######## design 1 ########
design_1/pdn.png
Bar = 50 um. Pins as bars on the die edge. Tap cells in gray.
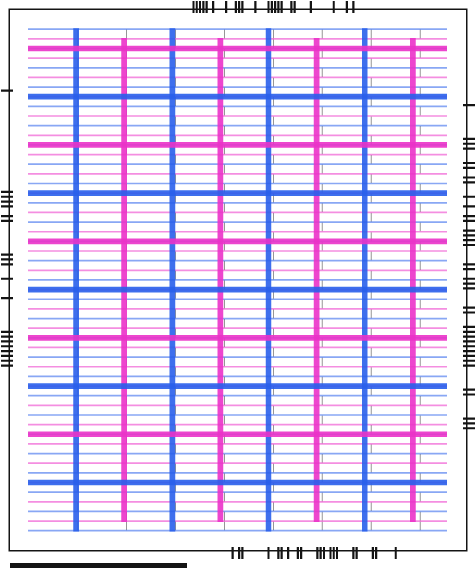

## src/rtl/z80_dma_ctrl.sv

```systemverilog
// Z80-style single-channel DMA controller: requests the CPU bus, then moves bytes
// src->dst as read/write cycle pairs in bursts of up to BURST_MAX per bus tenure.
module z80_dma_ctrl #(
  parameter int unsigned BURST_MAX = 16
) (
  input  logic        clk,
  input  logic        reset,
  input  logic        clken,
  input  logic [15:0] src_addr,
  input  logic [15:0] dst_addr,
  input  logic [15:0] length,
  input  logic        src_io,
  input  logic        dst_io,
  input  logic        src_inc,
  input  logic        dst_inc,
  input  logic        start,
  input  logic        abort,
  output logic        busy,
  output logic        done,
  output logic        busrq_n,
  input  logic        busak_n,
  output logic [15:0] addr,
  output logic [7:0]  dq_out,
  input  logic [7:0]  dq_in,
  output logic        dq_oe,
  output logic        mreq_n,
  output logic        iorq_n,
  output logic        rd_n,
  output logic        wr_n,
  input  logic        wait_n
);

  typedef enum logic [3:0] {IDLE, REQ, RD1, RD2, RD3, WR1, WR2, WR3, REL} state_t;

  localparam logic [7:0] BURST_LIM = 8'(BURST_MAX);

  state_t      state_q, state_d;
  logic [15:0] src_q, src_d, dst_q, dst_d;
  logic [16:0] rem_q, rem_d;
  logic [7:0]  burst_q, burst_d, data_q, data_d;
  logic        sio_q, sio_d, dio_q, dio_d, sinc_q, sinc_d, dinc_q, dinc_d;
  logic        abort_q, abort_d, finish_q, finish_d, rel_q, rel_d;
  logic        busy_q, busy_d, done_q, done_d;
  logic [15:0] addr_q, addr_d;
  logic [7:0]  dout_q, dout_d;
  logic        oe_q, oe_d, mreq_q, mreq_d, iorq_q, iorq_d;
  logic        rd_q, rd_d, wr_q, wr_d, busrq_q, busrq_d;

  always_comb begin
    state_d  = state_q;
    src_d    = src_q;
    dst_d    = dst_q;
    rem_d    = rem_q;
    burst_d  = burst_q;
    data_d   = data_q;
    sio_d    = sio_q;
    dio_d    = dio_q;
    sinc_d   = sinc_q;
    dinc_d   = dinc_q;
    finish_d = finish_q;
    rel_d    = rel_q;
    busy_d   = busy_q;
    done_d   = 1'b0;
    // abort is remembered on every clk so a pulse between bus ticks is not lost
    abort_d  = abort_q | (abort & busy_q);
    if (clken) begin
      case (state_q)
        IDLE: if (start) begin
          src_d    = src_addr;
          dst_d    = dst_addr;
          rem_d    = (length == 16'd0) ? 17'h10000 : {1'b0, length};
          sio_d    = src_io;
          dio_d    = dst_io;
          sinc_d   = src_inc;
          dinc_d   = dst_inc;
          burst_d  = '0;
          busy_d   = 1'b1;
          abort_d  = 1'b0;
          finish_d = 1'b0;
          state_d  = REQ;
        end
        REQ: if (abort_d) begin
          finish_d = 1'b1;
          rel_d    = 1'b0;
          state_d  = REL;
        end else if (!busak_n) begin
          state_d = RD1;
        end
        RD1: state_d = RD2;
        RD2: if (wait_n) state_d = RD3;
        RD3: begin
          data_d  = dq_in;
          state_d = WR1;
        end
        WR1: state_d = WR2;
        WR2: if (wait_n) state_d = WR3;
        WR3: begin
          if (sinc_q) src_d = src_q + 16'd1;
          if (dinc_q) dst_d = dst_q + 16'd1;
          rem_d   = rem_q - 17'd1;
          burst_d = burst_q + 8'd1;
          rel_d   = 1'b0;
          if (rem_d == '0 || abort_d) begin
            finish_d = 1'b1;
            state_d  = REL;
          end else if (burst_d == BURST_LIM) begin
            state_d = REL;
          end else begin
            state_d = RD1;
          end
        end
        REL: if (rel_q) begin
          if (finish_q) begin
            busy_d  = 1'b0;
            done_d  = 1'b1;
            abort_d = 1'b0;
            state_d = IDLE;
          end else begin
            burst_d = '0;
            state_d = REQ;
          end
        end else begin
          rel_d = 1'b1;
        end
        default: state_d = IDLE;
      endcase
    end
  end

  // Bus outputs are decoded from the next state and registered, so nothing
  // combinational reaches the pins.
  always_comb begin
    addr_d  = '0;
    dout_d  = '0;
    oe_d    = 1'b0;
    mreq_d  = 1'b1;
    iorq_d  = 1'b1;
    rd_d    = 1'b1;
    wr_d    = 1'b1;
    busrq_d = 1'b1;
    case (state_d)
      REQ: busrq_d = 1'b0;
      RD1, RD2: begin
        busrq_d = 1'b0;
        addr_d  = src_d;
        mreq_d  = sio_d;
        iorq_d  = ~sio_d;
        rd_d    = 1'b0;
      end
      RD3: begin
        busrq_d = 1'b0;
        addr_d  = src_d;
      end
      WR1, WR2: begin
        busrq_d = 1'b0;
        addr_d  = dst_d;
        dout_d  = data_d;
        oe_d    = 1'b1;
        mreq_d  = dio_d;
        iorq_d  = ~dio_d;
        wr_d    = (state_d != WR2);
      end
      WR3: begin
        busrq_d = 1'b0;
        addr_d  = dst_d;
        dout_d  = data_d;
        oe_d    = 1'b1;
      end
      default: ;
    endcase
  end

  always_ff @(posedge clk or posedge reset) begin
    if (reset) begin
      state_q  <= IDLE;
      src_q    <= '0;
      dst_q    <= '0;
      rem_q    <= '0;
      burst_q  <= '0;
      data_q   <= '0;
      sio_q    <= 1'b0;
      dio_q    <= 1'b0;
      sinc_q   <= 1'b0;
      dinc_q   <= 1'b0;
      abort_q  <= 1'b0;
      finish_q <= 1'b0;
      rel_q    <= 1'b0;
      busy_q   <= 1'b0;
      done_q   <= 1'b0;
      addr_q   <= '0;
      dout_q   <= '0;
      oe_q     <= 1'b0;
      mreq_q   <= 1'b1;
      iorq_q   <= 1'b1;
      rd_q     <= 1'b1;
      wr_q     <= 1'b1;
      busrq_q  <= 1'b1;
    end else begin
      state_q  <= state_d;
      src_q    <= src_d;
      dst_q    <= dst_d;
      rem_q    <= rem_d;
      burst_q  <= burst_d;
      data_q   <= data_d;
      sio_q    <= sio_d;
      dio_q    <= dio_d;
      sinc_q   <= sinc_d;
      dinc_q   <= dinc_d;
      abort_q  <= abort_d;
      finish_q <= finish_d;
      rel_q    <= rel_d;
      busy_q   <= busy_d;
      done_q   <= done_d;
      addr_q   <= addr_d;
      dout_q   <= dout_d;
      oe_q     <= oe_d;
      mreq_q   <= mreq_d;
      iorq_q   <= iorq_d;
      rd_q     <= rd_d;
      wr_q     <= wr_d;
      busrq_q  <= busrq_d;
    end
  end

  assign busy    = busy_q;
  assign done    = done_q;
  assign busrq_n = busrq_q;
  assign addr    = addr_q;
  assign dq_out  = dout_q;
  assign dq_oe   = oe_q;
  assign mreq_n  = mreq_q;
  assign iorq_n  = iorq_q;
  assign rd_n    = rd_q;
  assign wr_n    = wr_q;

endmodule

```

## config.mk

```make
export PLATFORM = sky130hd
export DESIGN_NAME = z80_dma_ctrl
export DESIGN_NICKNAME = d
export VERILOG_FILES = /design/src/rtl/z80_dma_ctrl.sv
export SDC_FILE = /design/constraint.sdc
export NUM_CORES = 1
export LEC_CHECK = 0
export CAP_MARGIN = 0
export CORE_ASPECT_RATIO = 1.2
export CORE_MARGIN = 5
export CORE_UTILIZATION = 35
export DETAILED_ROUTE_END_ITERATION = 10
export PLACE_DENSITY = 0.61
export SYNTH_ARGS = -nofsm -noshare
export SYNTH_HDL_FRONTEND = slang
export SYNTH_SLANG_ARGS = --single-unit
```

## constraint.sdc

```tcl
create_clock -name clk -period 4.4 [get_ports clk]
set_clock_uncertainty 0.2 [all_clocks]
set_input_delay 0.66 -clock clk [delete_from_list [all_inputs] [get_ports clk]]
set_output_delay 0.66 -clock clk [all_outputs]
set_load 0.02 [all_outputs]
```

######## design 2 ########
==> config.mk <==
export PLATFORM = sky130hd
export DESIGN_NAME = fetch_stage
export DESIGN_NICKNAME = d
export VERILOG_FILES = /design/src/rtl/fetch_stage.sv
export SDC_FILE = /design/constraint.sdc
export NUM_CORES = 1
export LEC_CHECK = 0
export CAP_MARGIN = 20
export CORE_MARGIN = 2
export CORE_UTILIZATION = 45
export DETAILED_ROUTE_END_ITERATION = 12
export HOLD_SLACK_MARGIN = 0.06
export PLACE_DENSITY_LB_ADDON = 0.1
export SKIP_LAST_GASP = 1
export SYNTH_ARGS = -nofsm -noshare
export SYNTH_HDL_FRONTEND = slang
export SYNTH_SLANG_ARGS = --single-unit
==> constraint.sdc <==
create_clock -name clk -period 7.5 [get_ports clk]
set_clock_uncertainty 0.1 [all_clocks]
set_input_delay 2.25 -clock clk [delete_from_list [all_inputs] [get_ports clk]]
set_output_delay 2.25 -clock clk [all_outputs]
set_load 0.01 [all_outputs]
==> src/rtl/fetch_stage.sv <==
// fetch_stage: PC generation, 1-cycle imem fetch, single-entry skid buffer and IF/ID register.
module fetch_stage #(
  parameter logic [31:0] RESET_PC  = 32'h0000_0000,
  parameter logic [31:0] NOP_INSTR = 32'h0000_0013
) (
  input  logic        clk,
  input  logic        rst,
  input  logic        stall,
  input  logic        redirect,
  input  logic [31:0] redirect_pc,
  output logic        imem_en,
  output logic [31:0] imem_addr,
  input  logic [31:0] imem_rdata,
  output logic [31:0] id_instr,
  output logic [31:0] id_pc,
  output logic        id_valid
);
  typedef enum logic [1:0] {FETCH, STALL_EMPTY, STALL_FULL} state_t;
  state_t state, state_next;
  logic [31:0] pc, resp_pc, skid_instr, skid_pc, target;
  logic        resp_v;
  assign target    = {redirect_pc[31:2], 2'b00};
  assign imem_addr = pc;
  always_comb begin
    imem_en    = ~rst & ~redirect & ~stall;
    state_next = (redirect | ~stall) ? FETCH
               : state == FETCH ? (resp_v ? STALL_FULL : STALL_EMPTY) : state;
  end
  always_ff @(posedge clk or posedge rst) begin
    if (rst) begin
      state      <= FETCH;
      pc         <= RESET_PC;
      resp_v     <= 1'b0;
      resp_pc    <= RESET_PC;
      skid_instr <= NOP_INSTR;
      skid_pc    <= RESET_PC;
      id_instr   <= NOP_INSTR;
      id_pc      <= RESET_PC;
      id_valid   <= 1'b0;
    end else begin
      state <= state_next;
      if (redirect) begin
        pc       <= target;
        resp_v   <= 1'b0;
        id_instr <= NOP_INSTR;
        id_pc    <= target;
        id_valid <= 1'b0;
      end else if (stall) begin
        resp_v <= 1'b0;
        // Only a response in flight when the stall first hits needs parking.
        if (state == FETCH && resp_v) begin
          skid_instr <= imem_rdata;
          skid_pc    <= resp_pc;
        end
      end else begin
        pc       <= pc + 32'd4;
        resp_v   <= 1'b1;
        resp_pc  <= pc;
        id_instr <= state == STALL_FULL ? skid_instr
                  : (state == FETCH && resp_v) ? imem_rdata : NOP_INSTR;
        id_valid <= state == STALL_FULL || (state == FETCH && resp_v);
        id_pc    <= state == STALL_FULL ? skid_pc : state == FETCH ? resp_pc : id_pc;
      end
    end
  end
endmodule

######## design 3 ########
<file path="config.mk">
export PLATFORM = sky130hd
export DESIGN_NAME = stage_latch
export DESIGN_NICKNAME = d
export VERILOG_FILES = /design/src/rtl/cpu_types_pkg.sv /design/src/rtl/latch_slot.sv /design/src/rtl/stage_latch.sv
export SDC_FILE = /design/constraint.sdc
export NUM_CORES = 1
export LEC_CHECK = 0
export ABC_AREA = 1
export ABC_CLOCK_PERIOD_IN_PS = 3800
export CAP_MARGIN = 20
export CORE_UTILIZATION = 40
export CTS_BUF_LIST = sky130_fd_sc_hd__clkbuf_16
export CTS_CLUSTER_DIAMETER = 60
export CTS_CLUSTER_SIZE = 30
export DETAILED_ROUTE_END_ITERATION = 10
export DONT_BUFFER_PORTS = 1
export GPL_ROUTABILITY_DRIVEN = 0
export SYNTH_ARGS = -nofsm -noshare
export SYNTH_HDL_FRONTEND = slang
export SYNTH_SLANG_ARGS = --single-unit
</file>
<file path="constraint.sdc">
create_clock -name CLK -period 3.8 [get_ports CLK]
set_input_delay 0.76 -clock CLK [delete_from_list [all_inputs] [get_ports CLK]]
set_output_delay 0.76 -clock CLK [all_outputs]
set_load 0.005 [all_outputs]
</file>
<file path="src/rtl/cpu_types_pkg.sv">
// Shared CPU pipeline types: counter width, control-bit positions, word type
// and the saturating increment used by the stage latch counters.
package cpu_types_pkg;

  localparam int CNT_W = 16;

  localparam int CTRL_DREN = 0;
  localparam int CTRL_DWEN = 1;
  localparam int CTRL_WEN  = 2;
  localparam int CTRL_WSEL = 3;
  localparam int CTRL_BEQ  = 4;
  localparam int CTRL_BNE  = 5;
  localparam int CTRL_J    = 6;
  localparam int CTRL_JR   = 7;

  typedef logic [31:0]      word_t;
  typedef logic [CNT_W-1:0] cnt_t;

  function automatic cnt_t sat_inc(input cnt_t v);
    return (v == {CNT_W{1'b1}}) ? v : v + cnt_t'(1);
  endfunction

endpackage

</file>
<file path="src/rtl/latch_slot.sv">
// One pipeline slot {valid, halt, ctrl, data} with clear, load and hold.
// Clear beats load; reset beats both.
module latch_slot
  import cpu_types_pkg::*;
#(
  parameter int DW    = 32,
  parameter int NCTRL = 16
) (
  input  logic             clk,
  input  logic             rst,
  input  logic             clr,
  input  logic             load,
  input  logic             valid_i,
  input  logic             halt_i,
  input  logic [NCTRL-1:0] ctrl_i,
  input  logic [DW-1:0]    data_i,
  output logic             valid_o,
  output logic             halt_o,
  output logic [NCTRL-1:0] ctrl_o,
  output logic [DW-1:0]    data_o
);

  logic             valid_q, valid_d;
  logic             halt_q,  halt_d;
  logic [NCTRL-1:0] ctrl_q,  ctrl_d;
  logic [DW-1:0]    data_q,  data_d;

  always_comb begin
    valid_d = valid_q;
    halt_d  = halt_q;
    ctrl_d  = ctrl_q;
    data_d  = data_q;
    if (clr) begin
      valid_d = 1'b0;
      halt_d  = 1'b0;
      ctrl_d  = '0;
      data_d  = '0;
    end else if (load) begin
      valid_d = valid_i;
      halt_d  = halt_i;
      ctrl_d  = ctrl_i;
      data_d  = data_i;
    end
  end

  always_ff @(posedge clk) begin
    if (rst) begin
      valid_q <= 1'b0;
      halt_q  <= 1'b0;
      ctrl_q  <= '0;
      data_q  <= '0;
    end else begin
      valid_q <= valid_d;
      halt_q  <= halt_d;
      ctrl_q  <= ctrl_d;
      data_q  <= data_d;
    end
  end

  assign valid_o = valid_q;
  assign halt_o  = halt_q;
  assign ctrl_o  = ctrl_q;
  assign data_o  = data_q;

endmodule

</file>
<file path="src/rtl/stage_latch.sv">
// Pipeline stage latch: DEPTH cascaded slots with stall, flush, sticky halt
// and saturating stall/flush cycle counters.
module stage_latch
  import cpu_types_pkg::*;
#(
  parameter int DW    = 32,
  parameter int NCTRL = 16,
  parameter int DEPTH = 1
) (
  input  logic             CLK,
  input  logic             RST,
  input  logic             en,
  input  logic             flush,
  input  logic             valid_i,
  input  logic [DW-1:0]    data_i,
  input  logic [NCTRL-1:0] ctrl_i,
  input  logic             halt_i,
  output logic             valid_o,
  output logic [DW-1:0]    data_o,
  output logic [NCTRL-1:0] ctrl_o,
  output logic             halt_o,
  output logic [15:0]      stall_cnt,
  output logic [15:0]      flush_cnt
);

  logic [DEPTH-1:0]            s_valid;
  logic [DEPTH-1:0]            s_halt;
  logic [DEPTH-1:0][NCTRL-1:0] s_ctrl;
  logic [DEPTH-1:0][DW-1:0]    s_data;

  logic halt_q, halt_d;
  cnt_t stall_cnt_q, stall_cnt_d;
  cnt_t flush_cnt_q, flush_cnt_d;
  logic advance;

  // A latched halt freezes the chain exactly like a stall.
  assign advance = en & ~halt_q;

  for (genvar k = 0; k < DEPTH; k++) begin : g_slot
    logic             in_valid;
    logic             in_halt;
    logic [NCTRL-1:0] in_ctrl;
    logic [DW-1:0]    in_data;

    if (k == 0) begin : g_head
      assign in_valid = valid_i;
      assign in_halt  = halt_i & valid_i;
      assign in_ctrl  = ctrl_i;
      assign in_data  = data_i;
    end else begin : g_body
      assign in_valid = s_valid[k-1];
      assign in_halt  = s_halt[k-1];
      assign in_ctrl  = s_ctrl[k-1];
      assign in_data  = s_data[k-1];
    end

    latch_slot #(.DW(DW), .NCTRL(NCTRL)) u_slot (
      .clk     (CLK),
      .rst     (RST),
      .clr     (flush),
      .load    (advance),
      .valid_i (in_valid),
      .halt_i  (in_halt),
      .ctrl_i  (in_ctrl),
      .data_i  (in_data),
      .valid_o (s_valid[k]),
      .halt_o  (s_halt[k]),
      .ctrl_o  (s_ctrl[k]),
      .data_o  (s_data[k])
    );
  end

  always_comb begin
    halt_d      = halt_q | (s_valid[DEPTH-1] & s_halt[DEPTH-1]);
    stall_cnt_d = stall_cnt_q;
    flush_cnt_d = flush_cnt_q;
    if (!en && !flush && !halt_q && (|s_valid))
      stall_cnt_d = sat_inc(stall_cnt_q);
    if (flush)
      flush_cnt_d = sat_inc(flush_cnt_q);
  end

  always_ff @(posedge CLK) begin
    if (RST) begin
      halt_q      <= 1'b0;
      stall_cnt_q <= '0;
      flush_cnt_q <= '0;
    end else begin
      halt_q      <= halt_d;
      stall_cnt_q <= stall_cnt_d;
      flush_cnt_q <= flush_cnt_d;
    end
  end

  assign valid_o   = s_valid[DEPTH-1];
  assign data_o    = s_data[DEPTH-1];
  // Bubbles must never present write enables downstream.
  assign ctrl_o    = s_valid[DEPTH-1] ? s_ctrl[DEPTH-1] : '0;
  assign halt_o    = halt_q;
  assign stall_cnt = stall_cnt_q;
  assign flush_cnt = flush_cnt_q;

endmodule

</file>
######## design 4 ########
[src/rtl/sigma_delta_pkg.sv]
// rtl/sigma_delta_pkg.sv - shared types and helpers for the sigma-delta DAC feeder
//
// Purpose: feeder FSM state encoding plus mid-scale and drain-step helpers,
// so every instance derives these values from its own parameters.
// Ports: none (package).
package sigma_delta_pkg;

  typedef enum logic [1:0] {
    IDLE  = 2'd0,
    PRIME = 2'd1,
    RUN   = 2'd2,
    DRAIN = 2'd3
  } feeder_state_t;

  localparam int unsigned DEF_DAC_BITLEN = 24;
  localparam int unsigned DEF_RAMP_SHIFT = 8;

  // Offset-binary zero: the code that puts the DAC output at mid-rail.
  function automatic int unsigned dac_mid(input int unsigned bitlen);
    return 32'd1 << (bitlen - 1);
  endfunction

  // Drain step in LSBs per dac_ready strobe.
  function automatic int unsigned dac_step(input int unsigned bitlen, input int unsigned shift);
    return 32'd1 << (bitlen - shift);
  endfunction

  localparam int unsigned DEF_STEP = dac_step(DEF_DAC_BITLEN, DEF_RAMP_SHIFT);

endpackage

[src/rtl/sdm_sync_fifo.sv]
// rtl/sdm_sync_fifo.sv - single-clock sample FIFO with registered flags and sync flush
//
// Purpose: first-word-fall-through FIFO; rd_data_o always shows the oldest entry.
// Ports:
//   clk, rst      clock, async active-low reset
//   flush_i       synchronous empty request; wins over push/pop in the same cycle
//   push_i        write request (ignored while full)
//   wr_data_i     write data
//   pop_i         read request (ignored while empty)
//   rd_data_o     oldest stored word
//   full_o        registered full flag
//   empty_o       registered empty flag
//   level_o       registered occupancy
module sdm_sync_fifo #(
  parameter int unsigned WIDTH = 24,
  parameter int unsigned DEPTH = 16
) (
  input  logic                       clk,
  input  logic                       rst,
  input  logic                       flush_i,
  input  logic                       push_i,
  input  logic [WIDTH-1:0]           wr_data_i,
  input  logic                       pop_i,
  output logic [WIDTH-1:0]           rd_data_o,
  output logic                       full_o,
  output logic                       empty_o,
  output logic [$clog2(DEPTH):0]     level_o
);

  localparam int unsigned AW = $clog2(DEPTH);
  localparam int unsigned LW = AW + 1;

  logic [WIDTH-1:0] mem_q [DEPTH];
  logic [AW-1:0]    wr_ptr_q, wr_ptr_d;
  logic [AW-1:0]    rd_ptr_q, rd_ptr_d;
  logic [LW-1:0]    level_q, level_d;
  logic             full_q, empty_q;
  logic             do_push, do_pop;

  assign do_push = push_i & ~full_q & ~flush_i;
  assign do_pop  = pop_i & ~empty_q & ~flush_i;

  always_comb begin
    wr_ptr_d = wr_ptr_q;
    rd_ptr_d = rd_ptr_q;
    level_d  = level_q;
    if (flush_i) begin
      wr_ptr_d = '0;
      rd_ptr_d = '0;
      level_d  = '0;
    end else begin
      if (do_push) wr_ptr_d = wr_ptr_q + AW'(1);
      if (do_pop)  rd_ptr_d = rd_ptr_q + AW'(1);
      case ({do_push, do_pop})
        2'b10:   level_d = level_q + LW'(1);
        2'b01:   level_d = level_q - LW'(1);
        default: level_d = level_q;
      endcase
    end
  end

  always_ff @(posedge clk or negedge rst) begin
    if (!rst) begin
      wr_ptr_q <= '0;
      rd_ptr_q <= '0;
      level_q  <= '0;
      full_q   <= 1'b0;
      empty_q  <= 1'b1;
    end else begin
      wr_ptr_q <= wr_ptr_d;
      rd_ptr_q <= rd_ptr_d;
      level_q  <= level_d;
      full_q   <= (level_d == LW'(DEPTH));
      empty_q  <= (level_d == '0);
    end
  end

  // Storage needs no reset: entries are only visible once written.
  always_ff @(posedge clk) begin
    if (do_push) mem_q[wr_ptr_q] <= wr_data_i;
  end

  assign rd_data_o = mem_q[rd_ptr_q];
  assign full_o    = full_q;
  assign empty_o   = empty_q;
  assign level_o   = level_q;

endmodule

[src/rtl/sigma_delta_dac_feeder.sv]
// rtl/sigma_delta_dac_feeder.sv - sample scheduler feeding a sigma-delta DAC
//
// Purpose: buffers PCM samples, primes to half-full before playback, hands one
// sample to the DAC per dac_ready strobe, counts underruns, and ramps the output
// back to mid-scale when disabled.
// Ports:
//   clk, rst      clock shared with the DAC, async active-low reset
//   enable        1 = play, 0 = drain to mid-scale and idle
//   s_data/s_valid/s_ready  upstream sample stream (push = s_valid & s_ready)
//   dac_ready     one-cycle strobe from the DAC
//   dac_input     registered sample to the DAC
//   fifo_level    FIFO occupancy
//   underrun_cnt  saturating underrun count
//   state         current FSM state
module sigma_delta_dac_feeder
  import sigma_delta_pkg::*;
#(
  parameter int unsigned DAC_BITLEN = 24,
  parameter int unsigned FIFO_DEPTH = 16,
  parameter int unsigned RAMP_SHIFT = 8
) (
  input  logic                          clk,
  input  logic                          rst,
  input  logic                          enable,
  input  logic [DAC_BITLEN-1:0]         s_data,
  input  logic                          s_valid,
  output logic                          s_ready,
  input  logic                          dac_ready,
  output logic [DAC_BITLEN-1:0]         dac_input,
  output logic [$clog2(FIFO_DEPTH):0]   fifo_level,
  output logic [15:0]                   underrun_cnt,
  output feeder_state_t                 state
);

  localparam int unsigned LW = $clog2(FIFO_DEPTH) + 1;
  localparam logic [DAC_BITLEN-1:0] MID  = DAC_BITLEN'(dac_mid(DAC_BITLEN));
  localparam logic [DAC_BITLEN-1:0] STEP = DAC_BITLEN'(dac_step(DAC_BITLEN, RAMP_SHIFT));
  localparam logic [LW-1:0]         HALF = LW'(FIFO_DEPTH / 2);

  feeder_state_t          state_q, state_d;
  logic [DAC_BITLEN-1:0]  dac_q, dac_d;
  logic [15:0]            ucnt_q, ucnt_d;
  logic                   ready_c, pop, flush;
  logic [DAC_BITLEN-1:0]  fifo_rd_data;
  logic                   fifo_full, fifo_empty;
  logic [LW-1:0]          level;

  sdm_sync_fifo #(
    .WIDTH (DAC_BITLEN),
    .DEPTH (FIFO_DEPTH)
  ) u_fifo (
    .clk       (clk),
    .rst       (rst),
    .flush_i   (flush),
    .push_i    (s_valid & ready_c),
    .wr_data_i (s_data),
    .pop_i     (pop),
    .rd_data_o (fifo_rd_data),
    .full_o    (fifo_full),
    .empty_o   (fifo_empty),
    .level_o   (level)
  );

  always_comb begin
    state_d = state_q;
    dac_d   = dac_q;
    ucnt_d  = ucnt_q;
    ready_c = 1'b0;
    pop     = 1'b0;
    flush   = 1'b0;
    case (state_q)
      IDLE: begin
        flush = 1'b1;
        if (enable) state_d = PRIME;
      end
      PRIME: begin
        ready_c = ~fifo_full;
        if (!enable) begin
          state_d = IDLE;
          flush   = 1'b1;
        end else if (level >= HALF) begin
          state_d = RUN;
        end
      end
      RUN: begin
        ready_c = ~fifo_full;
        // Disable wins over a coincident strobe so no extra sample escapes.
        if (!enable) begin
          state_d = DRAIN;
        end else if (dac_ready) begin
          if (!fifo_empty) begin
            pop   = 1'b1;
            dac_d = fifo_rd_data;
          end else if (ucnt_q != 16'hFFFF) begin
            ucnt_d = ucnt_q + 16'd1;
          end
        end
      end
      DRAIN: begin
        if (dac_q == MID) begin
          state_d = IDLE;
          flush   = 1'b1;
        end else if (dac_ready) begin
          // Compare the remaining distance rather than subtracting first,
          // so the last step lands on MID without wrapping.
          if (dac_q > MID) begin
            dac_d = ((dac_q - MID) > STEP) ? (dac_q - STEP) : MID;
          end else begin
            dac_d = ((MID - dac_q) > STEP) ? (dac_q + STEP) : MID;
          end
        end
      end
      default: state_d = IDLE;
    endcase
  end

  always_ff @(posedge clk or negedge rst) begin
    if (!rst) begin
      state_q <= IDLE;
      dac_q   <= MID;
      ucnt_q  <= '0;
    end else begin
      state_q <= state_d;
      dac_q   <= dac_d;
      ucnt_q  <= ucnt_d;
    end
  end

  assign s_ready      = ready_c;
  assign dac_input    = dac_q;
  assign fifo_level   = level;
  assign underrun_cnt = ucnt_q;
  assign state        = state_q;

endmodule

[config.mk]
export PLATFORM = sky130hd
export DESIGN_NAME = sigma_delta_dac_feeder
export DESIGN_NICKNAME = d
export VERILOG_FILES = /design/src/rtl/sigma_delta_pkg.sv /design/src/rtl/sdm_sync_fifo.sv /design/src/rtl/sigma_delta_dac_feeder.sv
export SDC_FILE = /design/constraint.sdc
export NUM_CORES = 1
export LEC_CHECK = 0
export CAP_MARGIN = 5
export CORE_MARGIN = 2
export CORE_UTILIZATION = 60
export DETAILED_ROUTE_END_ITERATION = 6
export PLACE_DENSITY = 0.8
export SYNTH_ARGS = -nofsm -noshare
export SYNTH_HDL_FRONTEND = slang
export SYNTH_HIERARCHICAL = 1
export SYNTH_SLANG_ARGS = --single-unit
[constraint.sdc]
create_clock -name clk -period 5.4 [get_ports clk]
set_input_delay 0.81 -clock clk [delete_from_list [all_inputs] [get_ports clk]]
set_output_delay 0.81 -clock clk [all_outputs]
set_load 0.005 [all_outputs]
design_2/pdn.png
Bar = 50 um. Pins as bars on the die edge. Tap cells in gray.
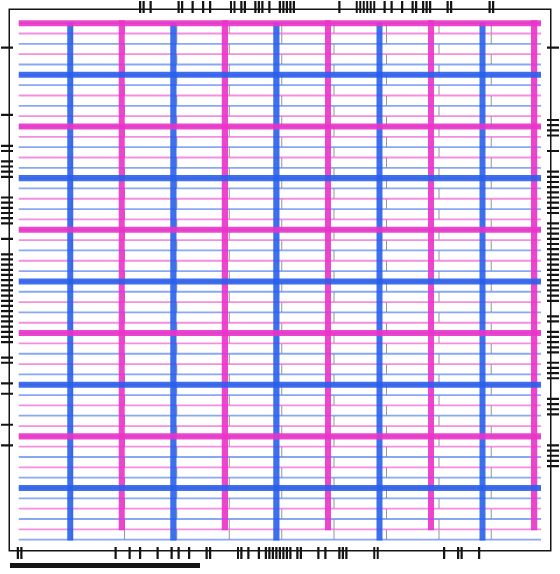
[VSS] blue
[VDD] magenta
met4 straps: 10
met5 straps: 10
signal pins: 166

==> run summary, design 2 <==
The full implementation flow was run.

The number of flip-flops and latches in the synthesized netlist stands at 189. The final report lists a non-filler cell total of approximately 1,100. The standard cell area after detailed placement stands at 10,300 sq um. In the layout the tool counted multi-input logic cells amounting to approximately 500. The number of hold violations in the final report stands at 0. The summed instance area of the synthesized netlist stands at 8590 sq um. The endpoint of the worst hold path is reported as skid_pc[26]. 166 I/O pins were placed.

The share of synthesized area spent on multiplexers stands at approximately 16%. RePlAce ended its routability-driven mode at a weighted congestion of 0.796. The yosys warning tally stands at 0. The standby leakage power stands at 4.46 nW. In the final design, more cell area goes to flip-flops and latches than to any other class.

Per report_power, the combinational group accounts for 17.4% of the total. The share of the core filled with cells in the final layout stands at 58.9%. The run finished with clean final reports. The area growth from synthesis to final layout stands at 28.2%.
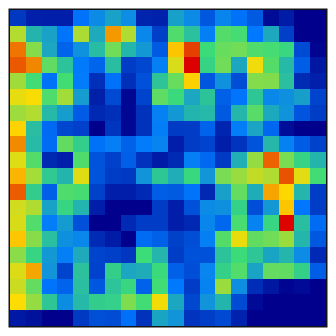
design_3/wire_density.png
20 x 20 tiles, from dark blue (low) to red (high), scaled to the fullest tile. Values are wire area over tile area, all layers added.
mean over tiles: 0.15
fullest tile: 0.45
tiles over half the peak: 23%
nearly empty tiles: 7.5%
emptiest ninth of the die: center

==> run summary, design 3 <==
The full implementation flow was run.

The critical path is of the flip-flop to output pin type. The final critical delay including setup and external delays stands at 2170 ps. The final-layout non-clock buffer area share stands at 0.539%.

The run finished with clean final reports. According to the floorplan report, the die height is 99.3 um. Summing the sequential cell areas from Yosys gives 43.8% of the chip area. The number of top-level pins stands at between 100 and 150. The cell family contributing the most delay on the critical path is flip-flops. The flip-flop count of the largest register after layout stands at 32. The post-detailed-route wirelength per cell stands at 13.5 um.

Looking at the max-slew report, the worst-margin pin has a slew of 806 ps. The H-tree was split into 3 levels. The standard cell area after detailed placement stands at 3850 sq um. The power attributed to sequential cells stands at just over 0.9 mW. Between the synthesized netlist and the finished layout, the area growth was recorded as 10.2%. The logic share of the area stands at ~45%.

The worst hold path terminates at halt_o. The routed design shows a via density per instance of 5.12. After Yosys synthesis, XOR and XNOR cells account for less than 1% of the synthesized area.

Measured on the finished design, the core utilization comes to 45.4%. The power report shows net switching accounting for roughly 23% of the total. The tap cell count stands at 111. Per the hold report, the tightest min-delay path originates at g_slot[0].u_slot.halt_o. According to the timing report, the data required time at the worst endpoint equals 3040 ps. Before CTS, the worst setup slack after placement is 1510 ps.
design_1/port_nets.png
Bar = 50 um.
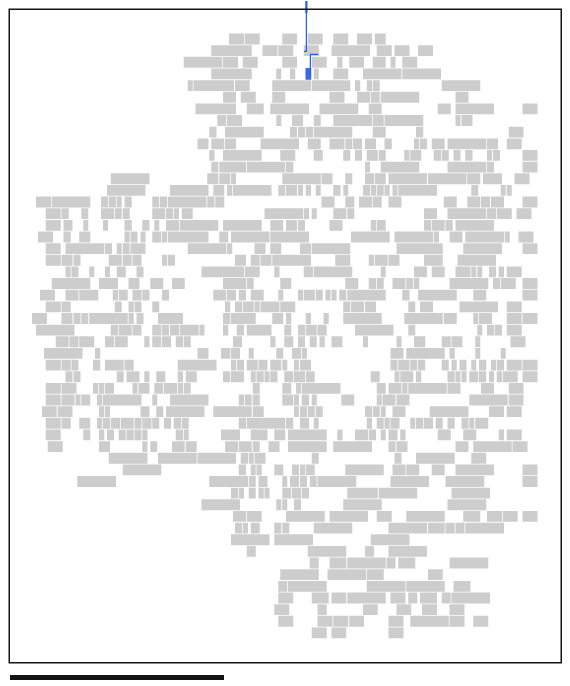
[src_inc] blue | direction: input | end cells: 1 | buffers: 1 | wire: 16.4 um

design_1/cell_classes.png
Fill, decap, tap and diode cells in gray.
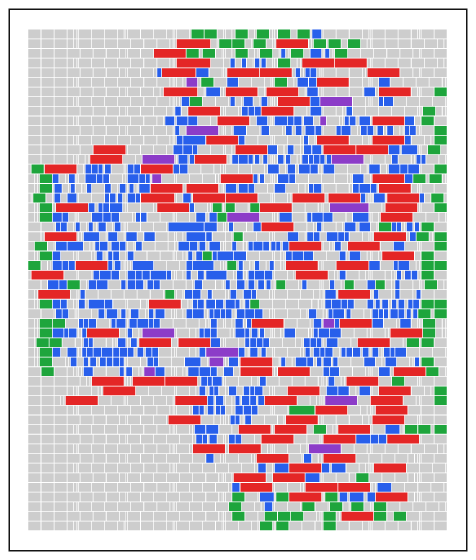
[other buffers and delay cells] green | cells: 111 | share of their area: 15%
[flip-flops] red | cells: 108 | share of their area: 38%
[clock drivers and dummy loads] purple | cells: 16 | share of their area: 4.3%
[all other logic] blue | cells: 508 | share of their area: 43%
final core utilization: 44.5%
flop share of the area: 36.4%
area of the placeable core: 16,700 sq um
cell area after layout: 7430 sq um

## Picture notes: design_1/pdn.png
[VDD] magenta
[VSS] blue
rows: 52
met1 rails: 53

==> run summary, design 1 <==
The full implementation flow was run.

The flow ran to the end, and the final reports show no timing, DRC or antenna violations. OpenSTA, run right after detailed placement, puts the worst setup slack at 844 ps. Signal routing reaches up to met4. The violation tally from detailed-route iteration zero stands at 398. The placed instance count stands at 943. The register with the most flip-flops in the layout has 17 of them. The synthesis report gives the async set-or-reset register share as 100%. The register area share after synthesis stands at 45.9%. Per the cell usage report, the commonest logic cell in the layout is dfrtp_1. The count of pins over their slew limit stands at 0. The synthesized netlist contains 67 unique library cells. Of the total power, the clock network draws 24.0%. The largest register by flop count is rem_q. From the final report, the count of setup violators was given as 0. The yosys cell count stands at 652. The power report attributes to the combinational group a share of 28.4%.

The post-synthesis share of cell area spent on full adders, half adders and majority gates stands at 1.06%. The number of resized instances in the post-cts repair step stands at 0. slightly below 500 cells are multi-input combinational gates.
design_4/pdn.png
Bar = 50 um. Pins as bars on the die edge. Tap cells in gray.
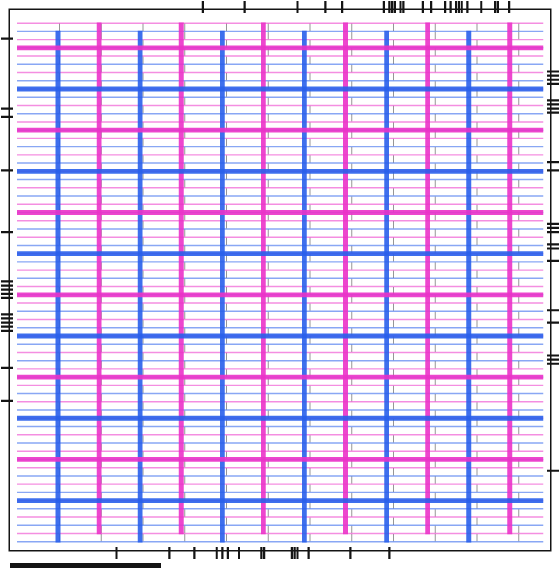
[VSS] blue
[VDD] magenta
met5 straps: 12
met1 rails: 64
rows: 63
signal pins: 77
met4 straps: 12
area of the placeable core: 29,800 sq um
maximum vdd drop: 347 uV
die width: 178 um
die height: 178 um

==> run summary, design 4 <==
The full implementation flow was run.

The run finished with clean final reports. The sequential cell area stands at about 13,000 sq um. The total power stands at between 8 and 9 mW. The via-per-instance ratio stands at 6.44.

The total wirelength of the detailed-routed design stands at 41,000 um. The number of resized instances in the post-cts repair step stands at 0. After synthesis, the share of flip-flops with an asynchronous set or reset is 12.9%. The clock group total power stands at 2.84 mW. The register with the most flip-flops in the layout has around 380 of them. The worst reg-to-reg path cell count stands at 15. The and-or/or-and share of the synthesized area stands at 7.88%. After filler insertion, the fill cell instance count of the layout stands at roughly 1,900. The number of antenna violations at the first check in global routing came to 0. For the final database, setup skew stands at 18.3 ps.

Per the timing report, the most critical flop-to-flop path originates at dac_input[20]. Counting buffers and inverters, the worst setup path is 15 cells deep. In this run the cell area measured after placement is 19,500 sq um.

Per report_power, the clock group accounts for 35.2% of the total.

==> gallery <==
Placed standard cells.
panel A
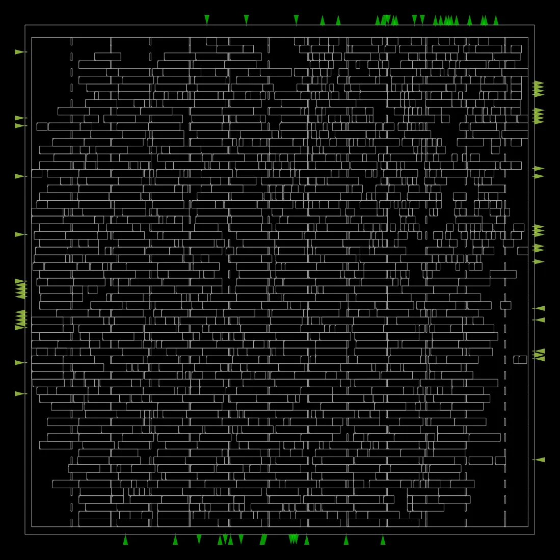
panel B
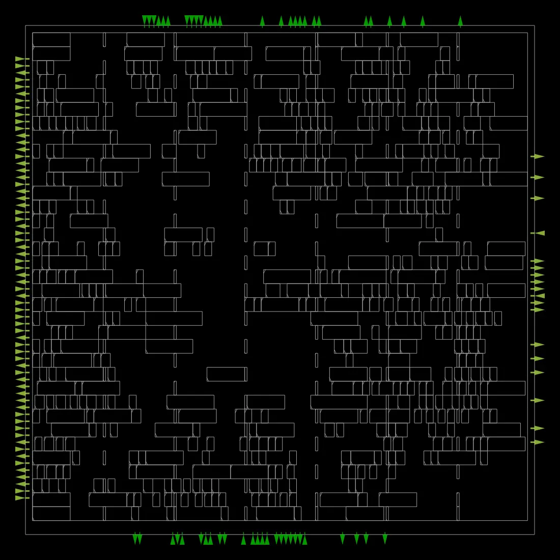
panel C
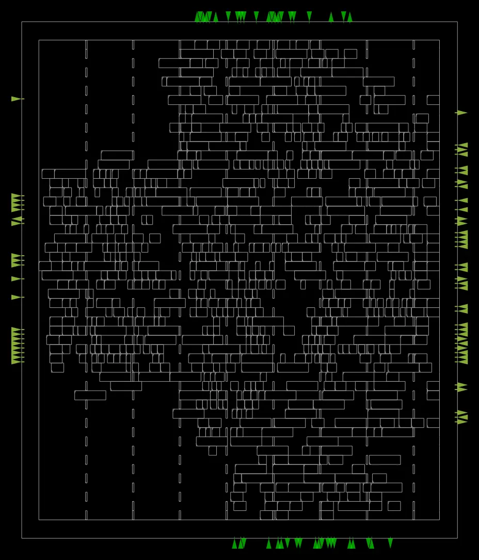
panel D
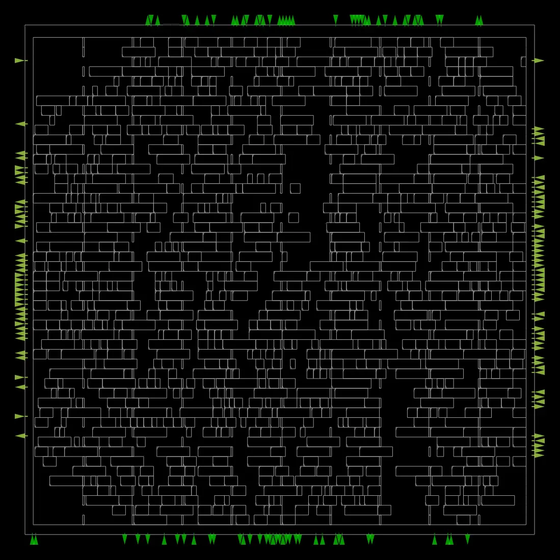
design 4: panel A
design 3: panel B
design 2: panel D
design 1: panel C


######## design 5 ########
design_5/port_nets.png
Bar = 50 um.
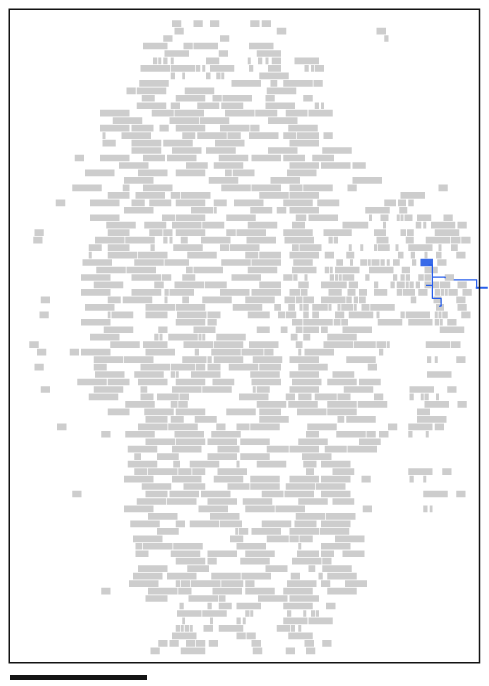

==> src/rtl/sc_spil_txseq_if.sv <==
// Bundle of the TX sequencer's host-side and SPI-engine-side signals.
// master: the host/engine side that drives requests and engine status.
// slave:  the sequencer itself.
interface sc_spil_txseq_if #(
  parameter int DEPTH = 8
);
  localparam int LW = $clog2(DEPTH) + 1;

  logic          PUSH;
  logic [31:0]   PUSH_DATA;
  logic          GO;
  logic          FLUSH;
  logic          SPIBUSY;
  logic          SPICOMPLETE;
  logic [31:0]   TXDATA;
  logic          TXSTART;
  logic          CSEXTEND;
  logic          FULL;
  logic          EMPTY;
  logic [LW-1:0] LEVEL;
  logic          OVERFLOW;
  logic          ACTIVE;
  logic          DONE;

  modport master (
    output PUSH, PUSH_DATA, GO, FLUSH, SPIBUSY, SPICOMPLETE,
    input  TXDATA, TXSTART, CSEXTEND, FULL, EMPTY, LEVEL, OVERFLOW, ACTIVE, DONE
  );

  modport slave (
    input  PUSH, PUSH_DATA, GO, FLUSH, SPIBUSY, SPICOMPLETE,
    output TXDATA, TXSTART, CSEXTEND, FULL, EMPTY, LEVEL, OVERFLOW, ACTIVE, DONE
  );
endinterface

==> src/rtl/sc_spil_txseq.sv <==
// SPI TX word sequencer: a small word FIFO drained one word at a time into
// the SPI engine, keeping CS asserted while more words are queued.
//
// state | meaning
// ------+---------------------------------------------------------------
// IDLE  | nothing in flight; waits for GO with data queued and engine free
// WAIT  | a word was handed to the engine; waits for its SPICOMPLETE
// CHECK | word finished; issue the next one, or finish with DONE if empty
module sc_spil_txseq #(
  parameter int DEPTH = 8
) (
  input logic           SYSCLK,
  input logic           SYSRST,
  sc_spil_txseq_if.slave bus
);
  localparam int AW = $clog2(DEPTH);
  localparam int LW = $clog2(DEPTH) + 1;
  localparam logic [LW-1:0] FULL_CNT = LW'(DEPTH);
  localparam logic [LW-1:0] ONE_CNT  = LW'(1);

  typedef enum logic [1:0] {IDLE, WAIT, CHECK} state_t;

  state_t        state;
  logic [31:0]   mem [DEPTH];
  logic [AW-1:0] rd_ptr;
  logic [AW-1:0] wr_ptr;
  logic [LW-1:0] cnt;
  logic [31:0]   txdata;
  logic          txstart;
  logic          csextend;
  logic          overflow;
  logic          active;
  logic          done;

  logic empty;
  logic full;
  logic issue_ok;
  logic pop;
  logic push_ok;
  logic push_drop;

  assign empty = (cnt == '0);
  assign full  = (cnt == FULL_CNT);

  // FLUSH blocks an issue so the flushed head is never sent.
  assign issue_ok  = !empty && !bus.SPIBUSY && !bus.FLUSH;
  assign pop       = issue_ok && (((state == IDLE) && bus.GO) || (state == CHECK));
  assign push_ok   = bus.PUSH && !bus.FLUSH && (!full || pop);
  assign push_drop = bus.PUSH && !bus.FLUSH && full && !pop;

  // Word storage; contents are don't-care after reset, so no reset here.
  always_ff @(posedge SYSCLK) begin
    if (push_ok) mem[wr_ptr] <= bus.PUSH_DATA;
  end

  // Sequencer FSM, FIFO pointers/count and all registered outputs.
  always_ff @(posedge SYSCLK or posedge SYSRST) begin
    if (SYSRST) begin
      state    <= IDLE;
      rd_ptr   <= '0;
      wr_ptr   <= '0;
      cnt      <= '0;
      txdata   <= '0;
      txstart  <= 1'b0;
      csextend <= 1'b0;
      overflow <= 1'b0;
      active   <= 1'b0;
      done     <= 1'b0;
    end else begin
      txstart <= 1'b0;
      done    <= 1'b0;

      if (bus.FLUSH) begin
        rd_ptr   <= '0;
        wr_ptr   <= '0;
        cnt      <= '0;
        overflow <= 1'b0;
      end else begin
        if (push_ok) wr_ptr <= wr_ptr + 1'b1;
        if (pop)     rd_ptr <= rd_ptr + 1'b1;
        if (push_ok && !pop)      cnt <= cnt + 1'b1;
        else if (!push_ok && pop) cnt <= cnt - 1'b1;
        if (push_drop) overflow <= 1'b1;
      end

      // CS extension is decided from the level seen at issue time only.
      if (pop) begin
        txstart  <= 1'b1;
        txdata   <= mem[rd_ptr];
        csextend <= (cnt > ONE_CNT);
      end else if (bus.FLUSH) begin
        csextend <= 1'b0;
      end

      case (state)
        IDLE: begin
          if (pop) begin
            state  <= WAIT;
            active <= 1'b1;
          end
        end
        WAIT: begin
          if (bus.SPICOMPLETE) state <= CHECK;
        end
        CHECK: begin
          if (pop) begin
            state <= WAIT;
          end else if (empty) begin
            state    <= IDLE;
            active   <= 1'b0;
            done     <= 1'b1;
            csextend <= 1'b0;
          end
        end
        default: begin
          state  <= IDLE;
          active <= 1'b0;
        end
      endcase
    end
  end

  assign bus.TXDATA   = txdata;
  assign bus.TXSTART  = txstart;
  assign bus.CSEXTEND = csextend;
  assign bus.FULL     = full;
  assign bus.EMPTY    = empty;
  assign bus.LEVEL    = cnt;
  assign bus.OVERFLOW = overflow;
  assign bus.ACTIVE   = active;
  assign bus.DONE     = done;
endmodule

==> src/flat_wrapper.sv <==
// flat-port wrapper written by rule: the top's interface ports become plain ports
module sc_spil_txseq_flat 
#(
  parameter int DEPTH = 8
)
  (SYSCLK, SYSRST, bus_PUSH, bus_PUSH_DATA, bus_GO, bus_FLUSH, bus_SPIBUSY, bus_SPICOMPLETE, bus_TXDATA, bus_TXSTART, bus_CSEXTEND, bus_FULL, bus_EMPTY, bus_LEVEL, bus_OVERFLOW, bus_ACTIVE, bus_DONE);
  sc_spil_txseq_if #(.DEPTH(DEPTH)) bus_i ();
  input logic SYSCLK;
  input logic SYSRST;
  input wire logic [$bits(bus_i.PUSH)-1:0] bus_PUSH;
  input wire logic [$bits(bus_i.PUSH_DATA)-1:0] bus_PUSH_DATA;
  input wire logic [$bits(bus_i.GO)-1:0] bus_GO;
  input wire logic [$bits(bus_i.FLUSH)-1:0] bus_FLUSH;
  input wire logic [$bits(bus_i.SPIBUSY)-1:0] bus_SPIBUSY;
  input wire logic [$bits(bus_i.SPICOMPLETE)-1:0] bus_SPICOMPLETE;
  output wire logic [$bits(bus_i.TXDATA)-1:0] bus_TXDATA;
  output wire logic [$bits(bus_i.TXSTART)-1:0] bus_TXSTART;
  output wire logic [$bits(bus_i.CSEXTEND)-1:0] bus_CSEXTEND;
  output wire logic [$bits(bus_i.FULL)-1:0] bus_FULL;
  output wire logic [$bits(bus_i.EMPTY)-1:0] bus_EMPTY;
  output wire logic [$bits(bus_i.LEVEL)-1:0] bus_LEVEL;
  output wire logic [$bits(bus_i.OVERFLOW)-1:0] bus_OVERFLOW;
  output wire logic [$bits(bus_i.ACTIVE)-1:0] bus_ACTIVE;
  output wire logic [$bits(bus_i.DONE)-1:0] bus_DONE;
  assign bus_i.PUSH = bus_PUSH;
  assign bus_i.PUSH_DATA = bus_PUSH_DATA;
  assign bus_i.GO = bus_GO;
  assign bus_i.FLUSH = bus_FLUSH;
  assign bus_i.SPIBUSY = bus_SPIBUSY;
  assign bus_i.SPICOMPLETE = bus_SPICOMPLETE;
  assign bus_TXDATA = bus_i.TXDATA;
  assign bus_TXSTART = bus_i.TXSTART;
  assign bus_CSEXTEND = bus_i.CSEXTEND;
  assign bus_FULL = bus_i.FULL;
  assign bus_EMPTY = bus_i.EMPTY;
  assign bus_LEVEL = bus_i.LEVEL;
  assign bus_OVERFLOW = bus_i.OVERFLOW;
  assign bus_ACTIVE = bus_i.ACTIVE;
  assign bus_DONE = bus_i.DONE;
  sc_spil_txseq #(.DEPTH(DEPTH)) u_core (.SYSCLK(SYSCLK), .SYSRST(SYSRST), .bus(bus_i));
endmodule
==> config.mk <==
export PLATFORM = sky130hd
export DESIGN_NAME = sc_spil_txseq_flat
export DESIGN_NICKNAME = d
export VERILOG_FILES = /design/src/rtl/sc_spil_txseq_if.sv /design/src/rtl/sc_spil_txseq.sv /design/src/flat_wrapper.sv
export SDC_FILE = /design/constraint.sdc
export NUM_CORES = 1
export LEC_CHECK = 0
export ABC_AREA = 0
export CORE_ASPECT_RATIO = 1.4
export CORE_MARGIN = 2
export CORE_UTILIZATION = 30
export CTS_BUF_LIST = sky130_fd_sc_hd__clkbuf_4 sky130_fd_sc_hd__clkbuf_8
export DETAILED_ROUTE_END_ITERATION = 10
export MAX_ROUTING_LAYER = met4
export PLACE_DENSITY = 0.6
export SLEW_MARGIN = 20
export SYNTH_ARGS = -nofsm -noshare
export SYNTH_HDL_FRONTEND = slang
export SYNTH_SLANG_ARGS = --single-unit
==> constraint.sdc <==
create_clock -name SYSCLK -period 3.9 [get_ports SYSCLK]
set_input_delay 0.39 -clock SYSCLK [delete_from_list [all_inputs] [get_ports SYSCLK]]
set_output_delay 0.39 -clock SYSCLK [all_outputs]
set_load 0.1 [all_outputs]
######## design 6 ########
--- src/rtl/seg_scan_mux.sv ---
// Purpose: time-multiplexes four BCD digits (MM:SS) onto one decoder and drives active-low anodes.
// Latency: digit/anode registered, 1 cycle after pos/scan_cnt/inputs; GUARD off-cycles open each slot.
// Backpressure: none; free-running scan, inputs sampled every cycle, rst has priority.
module seg_scan_mux #(
  parameter int SCAN_DIV = 100000,
  parameter int GUARD    = 16
) (
  input  logic       clk,
  input  logic       rst,
  input  logic [3:0] min_tens,
  input  logic [3:0] min_ones,
  input  logic [3:0] sec_tens,
  input  logic [3:0] sec_ones,
  input  logic       adj_en,
  input  logic       adj_sel,
  input  logic       blink_tick,
  output logic [3:0] digit,
  output logic [3:0] anode
);

  localparam int CW = (SCAN_DIV > 1) ? $clog2(SCAN_DIV) : 1;

  logic [CW-1:0] scan_cnt;
  logic [1:0]    pos;
  logic          blink_ph;

  logic          slot_end;
  logic          in_guard;
  logic          in_sel_pair;
  logic          blanked;
  logic [3:0]    digit_nxt;
  logic [3:0]    anode_nxt;

  // Next output values derived from the current slot, blink phase and live inputs
  always_comb begin
    slot_end    = (scan_cnt == CW'(SCAN_DIV - 1));
    in_guard    = (GUARD > 0) && (scan_cnt < CW'(GUARD));
    // Seconds pair is positions 0,1 (pos[1]=0); minutes pair is positions 2,3
    in_sel_pair = adj_sel ? ~pos[1] : pos[1];
    blanked     = adj_en & blink_ph & in_sel_pair;
    unique case (pos)
      2'd0:    digit_nxt = sec_ones;
      2'd1:    digit_nxt = sec_tens;
      2'd2:    digit_nxt = min_ones;
      default: digit_nxt = min_tens;
    endcase
    // digit and anode come from the same pos, so a lit anode never shows another position's value
    if (in_guard || blanked) begin
      anode_nxt = 4'b1111;
    end else begin
      anode_nxt = ~(4'b0001 << pos);
    end
  end

  // Slot counter and digit position: pos advances when the slot counter wraps
  always_ff @(posedge clk) begin
    if (rst) begin
      scan_cnt <= '0;
      pos      <= 2'd0;
    end else if (slot_end) begin
      scan_cnt <= '0;
      pos      <= pos + 2'd1;
    end else begin
      scan_cnt <= scan_cnt + CW'(1);
    end
  end

  // Blink phase: toggles on tick in adjust mode, held low outside it; new phase is seen by the next output
  always_ff @(posedge clk) begin
    if (rst) begin
      blink_ph <= 1'b0;
    end else if (!adj_en) begin
      blink_ph <= 1'b0;
    end else if (blink_tick) begin
      blink_ph <= ~blink_ph;
    end
  end

  // Registered display outputs
  always_ff @(posedge clk) begin
    if (rst) begin
      digit <= 4'h0;
      anode <= 4'b1111;
    end else begin
      digit <= digit_nxt;
      anode <= anode_nxt;
    end
  end

endmodule
--- config.mk ---
export PLATFORM = sky130hd
export DESIGN_NAME = seg_scan_mux
export DESIGN_NICKNAME = d
export VERILOG_FILES = /design/src/rtl/seg_scan_mux.sv
export SDC_FILE = /design/constraint.sdc
export NUM_CORES = 1
export LEC_CHECK = 0
export ABC_AREA = 1
export CORE_MARGIN = 4
export CORE_UTILIZATION = 35
export DETAILED_ROUTE_END_ITERATION = 8
export PLACE_DENSITY = 0.59
export SYNTH_ARGS = -nofsm -noshare
export SYNTH_HDL_FRONTEND = slang
export SYNTH_SLANG_ARGS = --single-unit
--- constraint.sdc ---
create_clock -name clk -period 3.34 [get_ports clk]
set_clock_uncertainty 0.15 [all_clocks]
set_input_delay 0.668 -clock clk [delete_from_list [all_inputs] [get_ports clk]]
set_output_delay 0.668 -clock clk [all_outputs]
set_load 0.01 [all_outputs]
######## design 7 ########
### src/rtl/epb_bus_sync.sv
// epb_bus_sync: clocked EPB slave front-end. Synchronises the EPB chip-select,
// captures the request, hands a one-cycle strobe to fabric and returns ready.
// Optional macro EPB_BUS_SYNC_TIMEOUT_EN: forced completion after TIMEOUT cycles.
// Ports:
//   sys_clk, sys_rst_n            clock, async active-low reset
//   epb_cs_n/r_w_n/be_n/addr/..   EPB side inputs (cs_n asynchronous)
//   epb_data_out/oe_n/rdy         EPB side registered outputs
//   fab_req/rnw/addr/addr_gp/be   fabric request and captured fields
//   fab_wr_data, fab_rd_data      fabric write / read data
//   fab_ack                       fabric completion
//   epb_err                       one-cycle pulse on timeout or abort
module epb_bus_sync #(
    parameter int DATA_W      = 16,
    parameter int ADDR_W      = 23,
    parameter int GP_W        = 6,
    parameter int SYNC_STAGES = 2,
    parameter int TIMEOUT     = 255
) (
    input  logic                sys_clk,
    input  logic                sys_rst_n,
    input  logic                epb_cs_n,
    input  logic                epb_r_w_n,
    input  logic [DATA_W/8-1:0] epb_be_n,
    input  logic [ADDR_W-1:0]   epb_addr,
    input  logic [GP_W-1:0]     epb_addr_gp,
    input  logic [DATA_W-1:0]   epb_data_in,
    output logic [DATA_W-1:0]   epb_data_out,
    output logic                epb_data_oe_n,
    output logic                epb_rdy,
    output logic                fab_req,
    output logic                fab_rnw,
    output logic [ADDR_W-1:0]   fab_addr,
    output logic [GP_W-1:0]     fab_addr_gp,
    output logic [DATA_W/8-1:0] fab_be,
    output logic [DATA_W-1:0]   fab_wr_data,
    input  logic [DATA_W-1:0]   fab_rd_data,
    input  logic                fab_ack,
    output logic                epb_err
);

    localparam int BE_W = DATA_W / 8;
    // The last synchroniser stage is merged into the FSM/output registers:
    // they update on the same edge that cs_s would take its new value.
    localparam int SW = SYNC_STAGES - 1;

    if ((DATA_W % 8) != 0 || DATA_W < 8) begin : g_chk_dw
        $error("DATA_W must be a non-zero multiple of 8");
    end
    if (SYNC_STAGES < 2 || SYNC_STAGES > 4) begin : g_chk_ss
        $error("SYNC_STAGES must be 2..4");
    end
    if (TIMEOUT < 1 || TIMEOUT > 65535) begin : g_chk_to
        $error("TIMEOUT must be 1..65535");
    end

    typedef enum logic [1:0] {
        S_IDLE,
        S_REQ,
        S_WAIT,
        S_RESP
    } state_e;

    state_e state_q, state_d;

    logic [SW-1:0]     sync_q;
    logic [1:0]        fill_q;
    logic              fill_full;
    logic              cs_nxt;
    logic              armed_q, armed_d;
    logic              cap;
    logic              tmo_hit;

    logic              req_d, err_d, rdy_d, oe_n_d;
    logic [DATA_W-1:0] rd_d;

    logic              fab_req_q, fab_rnw_q, epb_err_q, epb_rdy_q, oe_n_q;
    logic [ADDR_W-1:0] fab_addr_q;
    logic [GP_W-1:0]   fab_gp_q;
    logic [BE_W-1:0]   fab_be_q;
    logic [DATA_W-1:0] fab_wr_q;
    logic [DATA_W-1:0] rd_q;

    always_ff @(posedge sys_clk or negedge sys_rst_n) begin
        if (!sys_rst_n) begin
            sync_q <= '1;
        end else begin
            sync_q[0] <= epb_cs_n;
            for (int i = 1; i < SW; i++) begin
                sync_q[i] <= sync_q[i-1];
            end
        end
    end

    // The chain comes out of reset full of ones that were never sampled;
    // only real samples may arm the slave, so a transfer already in
    // progress at reset release is ignored until cs has truly been high.
    assign cs_nxt    = sync_q[SW-1];
    assign fill_full = (fill_q == 2'(SW));
    assign armed_d   = armed_q | (fill_full & cs_nxt);

    always_ff @(posedge sys_clk or negedge sys_rst_n) begin
        if (!sys_rst_n) begin
            fill_q  <= '0;
            armed_q <= 1'b0;
        end else begin
            if (!fill_full) begin
                fill_q <= fill_q + 2'd1;
            end
            armed_q <= armed_d;
        end
    end

`ifdef EPB_BUS_SYNC_TIMEOUT_EN
    localparam logic [15:0] TMO_LAST = 16'(TIMEOUT - 1);

    logic [15:0] tmo_q, tmo_d;

    assign tmo_d   = (state_q == S_WAIT) ? tmo_q + 16'd1 : 16'd0;
    assign tmo_hit = (tmo_q == TMO_LAST);

    always_ff @(posedge sys_clk or negedge sys_rst_n) begin
        if (!sys_rst_n) begin
            tmo_q <= '0;
        end else begin
            tmo_q <= tmo_d;
        end
    end
`else
    assign tmo_hit = 1'b0;
`endif

    always_comb begin
        state_d = state_q;
        cap     = 1'b0;
        req_d   = 1'b0;
        err_d   = 1'b0;
        rd_d    = rd_q;
        case (state_q)
            S_IDLE: begin
                if (armed_q && fill_full && !cs_nxt) begin
                    state_d = S_REQ;
                    cap     = 1'b1;
                    req_d   = 1'b1;
                end
            end
            S_REQ: begin
                if (fab_ack) begin
                    state_d = S_RESP;
                    rd_d    = fab_rd_data;
                end else begin
                    state_d = S_WAIT;
                end
            end
            S_WAIT: begin
                if (fab_ack) begin
                    state_d = S_RESP;
                    rd_d    = fab_rd_data;
                end else if (cs_nxt) begin
                    state_d = S_IDLE;
                    err_d   = 1'b1;
                end else if (tmo_hit) begin
                    state_d = S_RESP;
                    rd_d    = '1;
                    err_d   = 1'b1;
                end
            end
            S_RESP: begin
                if (cs_nxt) begin
                    state_d = S_IDLE;
                end
            end
            default: begin
                state_d = S_IDLE;
            end
        endcase
    end

    assign rdy_d  = (state_d == S_RESP);
    assign oe_n_d = !((state_d == S_RESP) && fab_rnw_q);

    always_ff @(posedge sys_clk or negedge sys_rst_n) begin
        if (!sys_rst_n) begin
            state_q    <= S_IDLE;
            fab_req_q  <= 1'b0;
            fab_rnw_q  <= 1'b1;
            fab_addr_q <= '0;
            fab_gp_q   <= '0;
            fab_be_q   <= '0;
            fab_wr_q   <= '0;
            rd_q       <= '0;
            epb_err_q  <= 1'b0;
            epb_rdy_q  <= 1'b0;
            oe_n_q     <= 1'b1;
        end else begin
            state_q   <= state_d;
            fab_req_q <= req_d;
            epb_err_q <= err_d;
            epb_rdy_q <= rdy_d;
            oe_n_q    <= oe_n_d;
            rd_q      <= rd_d;
            if (cap) begin
                fab_rnw_q  <= epb_r_w_n;
                fab_addr_q <= epb_addr;
                fab_gp_q   <= epb_addr_gp;
                fab_be_q   <= ~epb_be_n;
                fab_wr_q   <= epb_data_in;
            end
        end
    end

    assign epb_data_out  = rd_q;
    assign epb_data_oe_n = oe_n_q;
    assign epb_rdy       = epb_rdy_q;
    assign epb_err       = epb_err_q;
    assign fab_req       = fab_req_q;
    assign fab_rnw       = fab_rnw_q;
    assign fab_addr      = fab_addr_q;
    assign fab_addr_gp   = fab_gp_q;
    assign fab_be        = fab_be_q;
    assign fab_wr_data   = fab_wr_q;

endmodule

### config.mk
export PLATFORM = sky130hd
export DESIGN_NAME = epb_bus_sync
export DESIGN_NICKNAME = d
export VERILOG_FILES = /design/src/rtl/epb_bus_sync.sv
export SDC_FILE = /design/constraint.sdc
export NUM_CORES = 1
export LEC_CHECK = 0
export ABC_CLOCK_PERIOD_IN_PS = 3850
export CAP_MARGIN = 30
export CORE_ASPECT_RATIO = 1.4
export CORE_MARGIN = 2
export CORE_UTILIZATION = 44
export CTS_CLUSTER_SIZE = 8
export DETAILED_ROUTE_END_ITERATION = 12
export PLACE_DENSITY = 0.91
export SETUP_SLACK_MARGIN = 0.4
export SKIP_LAST_GASP = 1
export SYNTH_ARGS = -nofsm -noshare
export SYNTH_HDL_FRONTEND = slang
export SYNTH_SLANG_ARGS = --single-unit
### constraint.sdc
create_clock -name sys_clk -period 3.85 [get_ports sys_clk]
set_input_delay 1.155 -clock sys_clk [delete_from_list [all_inputs] [get_ports sys_clk]]
set_output_delay 1.155 -clock sys_clk [all_outputs]
set_load 0.005 [all_outputs]
######## design 8 ########
==> src/rtl/mem_dump_unit.sv <==
// mem_dump_unit
// Readback engine: on a start request it holds the CPU off the memory port,
// reads word_count consecutive words starting at a word-aligned address and
// streams each word out little-endian, one byte per valid/ready handshake.
//
// Ports
//   clk, reset          rising-edge clock, asynchronous active-high reset
//   start               dump request, only looked at while idle
//   start_addr          first byte address (low two bits ignored)
//   word_count          number of words to dump, 0 allowed
//   cpu_hold, busy      high while a dump is in progress (including the done cycle)
//   mem_re, mem_addr    one-cycle read strobe and word-aligned byte address
//   mem_rdata           synchronous read data, valid the cycle after mem_re
//   tx_data, tx_valid   output byte stream
//   tx_ready            byte accepted when tx_valid and tx_ready are both high
//   done                one-cycle pulse when a dump completes
module mem_dump_unit #(
    parameter int ADDR_W = 32,
    parameter int DATA_W = 32,
    parameter int CNT_W  = 16
) (
    input  logic              clk,
    input  logic              reset,
    input  logic              start,
    input  logic [ADDR_W-1:0] start_addr,
    input  logic [CNT_W-1:0]  word_count,
    output logic              cpu_hold,
    output logic              mem_re,
    output logic [ADDR_W-1:0] mem_addr,
    input  logic [DATA_W-1:0] mem_rdata,
    output logic [7:0]        tx_data,
    output logic              tx_valid,
    input  logic              tx_ready,
    output logic              busy,
    output logic              done
);

    typedef enum logic [2:0] {
        S_IDLE = 3'd0,
        S_ADDR = 3'd1,
        S_WAIT = 3'd2,
        S_SEND = 3'd3,
        S_FIN  = 3'd4
    } state_t;

    state_t            state_r;
    logic [ADDR_W-1:0] addr_r;
    logic [CNT_W-1:0]  left_r;
    logic [1:0]        byte_idx_r;
    logic [DATA_W-1:0] word_r;
    logic [7:0]        tx_data_r;
    logic              tx_valid_r;
    logic              mem_re_r;
    logic              done_r;

    logic [ADDR_W-1:0] aligned_addr_s;
    logic [ADDR_W-1:0] addr_inc_s;
    logic              handshake_s;
    logic              last_word_s;

    // Little-endian byte lane select of a memory word.
    function automatic logic [7:0] select_byte(input logic [DATA_W-1:0] w,
                                               input logic [1:0]        idx);
        case (idx)
            2'd0:    select_byte = w[7:0];
            2'd1:    select_byte = w[15:8];
            2'd2:    select_byte = w[23:16];
            default: select_byte = w[31:24];
        endcase
    endfunction

    // Masking (rather than slicing) keeps every start_addr bit in use.
    assign aligned_addr_s = start_addr & {{(ADDR_W-2){1'b1}}, 2'b00};
    // Address increment wraps naturally modulo 2^ADDR_W.
    assign addr_inc_s     = addr_r + ADDR_W'(3'd4);
    assign handshake_s    = tx_valid_r & tx_ready;
    assign last_word_s    = (left_r == CNT_W'(1'b1));

    // Main sequencer: state, datapath registers and registered outputs.
    always_ff @(posedge clk or posedge reset) begin
        if (reset) begin
            state_r    <= S_IDLE;
            addr_r     <= {ADDR_W{1'b0}};
            left_r     <= {CNT_W{1'b0}};
            byte_idx_r <= 2'd0;
            word_r     <= {DATA_W{1'b0}};
            tx_data_r  <= 8'd0;
            tx_valid_r <= 1'b0;
            mem_re_r   <= 1'b0;
            done_r     <= 1'b0;
        end else begin
            case (state_r)
                S_IDLE: begin
                    done_r <= 1'b0;
                    if (start) begin
                        if (word_count != {CNT_W{1'b0}}) begin
                            addr_r   <= aligned_addr_s;
                            left_r   <= word_count;
                            mem_re_r <= 1'b1;
                            state_r  <= S_ADDR;
                        end else begin
                            // Empty dump: straight to the done cycle, no reads.
                            done_r  <= 1'b1;
                            state_r <= S_FIN;
                        end
                    end else begin
                        state_r <= S_IDLE;
                    end
                end
                S_ADDR: begin
                    mem_re_r <= 1'b0;
                    state_r  <= S_WAIT;
                end
                S_WAIT: begin
                    // Read data is valid this cycle; present byte 0 next cycle.
                    word_r     <= mem_rdata;
                    byte_idx_r <= 2'd0;
                    tx_data_r  <= select_byte(mem_rdata, 2'd0);
                    tx_valid_r <= 1'b1;
                    state_r    <= S_SEND;
                end
                S_SEND: begin
                    if (handshake_s) begin
                        if (byte_idx_r != 2'd3) begin
                            byte_idx_r <= byte_idx_r + 2'd1;
                            tx_data_r  <= select_byte(word_r, byte_idx_r + 2'd1);
                            state_r    <= S_SEND;
                        end else begin
                            tx_valid_r <= 1'b0;
                            left_r     <= left_r - CNT_W'(1'b1);
                            addr_r     <= addr_inc_s;
                            if (last_word_s) begin
                                done_r  <= 1'b1;
                                state_r <= S_FIN;
                            end else begin
                                mem_re_r <= 1'b1;
                                state_r  <= S_ADDR;
                            end
                        end
                    end else begin
                        state_r <= S_SEND;
                    end
                end
                S_FIN: begin
                    done_r  <= 1'b0;
                    state_r <= S_IDLE;
                end
                default: begin
                    tx_valid_r <= 1'b0;
                    mem_re_r   <= 1'b0;
                    done_r     <= 1'b0;
                    state_r    <= S_IDLE;
                end
            endcase
        end
    end

    assign busy     = (state_r != S_IDLE);
    assign cpu_hold = (state_r != S_IDLE);
    assign mem_re   = mem_re_r;
    assign mem_addr = addr_r;
    assign tx_data  = tx_data_r;
    assign tx_valid = tx_valid_r;
    assign done     = done_r;

endmodule
==> config.mk <==
export PLATFORM = sky130hd
export DESIGN_NAME = mem_dump_unit
export DESIGN_NICKNAME = d
export VERILOG_FILES = /design/src/rtl/mem_dump_unit.sv
export SDC_FILE = /design/constraint.sdc
export NUM_CORES = 1
export LEC_CHECK = 0
export ABC_AREA = 1
export CAP_MARGIN = 20
export CORE_UTILIZATION = 43
export DETAILED_ROUTE_END_ITERATION = 8
export GPL_ROUTABILITY_DRIVEN = 0
export HOLD_SLACK_MARGIN = 0.08
export PLACE_DENSITY_LB_ADDON = 0.25
export SLEW_MARGIN = 20
export SYNTH_ARGS = -nofsm -noshare
export SYNTH_HDL_FRONTEND = slang
export SYNTH_SLANG_ARGS = --single-unit
==> constraint.sdc <==
create_clock -name clk -period 7.1 [get_ports clk]
set_clock_uncertainty 0.05 [all_clocks]
set_input_delay 1.42 -clock clk [delete_from_list [all_inputs] [get_ports clk]]
set_output_delay 1.42 -clock clk [all_outputs]
set_load 0.01 [all_outputs]

==> layout pictures side by side <==
Power grid.
picture 1
Bar = 20 um. Pins as bars on the die edge. Tap cells in gray.
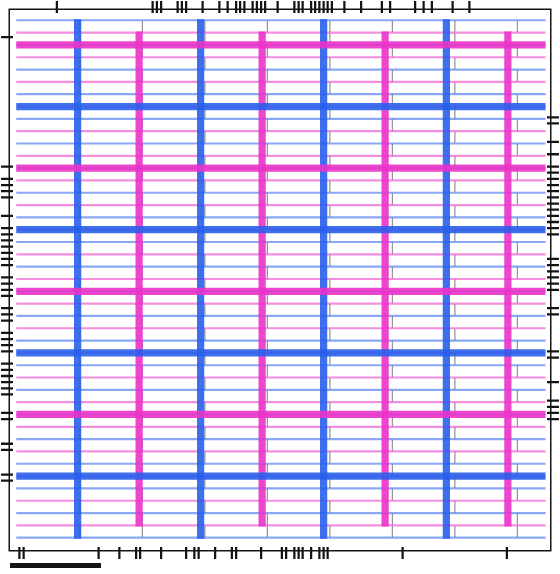
picture 2
Bar = 20 um. Pins as bars on the die edge. Tap cells in gray.
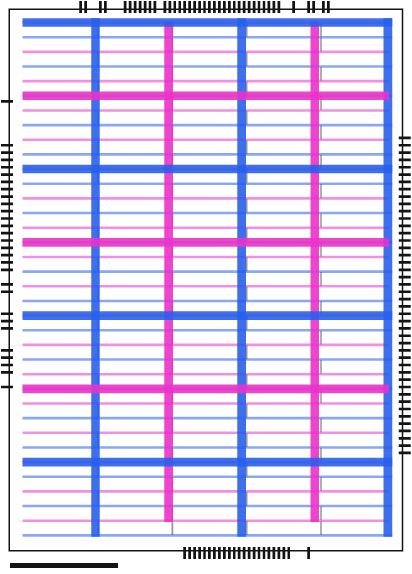
picture 3
Bar = 20 um. Pins as bars on the die edge. Tap cells in gray.
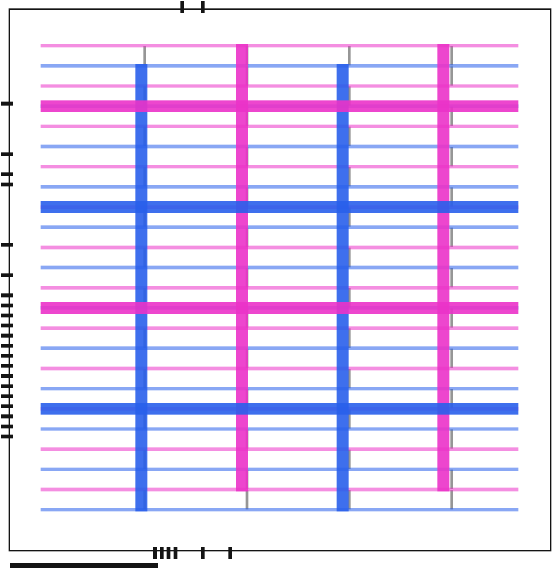
picture 4
Bar = 50 um. Pins as bars on the die edge. Tap cells in gray.
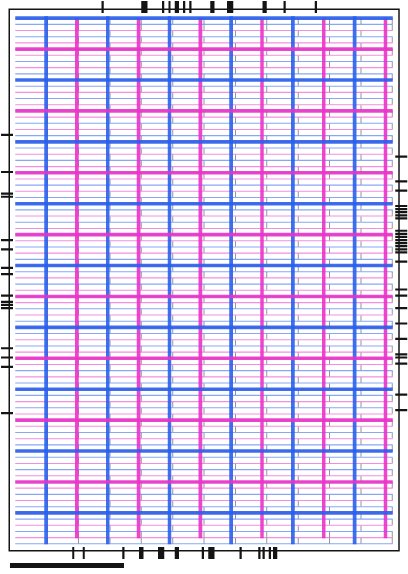
| picture | from |
|---|---|
| picture 1 | design 8 |
| picture 3 | design 6 |
| picture 2 | design 7 |
| picture 4 | design 5 |
- smallest die: picture 3
- fewest pins: picture 3

design_8/wire_density.png
24 x 24 tiles, from dark blue (low) to red (high), scaled to the fullest tile. Values are wire area over tile area, all layers added.
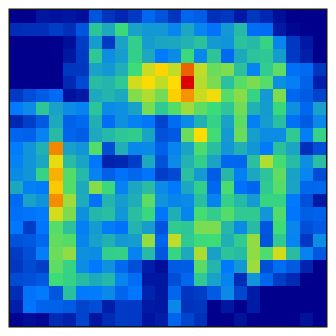
tiles over half the peak: 14%
fullest tile: 0.60
mean over tiles: 0.18
densest ninth of the die: north

design_8/cell_classes.png
Fill, decap, tap and diode cells in gray.
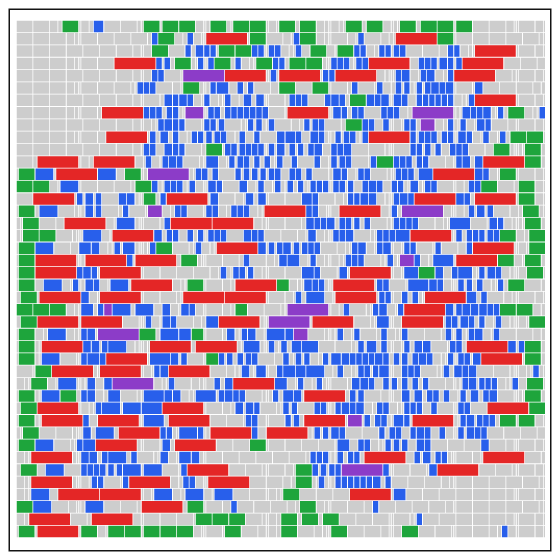
[all other logic] blue | cells: 736 | share of their area: 46%
[flip-flops] red | cells: 94 | share of their area: 32%
[clock drivers and dummy loads] purple | cells: 16 | share of their area: 3.9%
[other buffers and delay cells] green | cells: 129 | share of their area: 18%

==> run summary, design 8 <==
The full implementation flow was run.

The run finished with clean final reports. In this run, synthesis inferred 0 flip-flops with an integrated enable. The number of antenna violations at the first check in global routing is 0. The worst hold slack stands at 433 ps. The violation tally from detailed-route iteration zero stands at 338. The largest part of the power goes to combinational cells.

Of the total standard cell area in the layout, the multi-input combinational portion is 41.5%. The initial utilization of the core area, before any placement, comes to roughly 44%. The DRC violation count after routing stands at 0. The total negative setup slack stands at 0 ps. By instance count, the cell type seen most on the critical path is nor2_1. The launch point of the worst min-delay path is recorded as mem_re. Setup slack on the critical path of the routed design comes to about 3500 ps. The area growth from synthesis to layout is 27.4%. The count of multi-input gates stands at 665. The total via count after detailed routing stands at 5,799. The and-or/or-and share of the synthesized area stands at 7.03%. The standard cell area after detailed placement stands at roughly 7200 sq um.
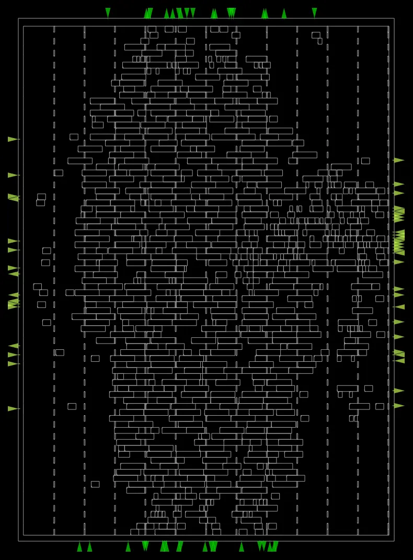
design_5/final_placement.png
fillers: 3,542
Non-Filler Instances: 1,267
flop share of the area: 62.8%
standard-cell row count: 85
number of sequential cells in the layout: 305

About design_5/port_nets.png:
[bus_EMPTY] blue | direction: output | end cells: 1 | buffers: 1 | wire: 39.5 um
count of buffers from port buffering: 81
total I/O pin count: 82

==> run summary, design 5 <==
The full implementation flow was run.

The share of the Yosys chip area taken by registers is 76.3%. Counting buffers and inverters, the worst setup path is 4 cells deep. The number of antenna violations at the first check in global routing is 3. The standard cell area after detailed placement stands at 13,300 sq um. The worst voltage drop across the vdd grid stands at around 360 uV. The group that draws the most power in this run is sequential cells. The via-per-instance ratio stands at 4.46. Tracing the worst setup path back leads to its startpoint at u_core.bus.LEVEL[0].

The area share of the largest cell type after synthesis stands at between 60 and 70%. The run finished with clean final reports. Across all setup checks in the final design, the least slack found is around 630 ps. The main area contributors are edfxtp_1 66%, mux4_2 12%, dfrtp_1 10%. In this run the tightest slew margin relative to its limit is 30.6%. The worst hold slack stands at 277 ps.

According to the finish report, the design has a final net count of 752. The routing usage on met3 stands at 2.55%. The detailed router finished its first iteration with 308 violations. The critical-path maximum fanout stands at 6. The number of global-route vias before repair is 6,180. Leaving out fill and tap cells, the most frequent cells in the layout are 256 x edfxtp_1, 80 x clkdlybuf4s50_1, 64 x mux4_2, 46 x dfrtp_1, 44 x clkbuf_8.
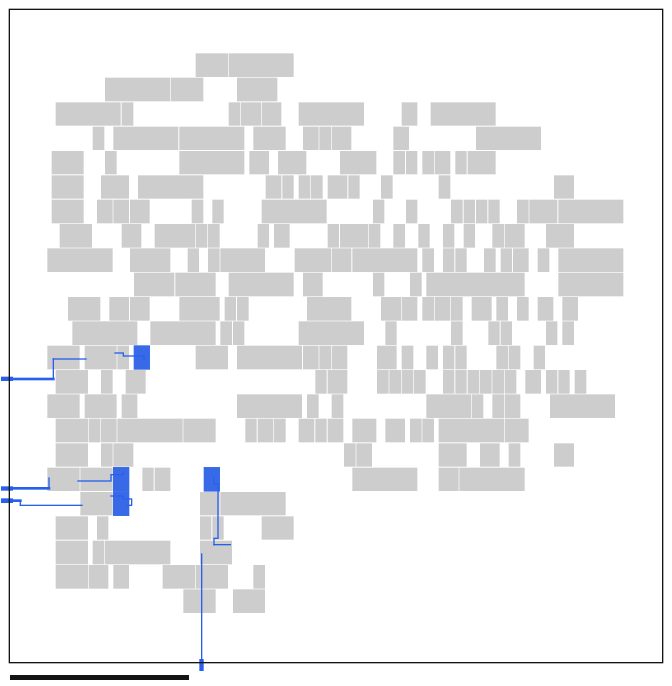
design_6/port_nets.png
Bar = 20 um.
[min_ones] blue | direction: input | end cells: 4 | buffers: 4 | wire: 59.2 um

==> run summary, design 6 <==
The full implementation flow was run.

The flow ran to the end, and the final reports show no timing, DRC or antenna violations. The global-route wire length before repair stands at roughly 5200 um. The worst hold path begins at scan_cnt[0]. In this run the count of I/O pins placed on the die edge is 29.

The number of ordinary and repair buffers in the finished layout stands at 28. The number of cells on the critical path stands at 1. In the synthesized netlist, mux cells make up 0% of the area. The core region is approximately 4000 sq um.

The number of buffers inserted by hold repair at cts stands at 0. Nets still carrying antenna violations after routing amount to 0. The critical-path maximum fanout stands at 1.

The maximum clock insertion buffer count stands at 2. The clock drives 28 sinks. The highest layer touched by signal routing is met4. The global routing usage on met1 stands at 15.1%. The critical path's slowest stage uses the library cell clkdlybuf4s50_1. At the end of the flow the core is filled with cells to 46.1%. The initial core utilization stands at 36.5%. For this run, global-route usage on met3 was measured as under 10%. In the final layout, the share of cells above drive strength 1 is 11.1%. The largest total area in the synthesized netlist belongs to dfxtp_1.

The chip occupies 5300 sq um. Once the clock tree was built, the resizer swapped 0 gates to a different size. After layout, the clock buffer instance count stands at 3.

The total routing usage reported by global routing stands at 12.4%. The number of hold violations in the final report stands at 0. The type recorded for the worst min-delay path is flip-flop to flip-flop. From left edge to right edge, the die measures 72.8 um.

The data required time of the critical path stands at 2520 ps.
design_7/port_nets.png
Bar = 20 um.
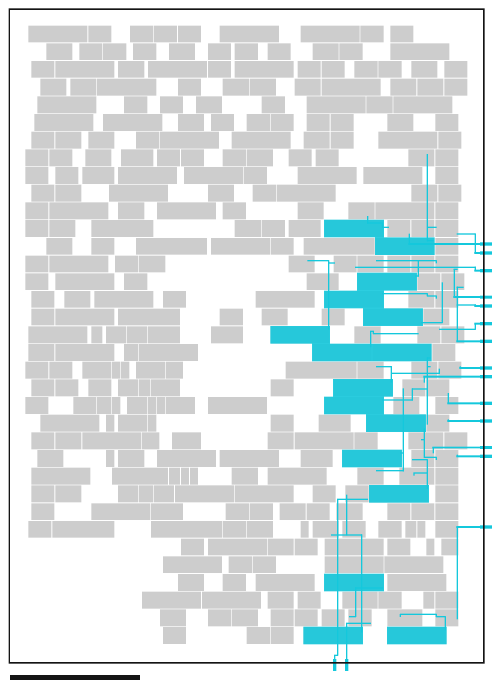
[fab_wr_data] cyan | direction: output | end cells: 16 | buffers: 16 | wire: 349 um
total I/O pin count: 136
count of buffers from port buffering: 135

==> run summary, design 7 <==
The full implementation flow was run.

The flow ran to the end, and the final reports show no timing, DRC or antenna violations. In the synthesized netlist, the dominant kind of combinational cell is multiplexers. The total global routing overflow stands at 0.

The standard cell area after detailed placement stands at 4270 sq um. The cell row count stands at 35. Setup slack on the critical path of the routed design comes to 1320 ps.

The yosys warning tally stands at 0. The worst setup path is captured at an output pin. In this run the number of cells on the critical path is 1. With fillers left out, the area of the finished cells amounts to between 4000 and 5000 sq um. For the final database, setup skew stands at approximately 11 ps. TritonCTS built the clock tree. Together, buffers and inverters on the worst path number 1. The number of ordinary and repair buffers in the finished layout stands at roughly 140.

In the detailed route, the total length drawn on met2 is 3310 um. Per the power-grid run, VDD falls by no more than 516 uV. In this run the maximum-capacitance check reported violations numbering 0. Entering global routing, the biggest net connects 75 pins. Yosys mapped the design onto 26 distinct sky130hd cell types.

Endpoints with negative setup slack in the final report add up to 0.


## Gallery

Cell classes on the final placement.
Fill, decap, tap and diode cells in gray.
Plate I
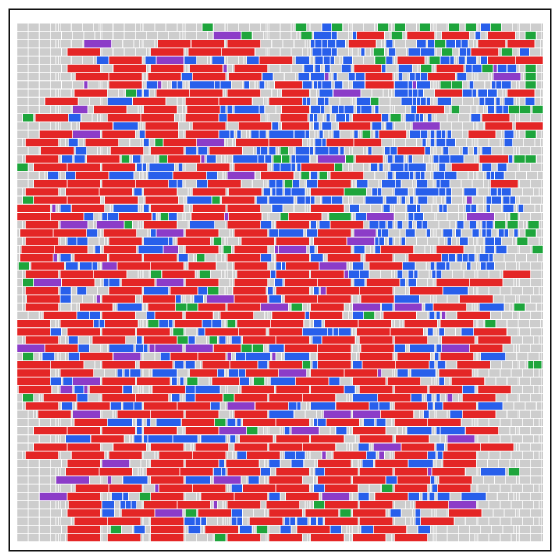
Plate II
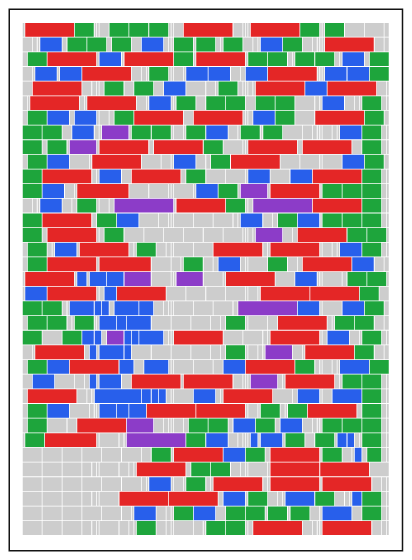
Plate III
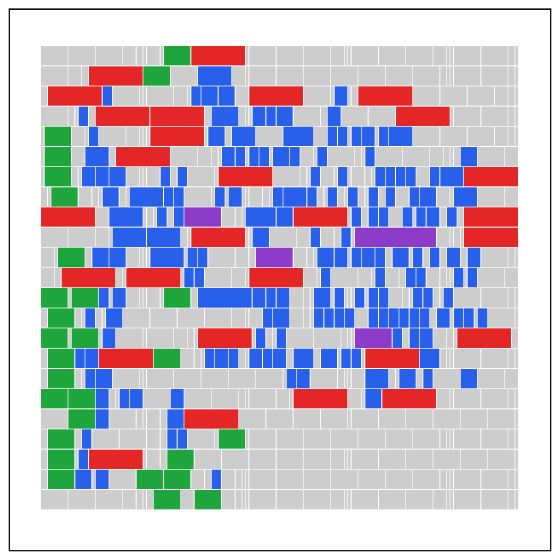
Plate IV
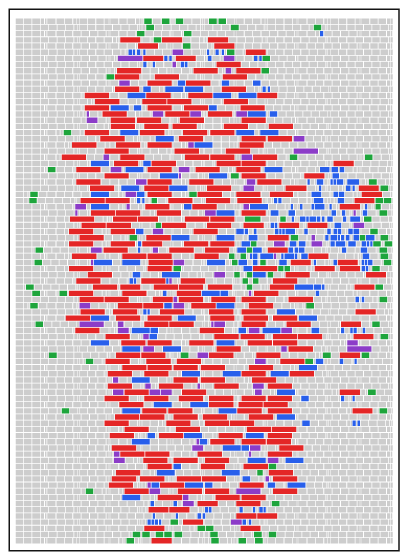
Plate V
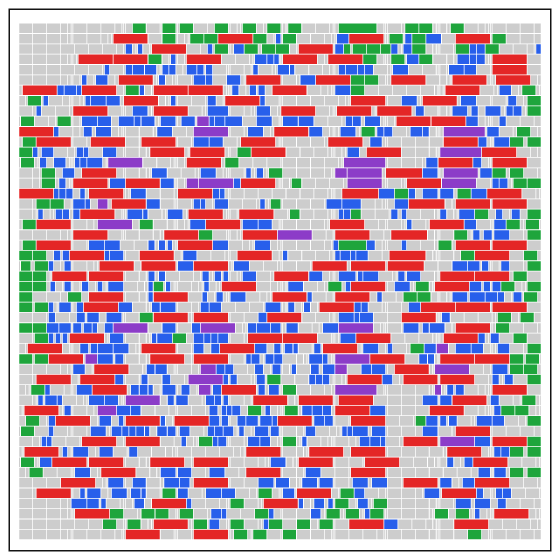
Plate VI
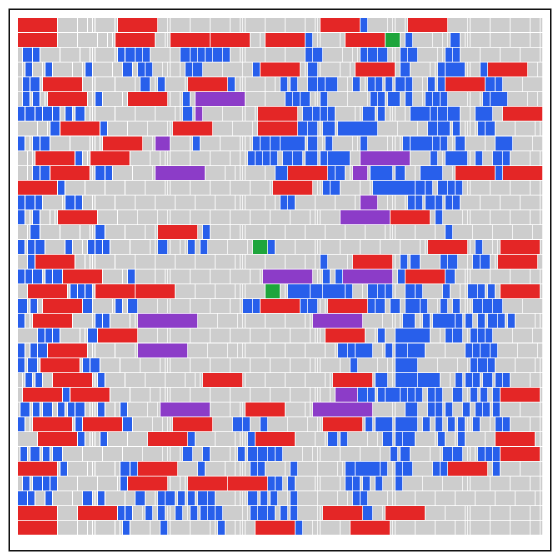
The one with the fewest sequential cells is Plate III.
The one with the fewest cells is Plate III.
- design 3 = Plate VI
- design 5 = Plate IV
- design 4 = Plate I
- design 7 = Plate II
- design 2 = Plate V
- design 6 = Plate III


==> notes/layouts.md <==
Pictures saved along the way, in no particular order.

Wires at chosen ports, followed through buffers.
shot_01.png
Bar = 50 um.
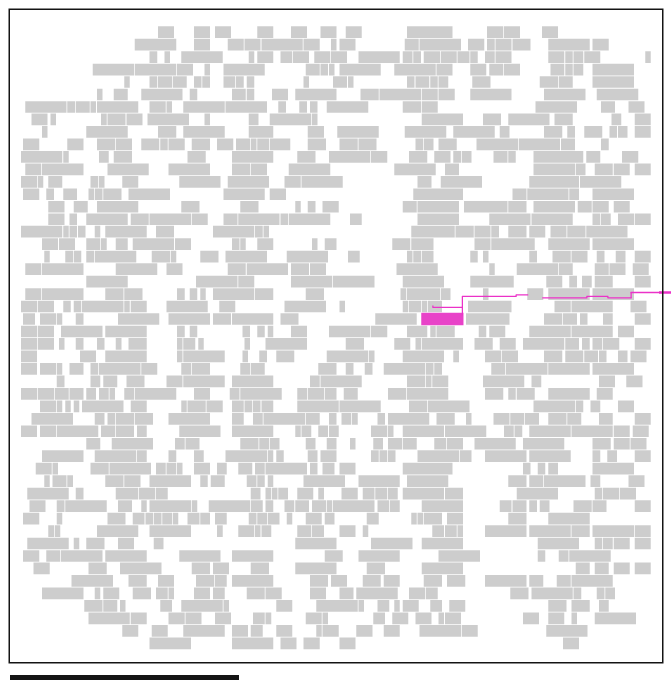
shot_02.png
Bar = 20 um.
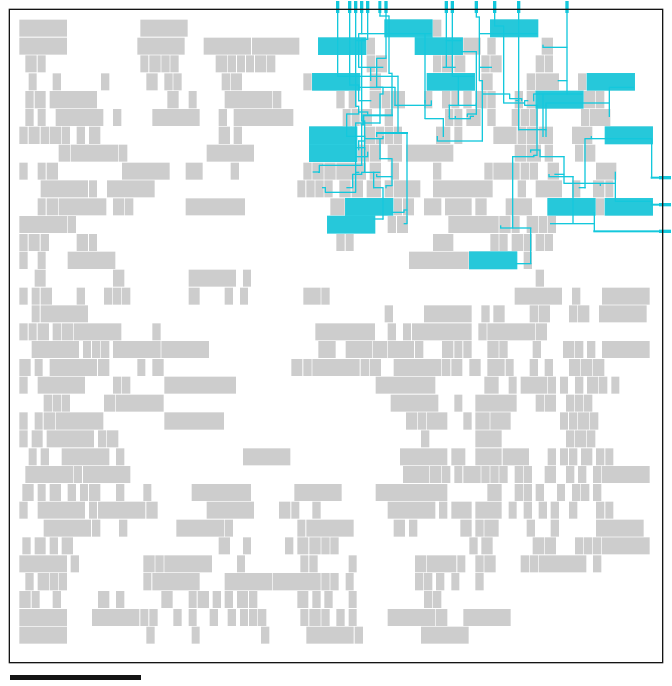
shot_03.png
Bar = 20 um.
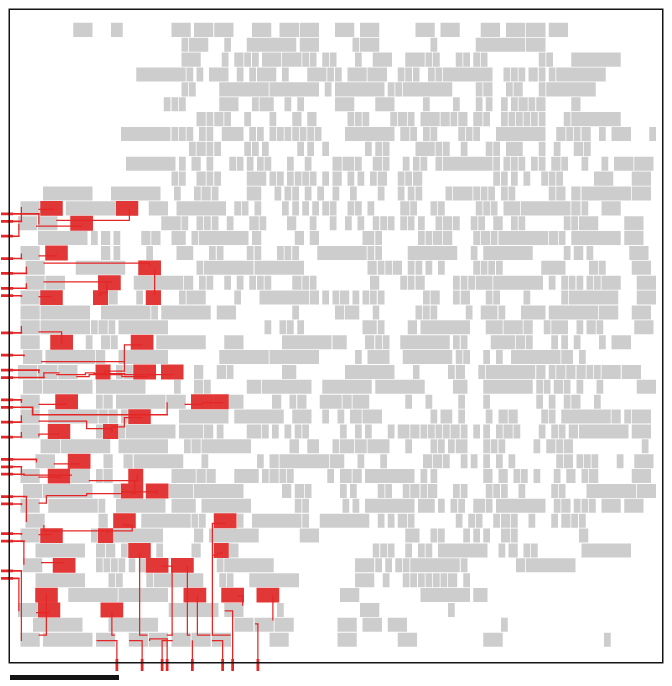
shot_04.png
Bar = 50 um.
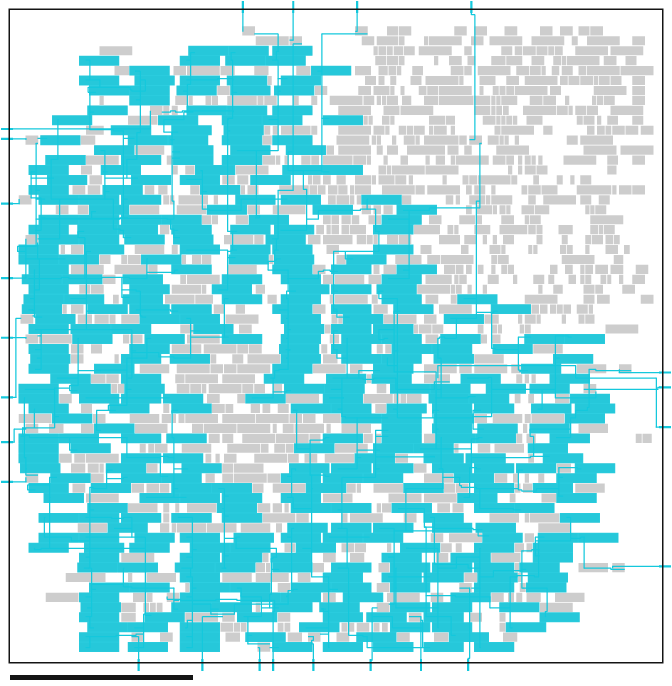
- design 4 = shot_04.png
- design 2 = shot_01.png
- design 3 = shot_02.png
- design 8 = shot_03.png

Key to shot_03.png:
[mem_rdata] red | direction: input | end cells: 40 | buffers: 32 | wire: 552 um

Power is estimated from default activity; no workload was simulated.
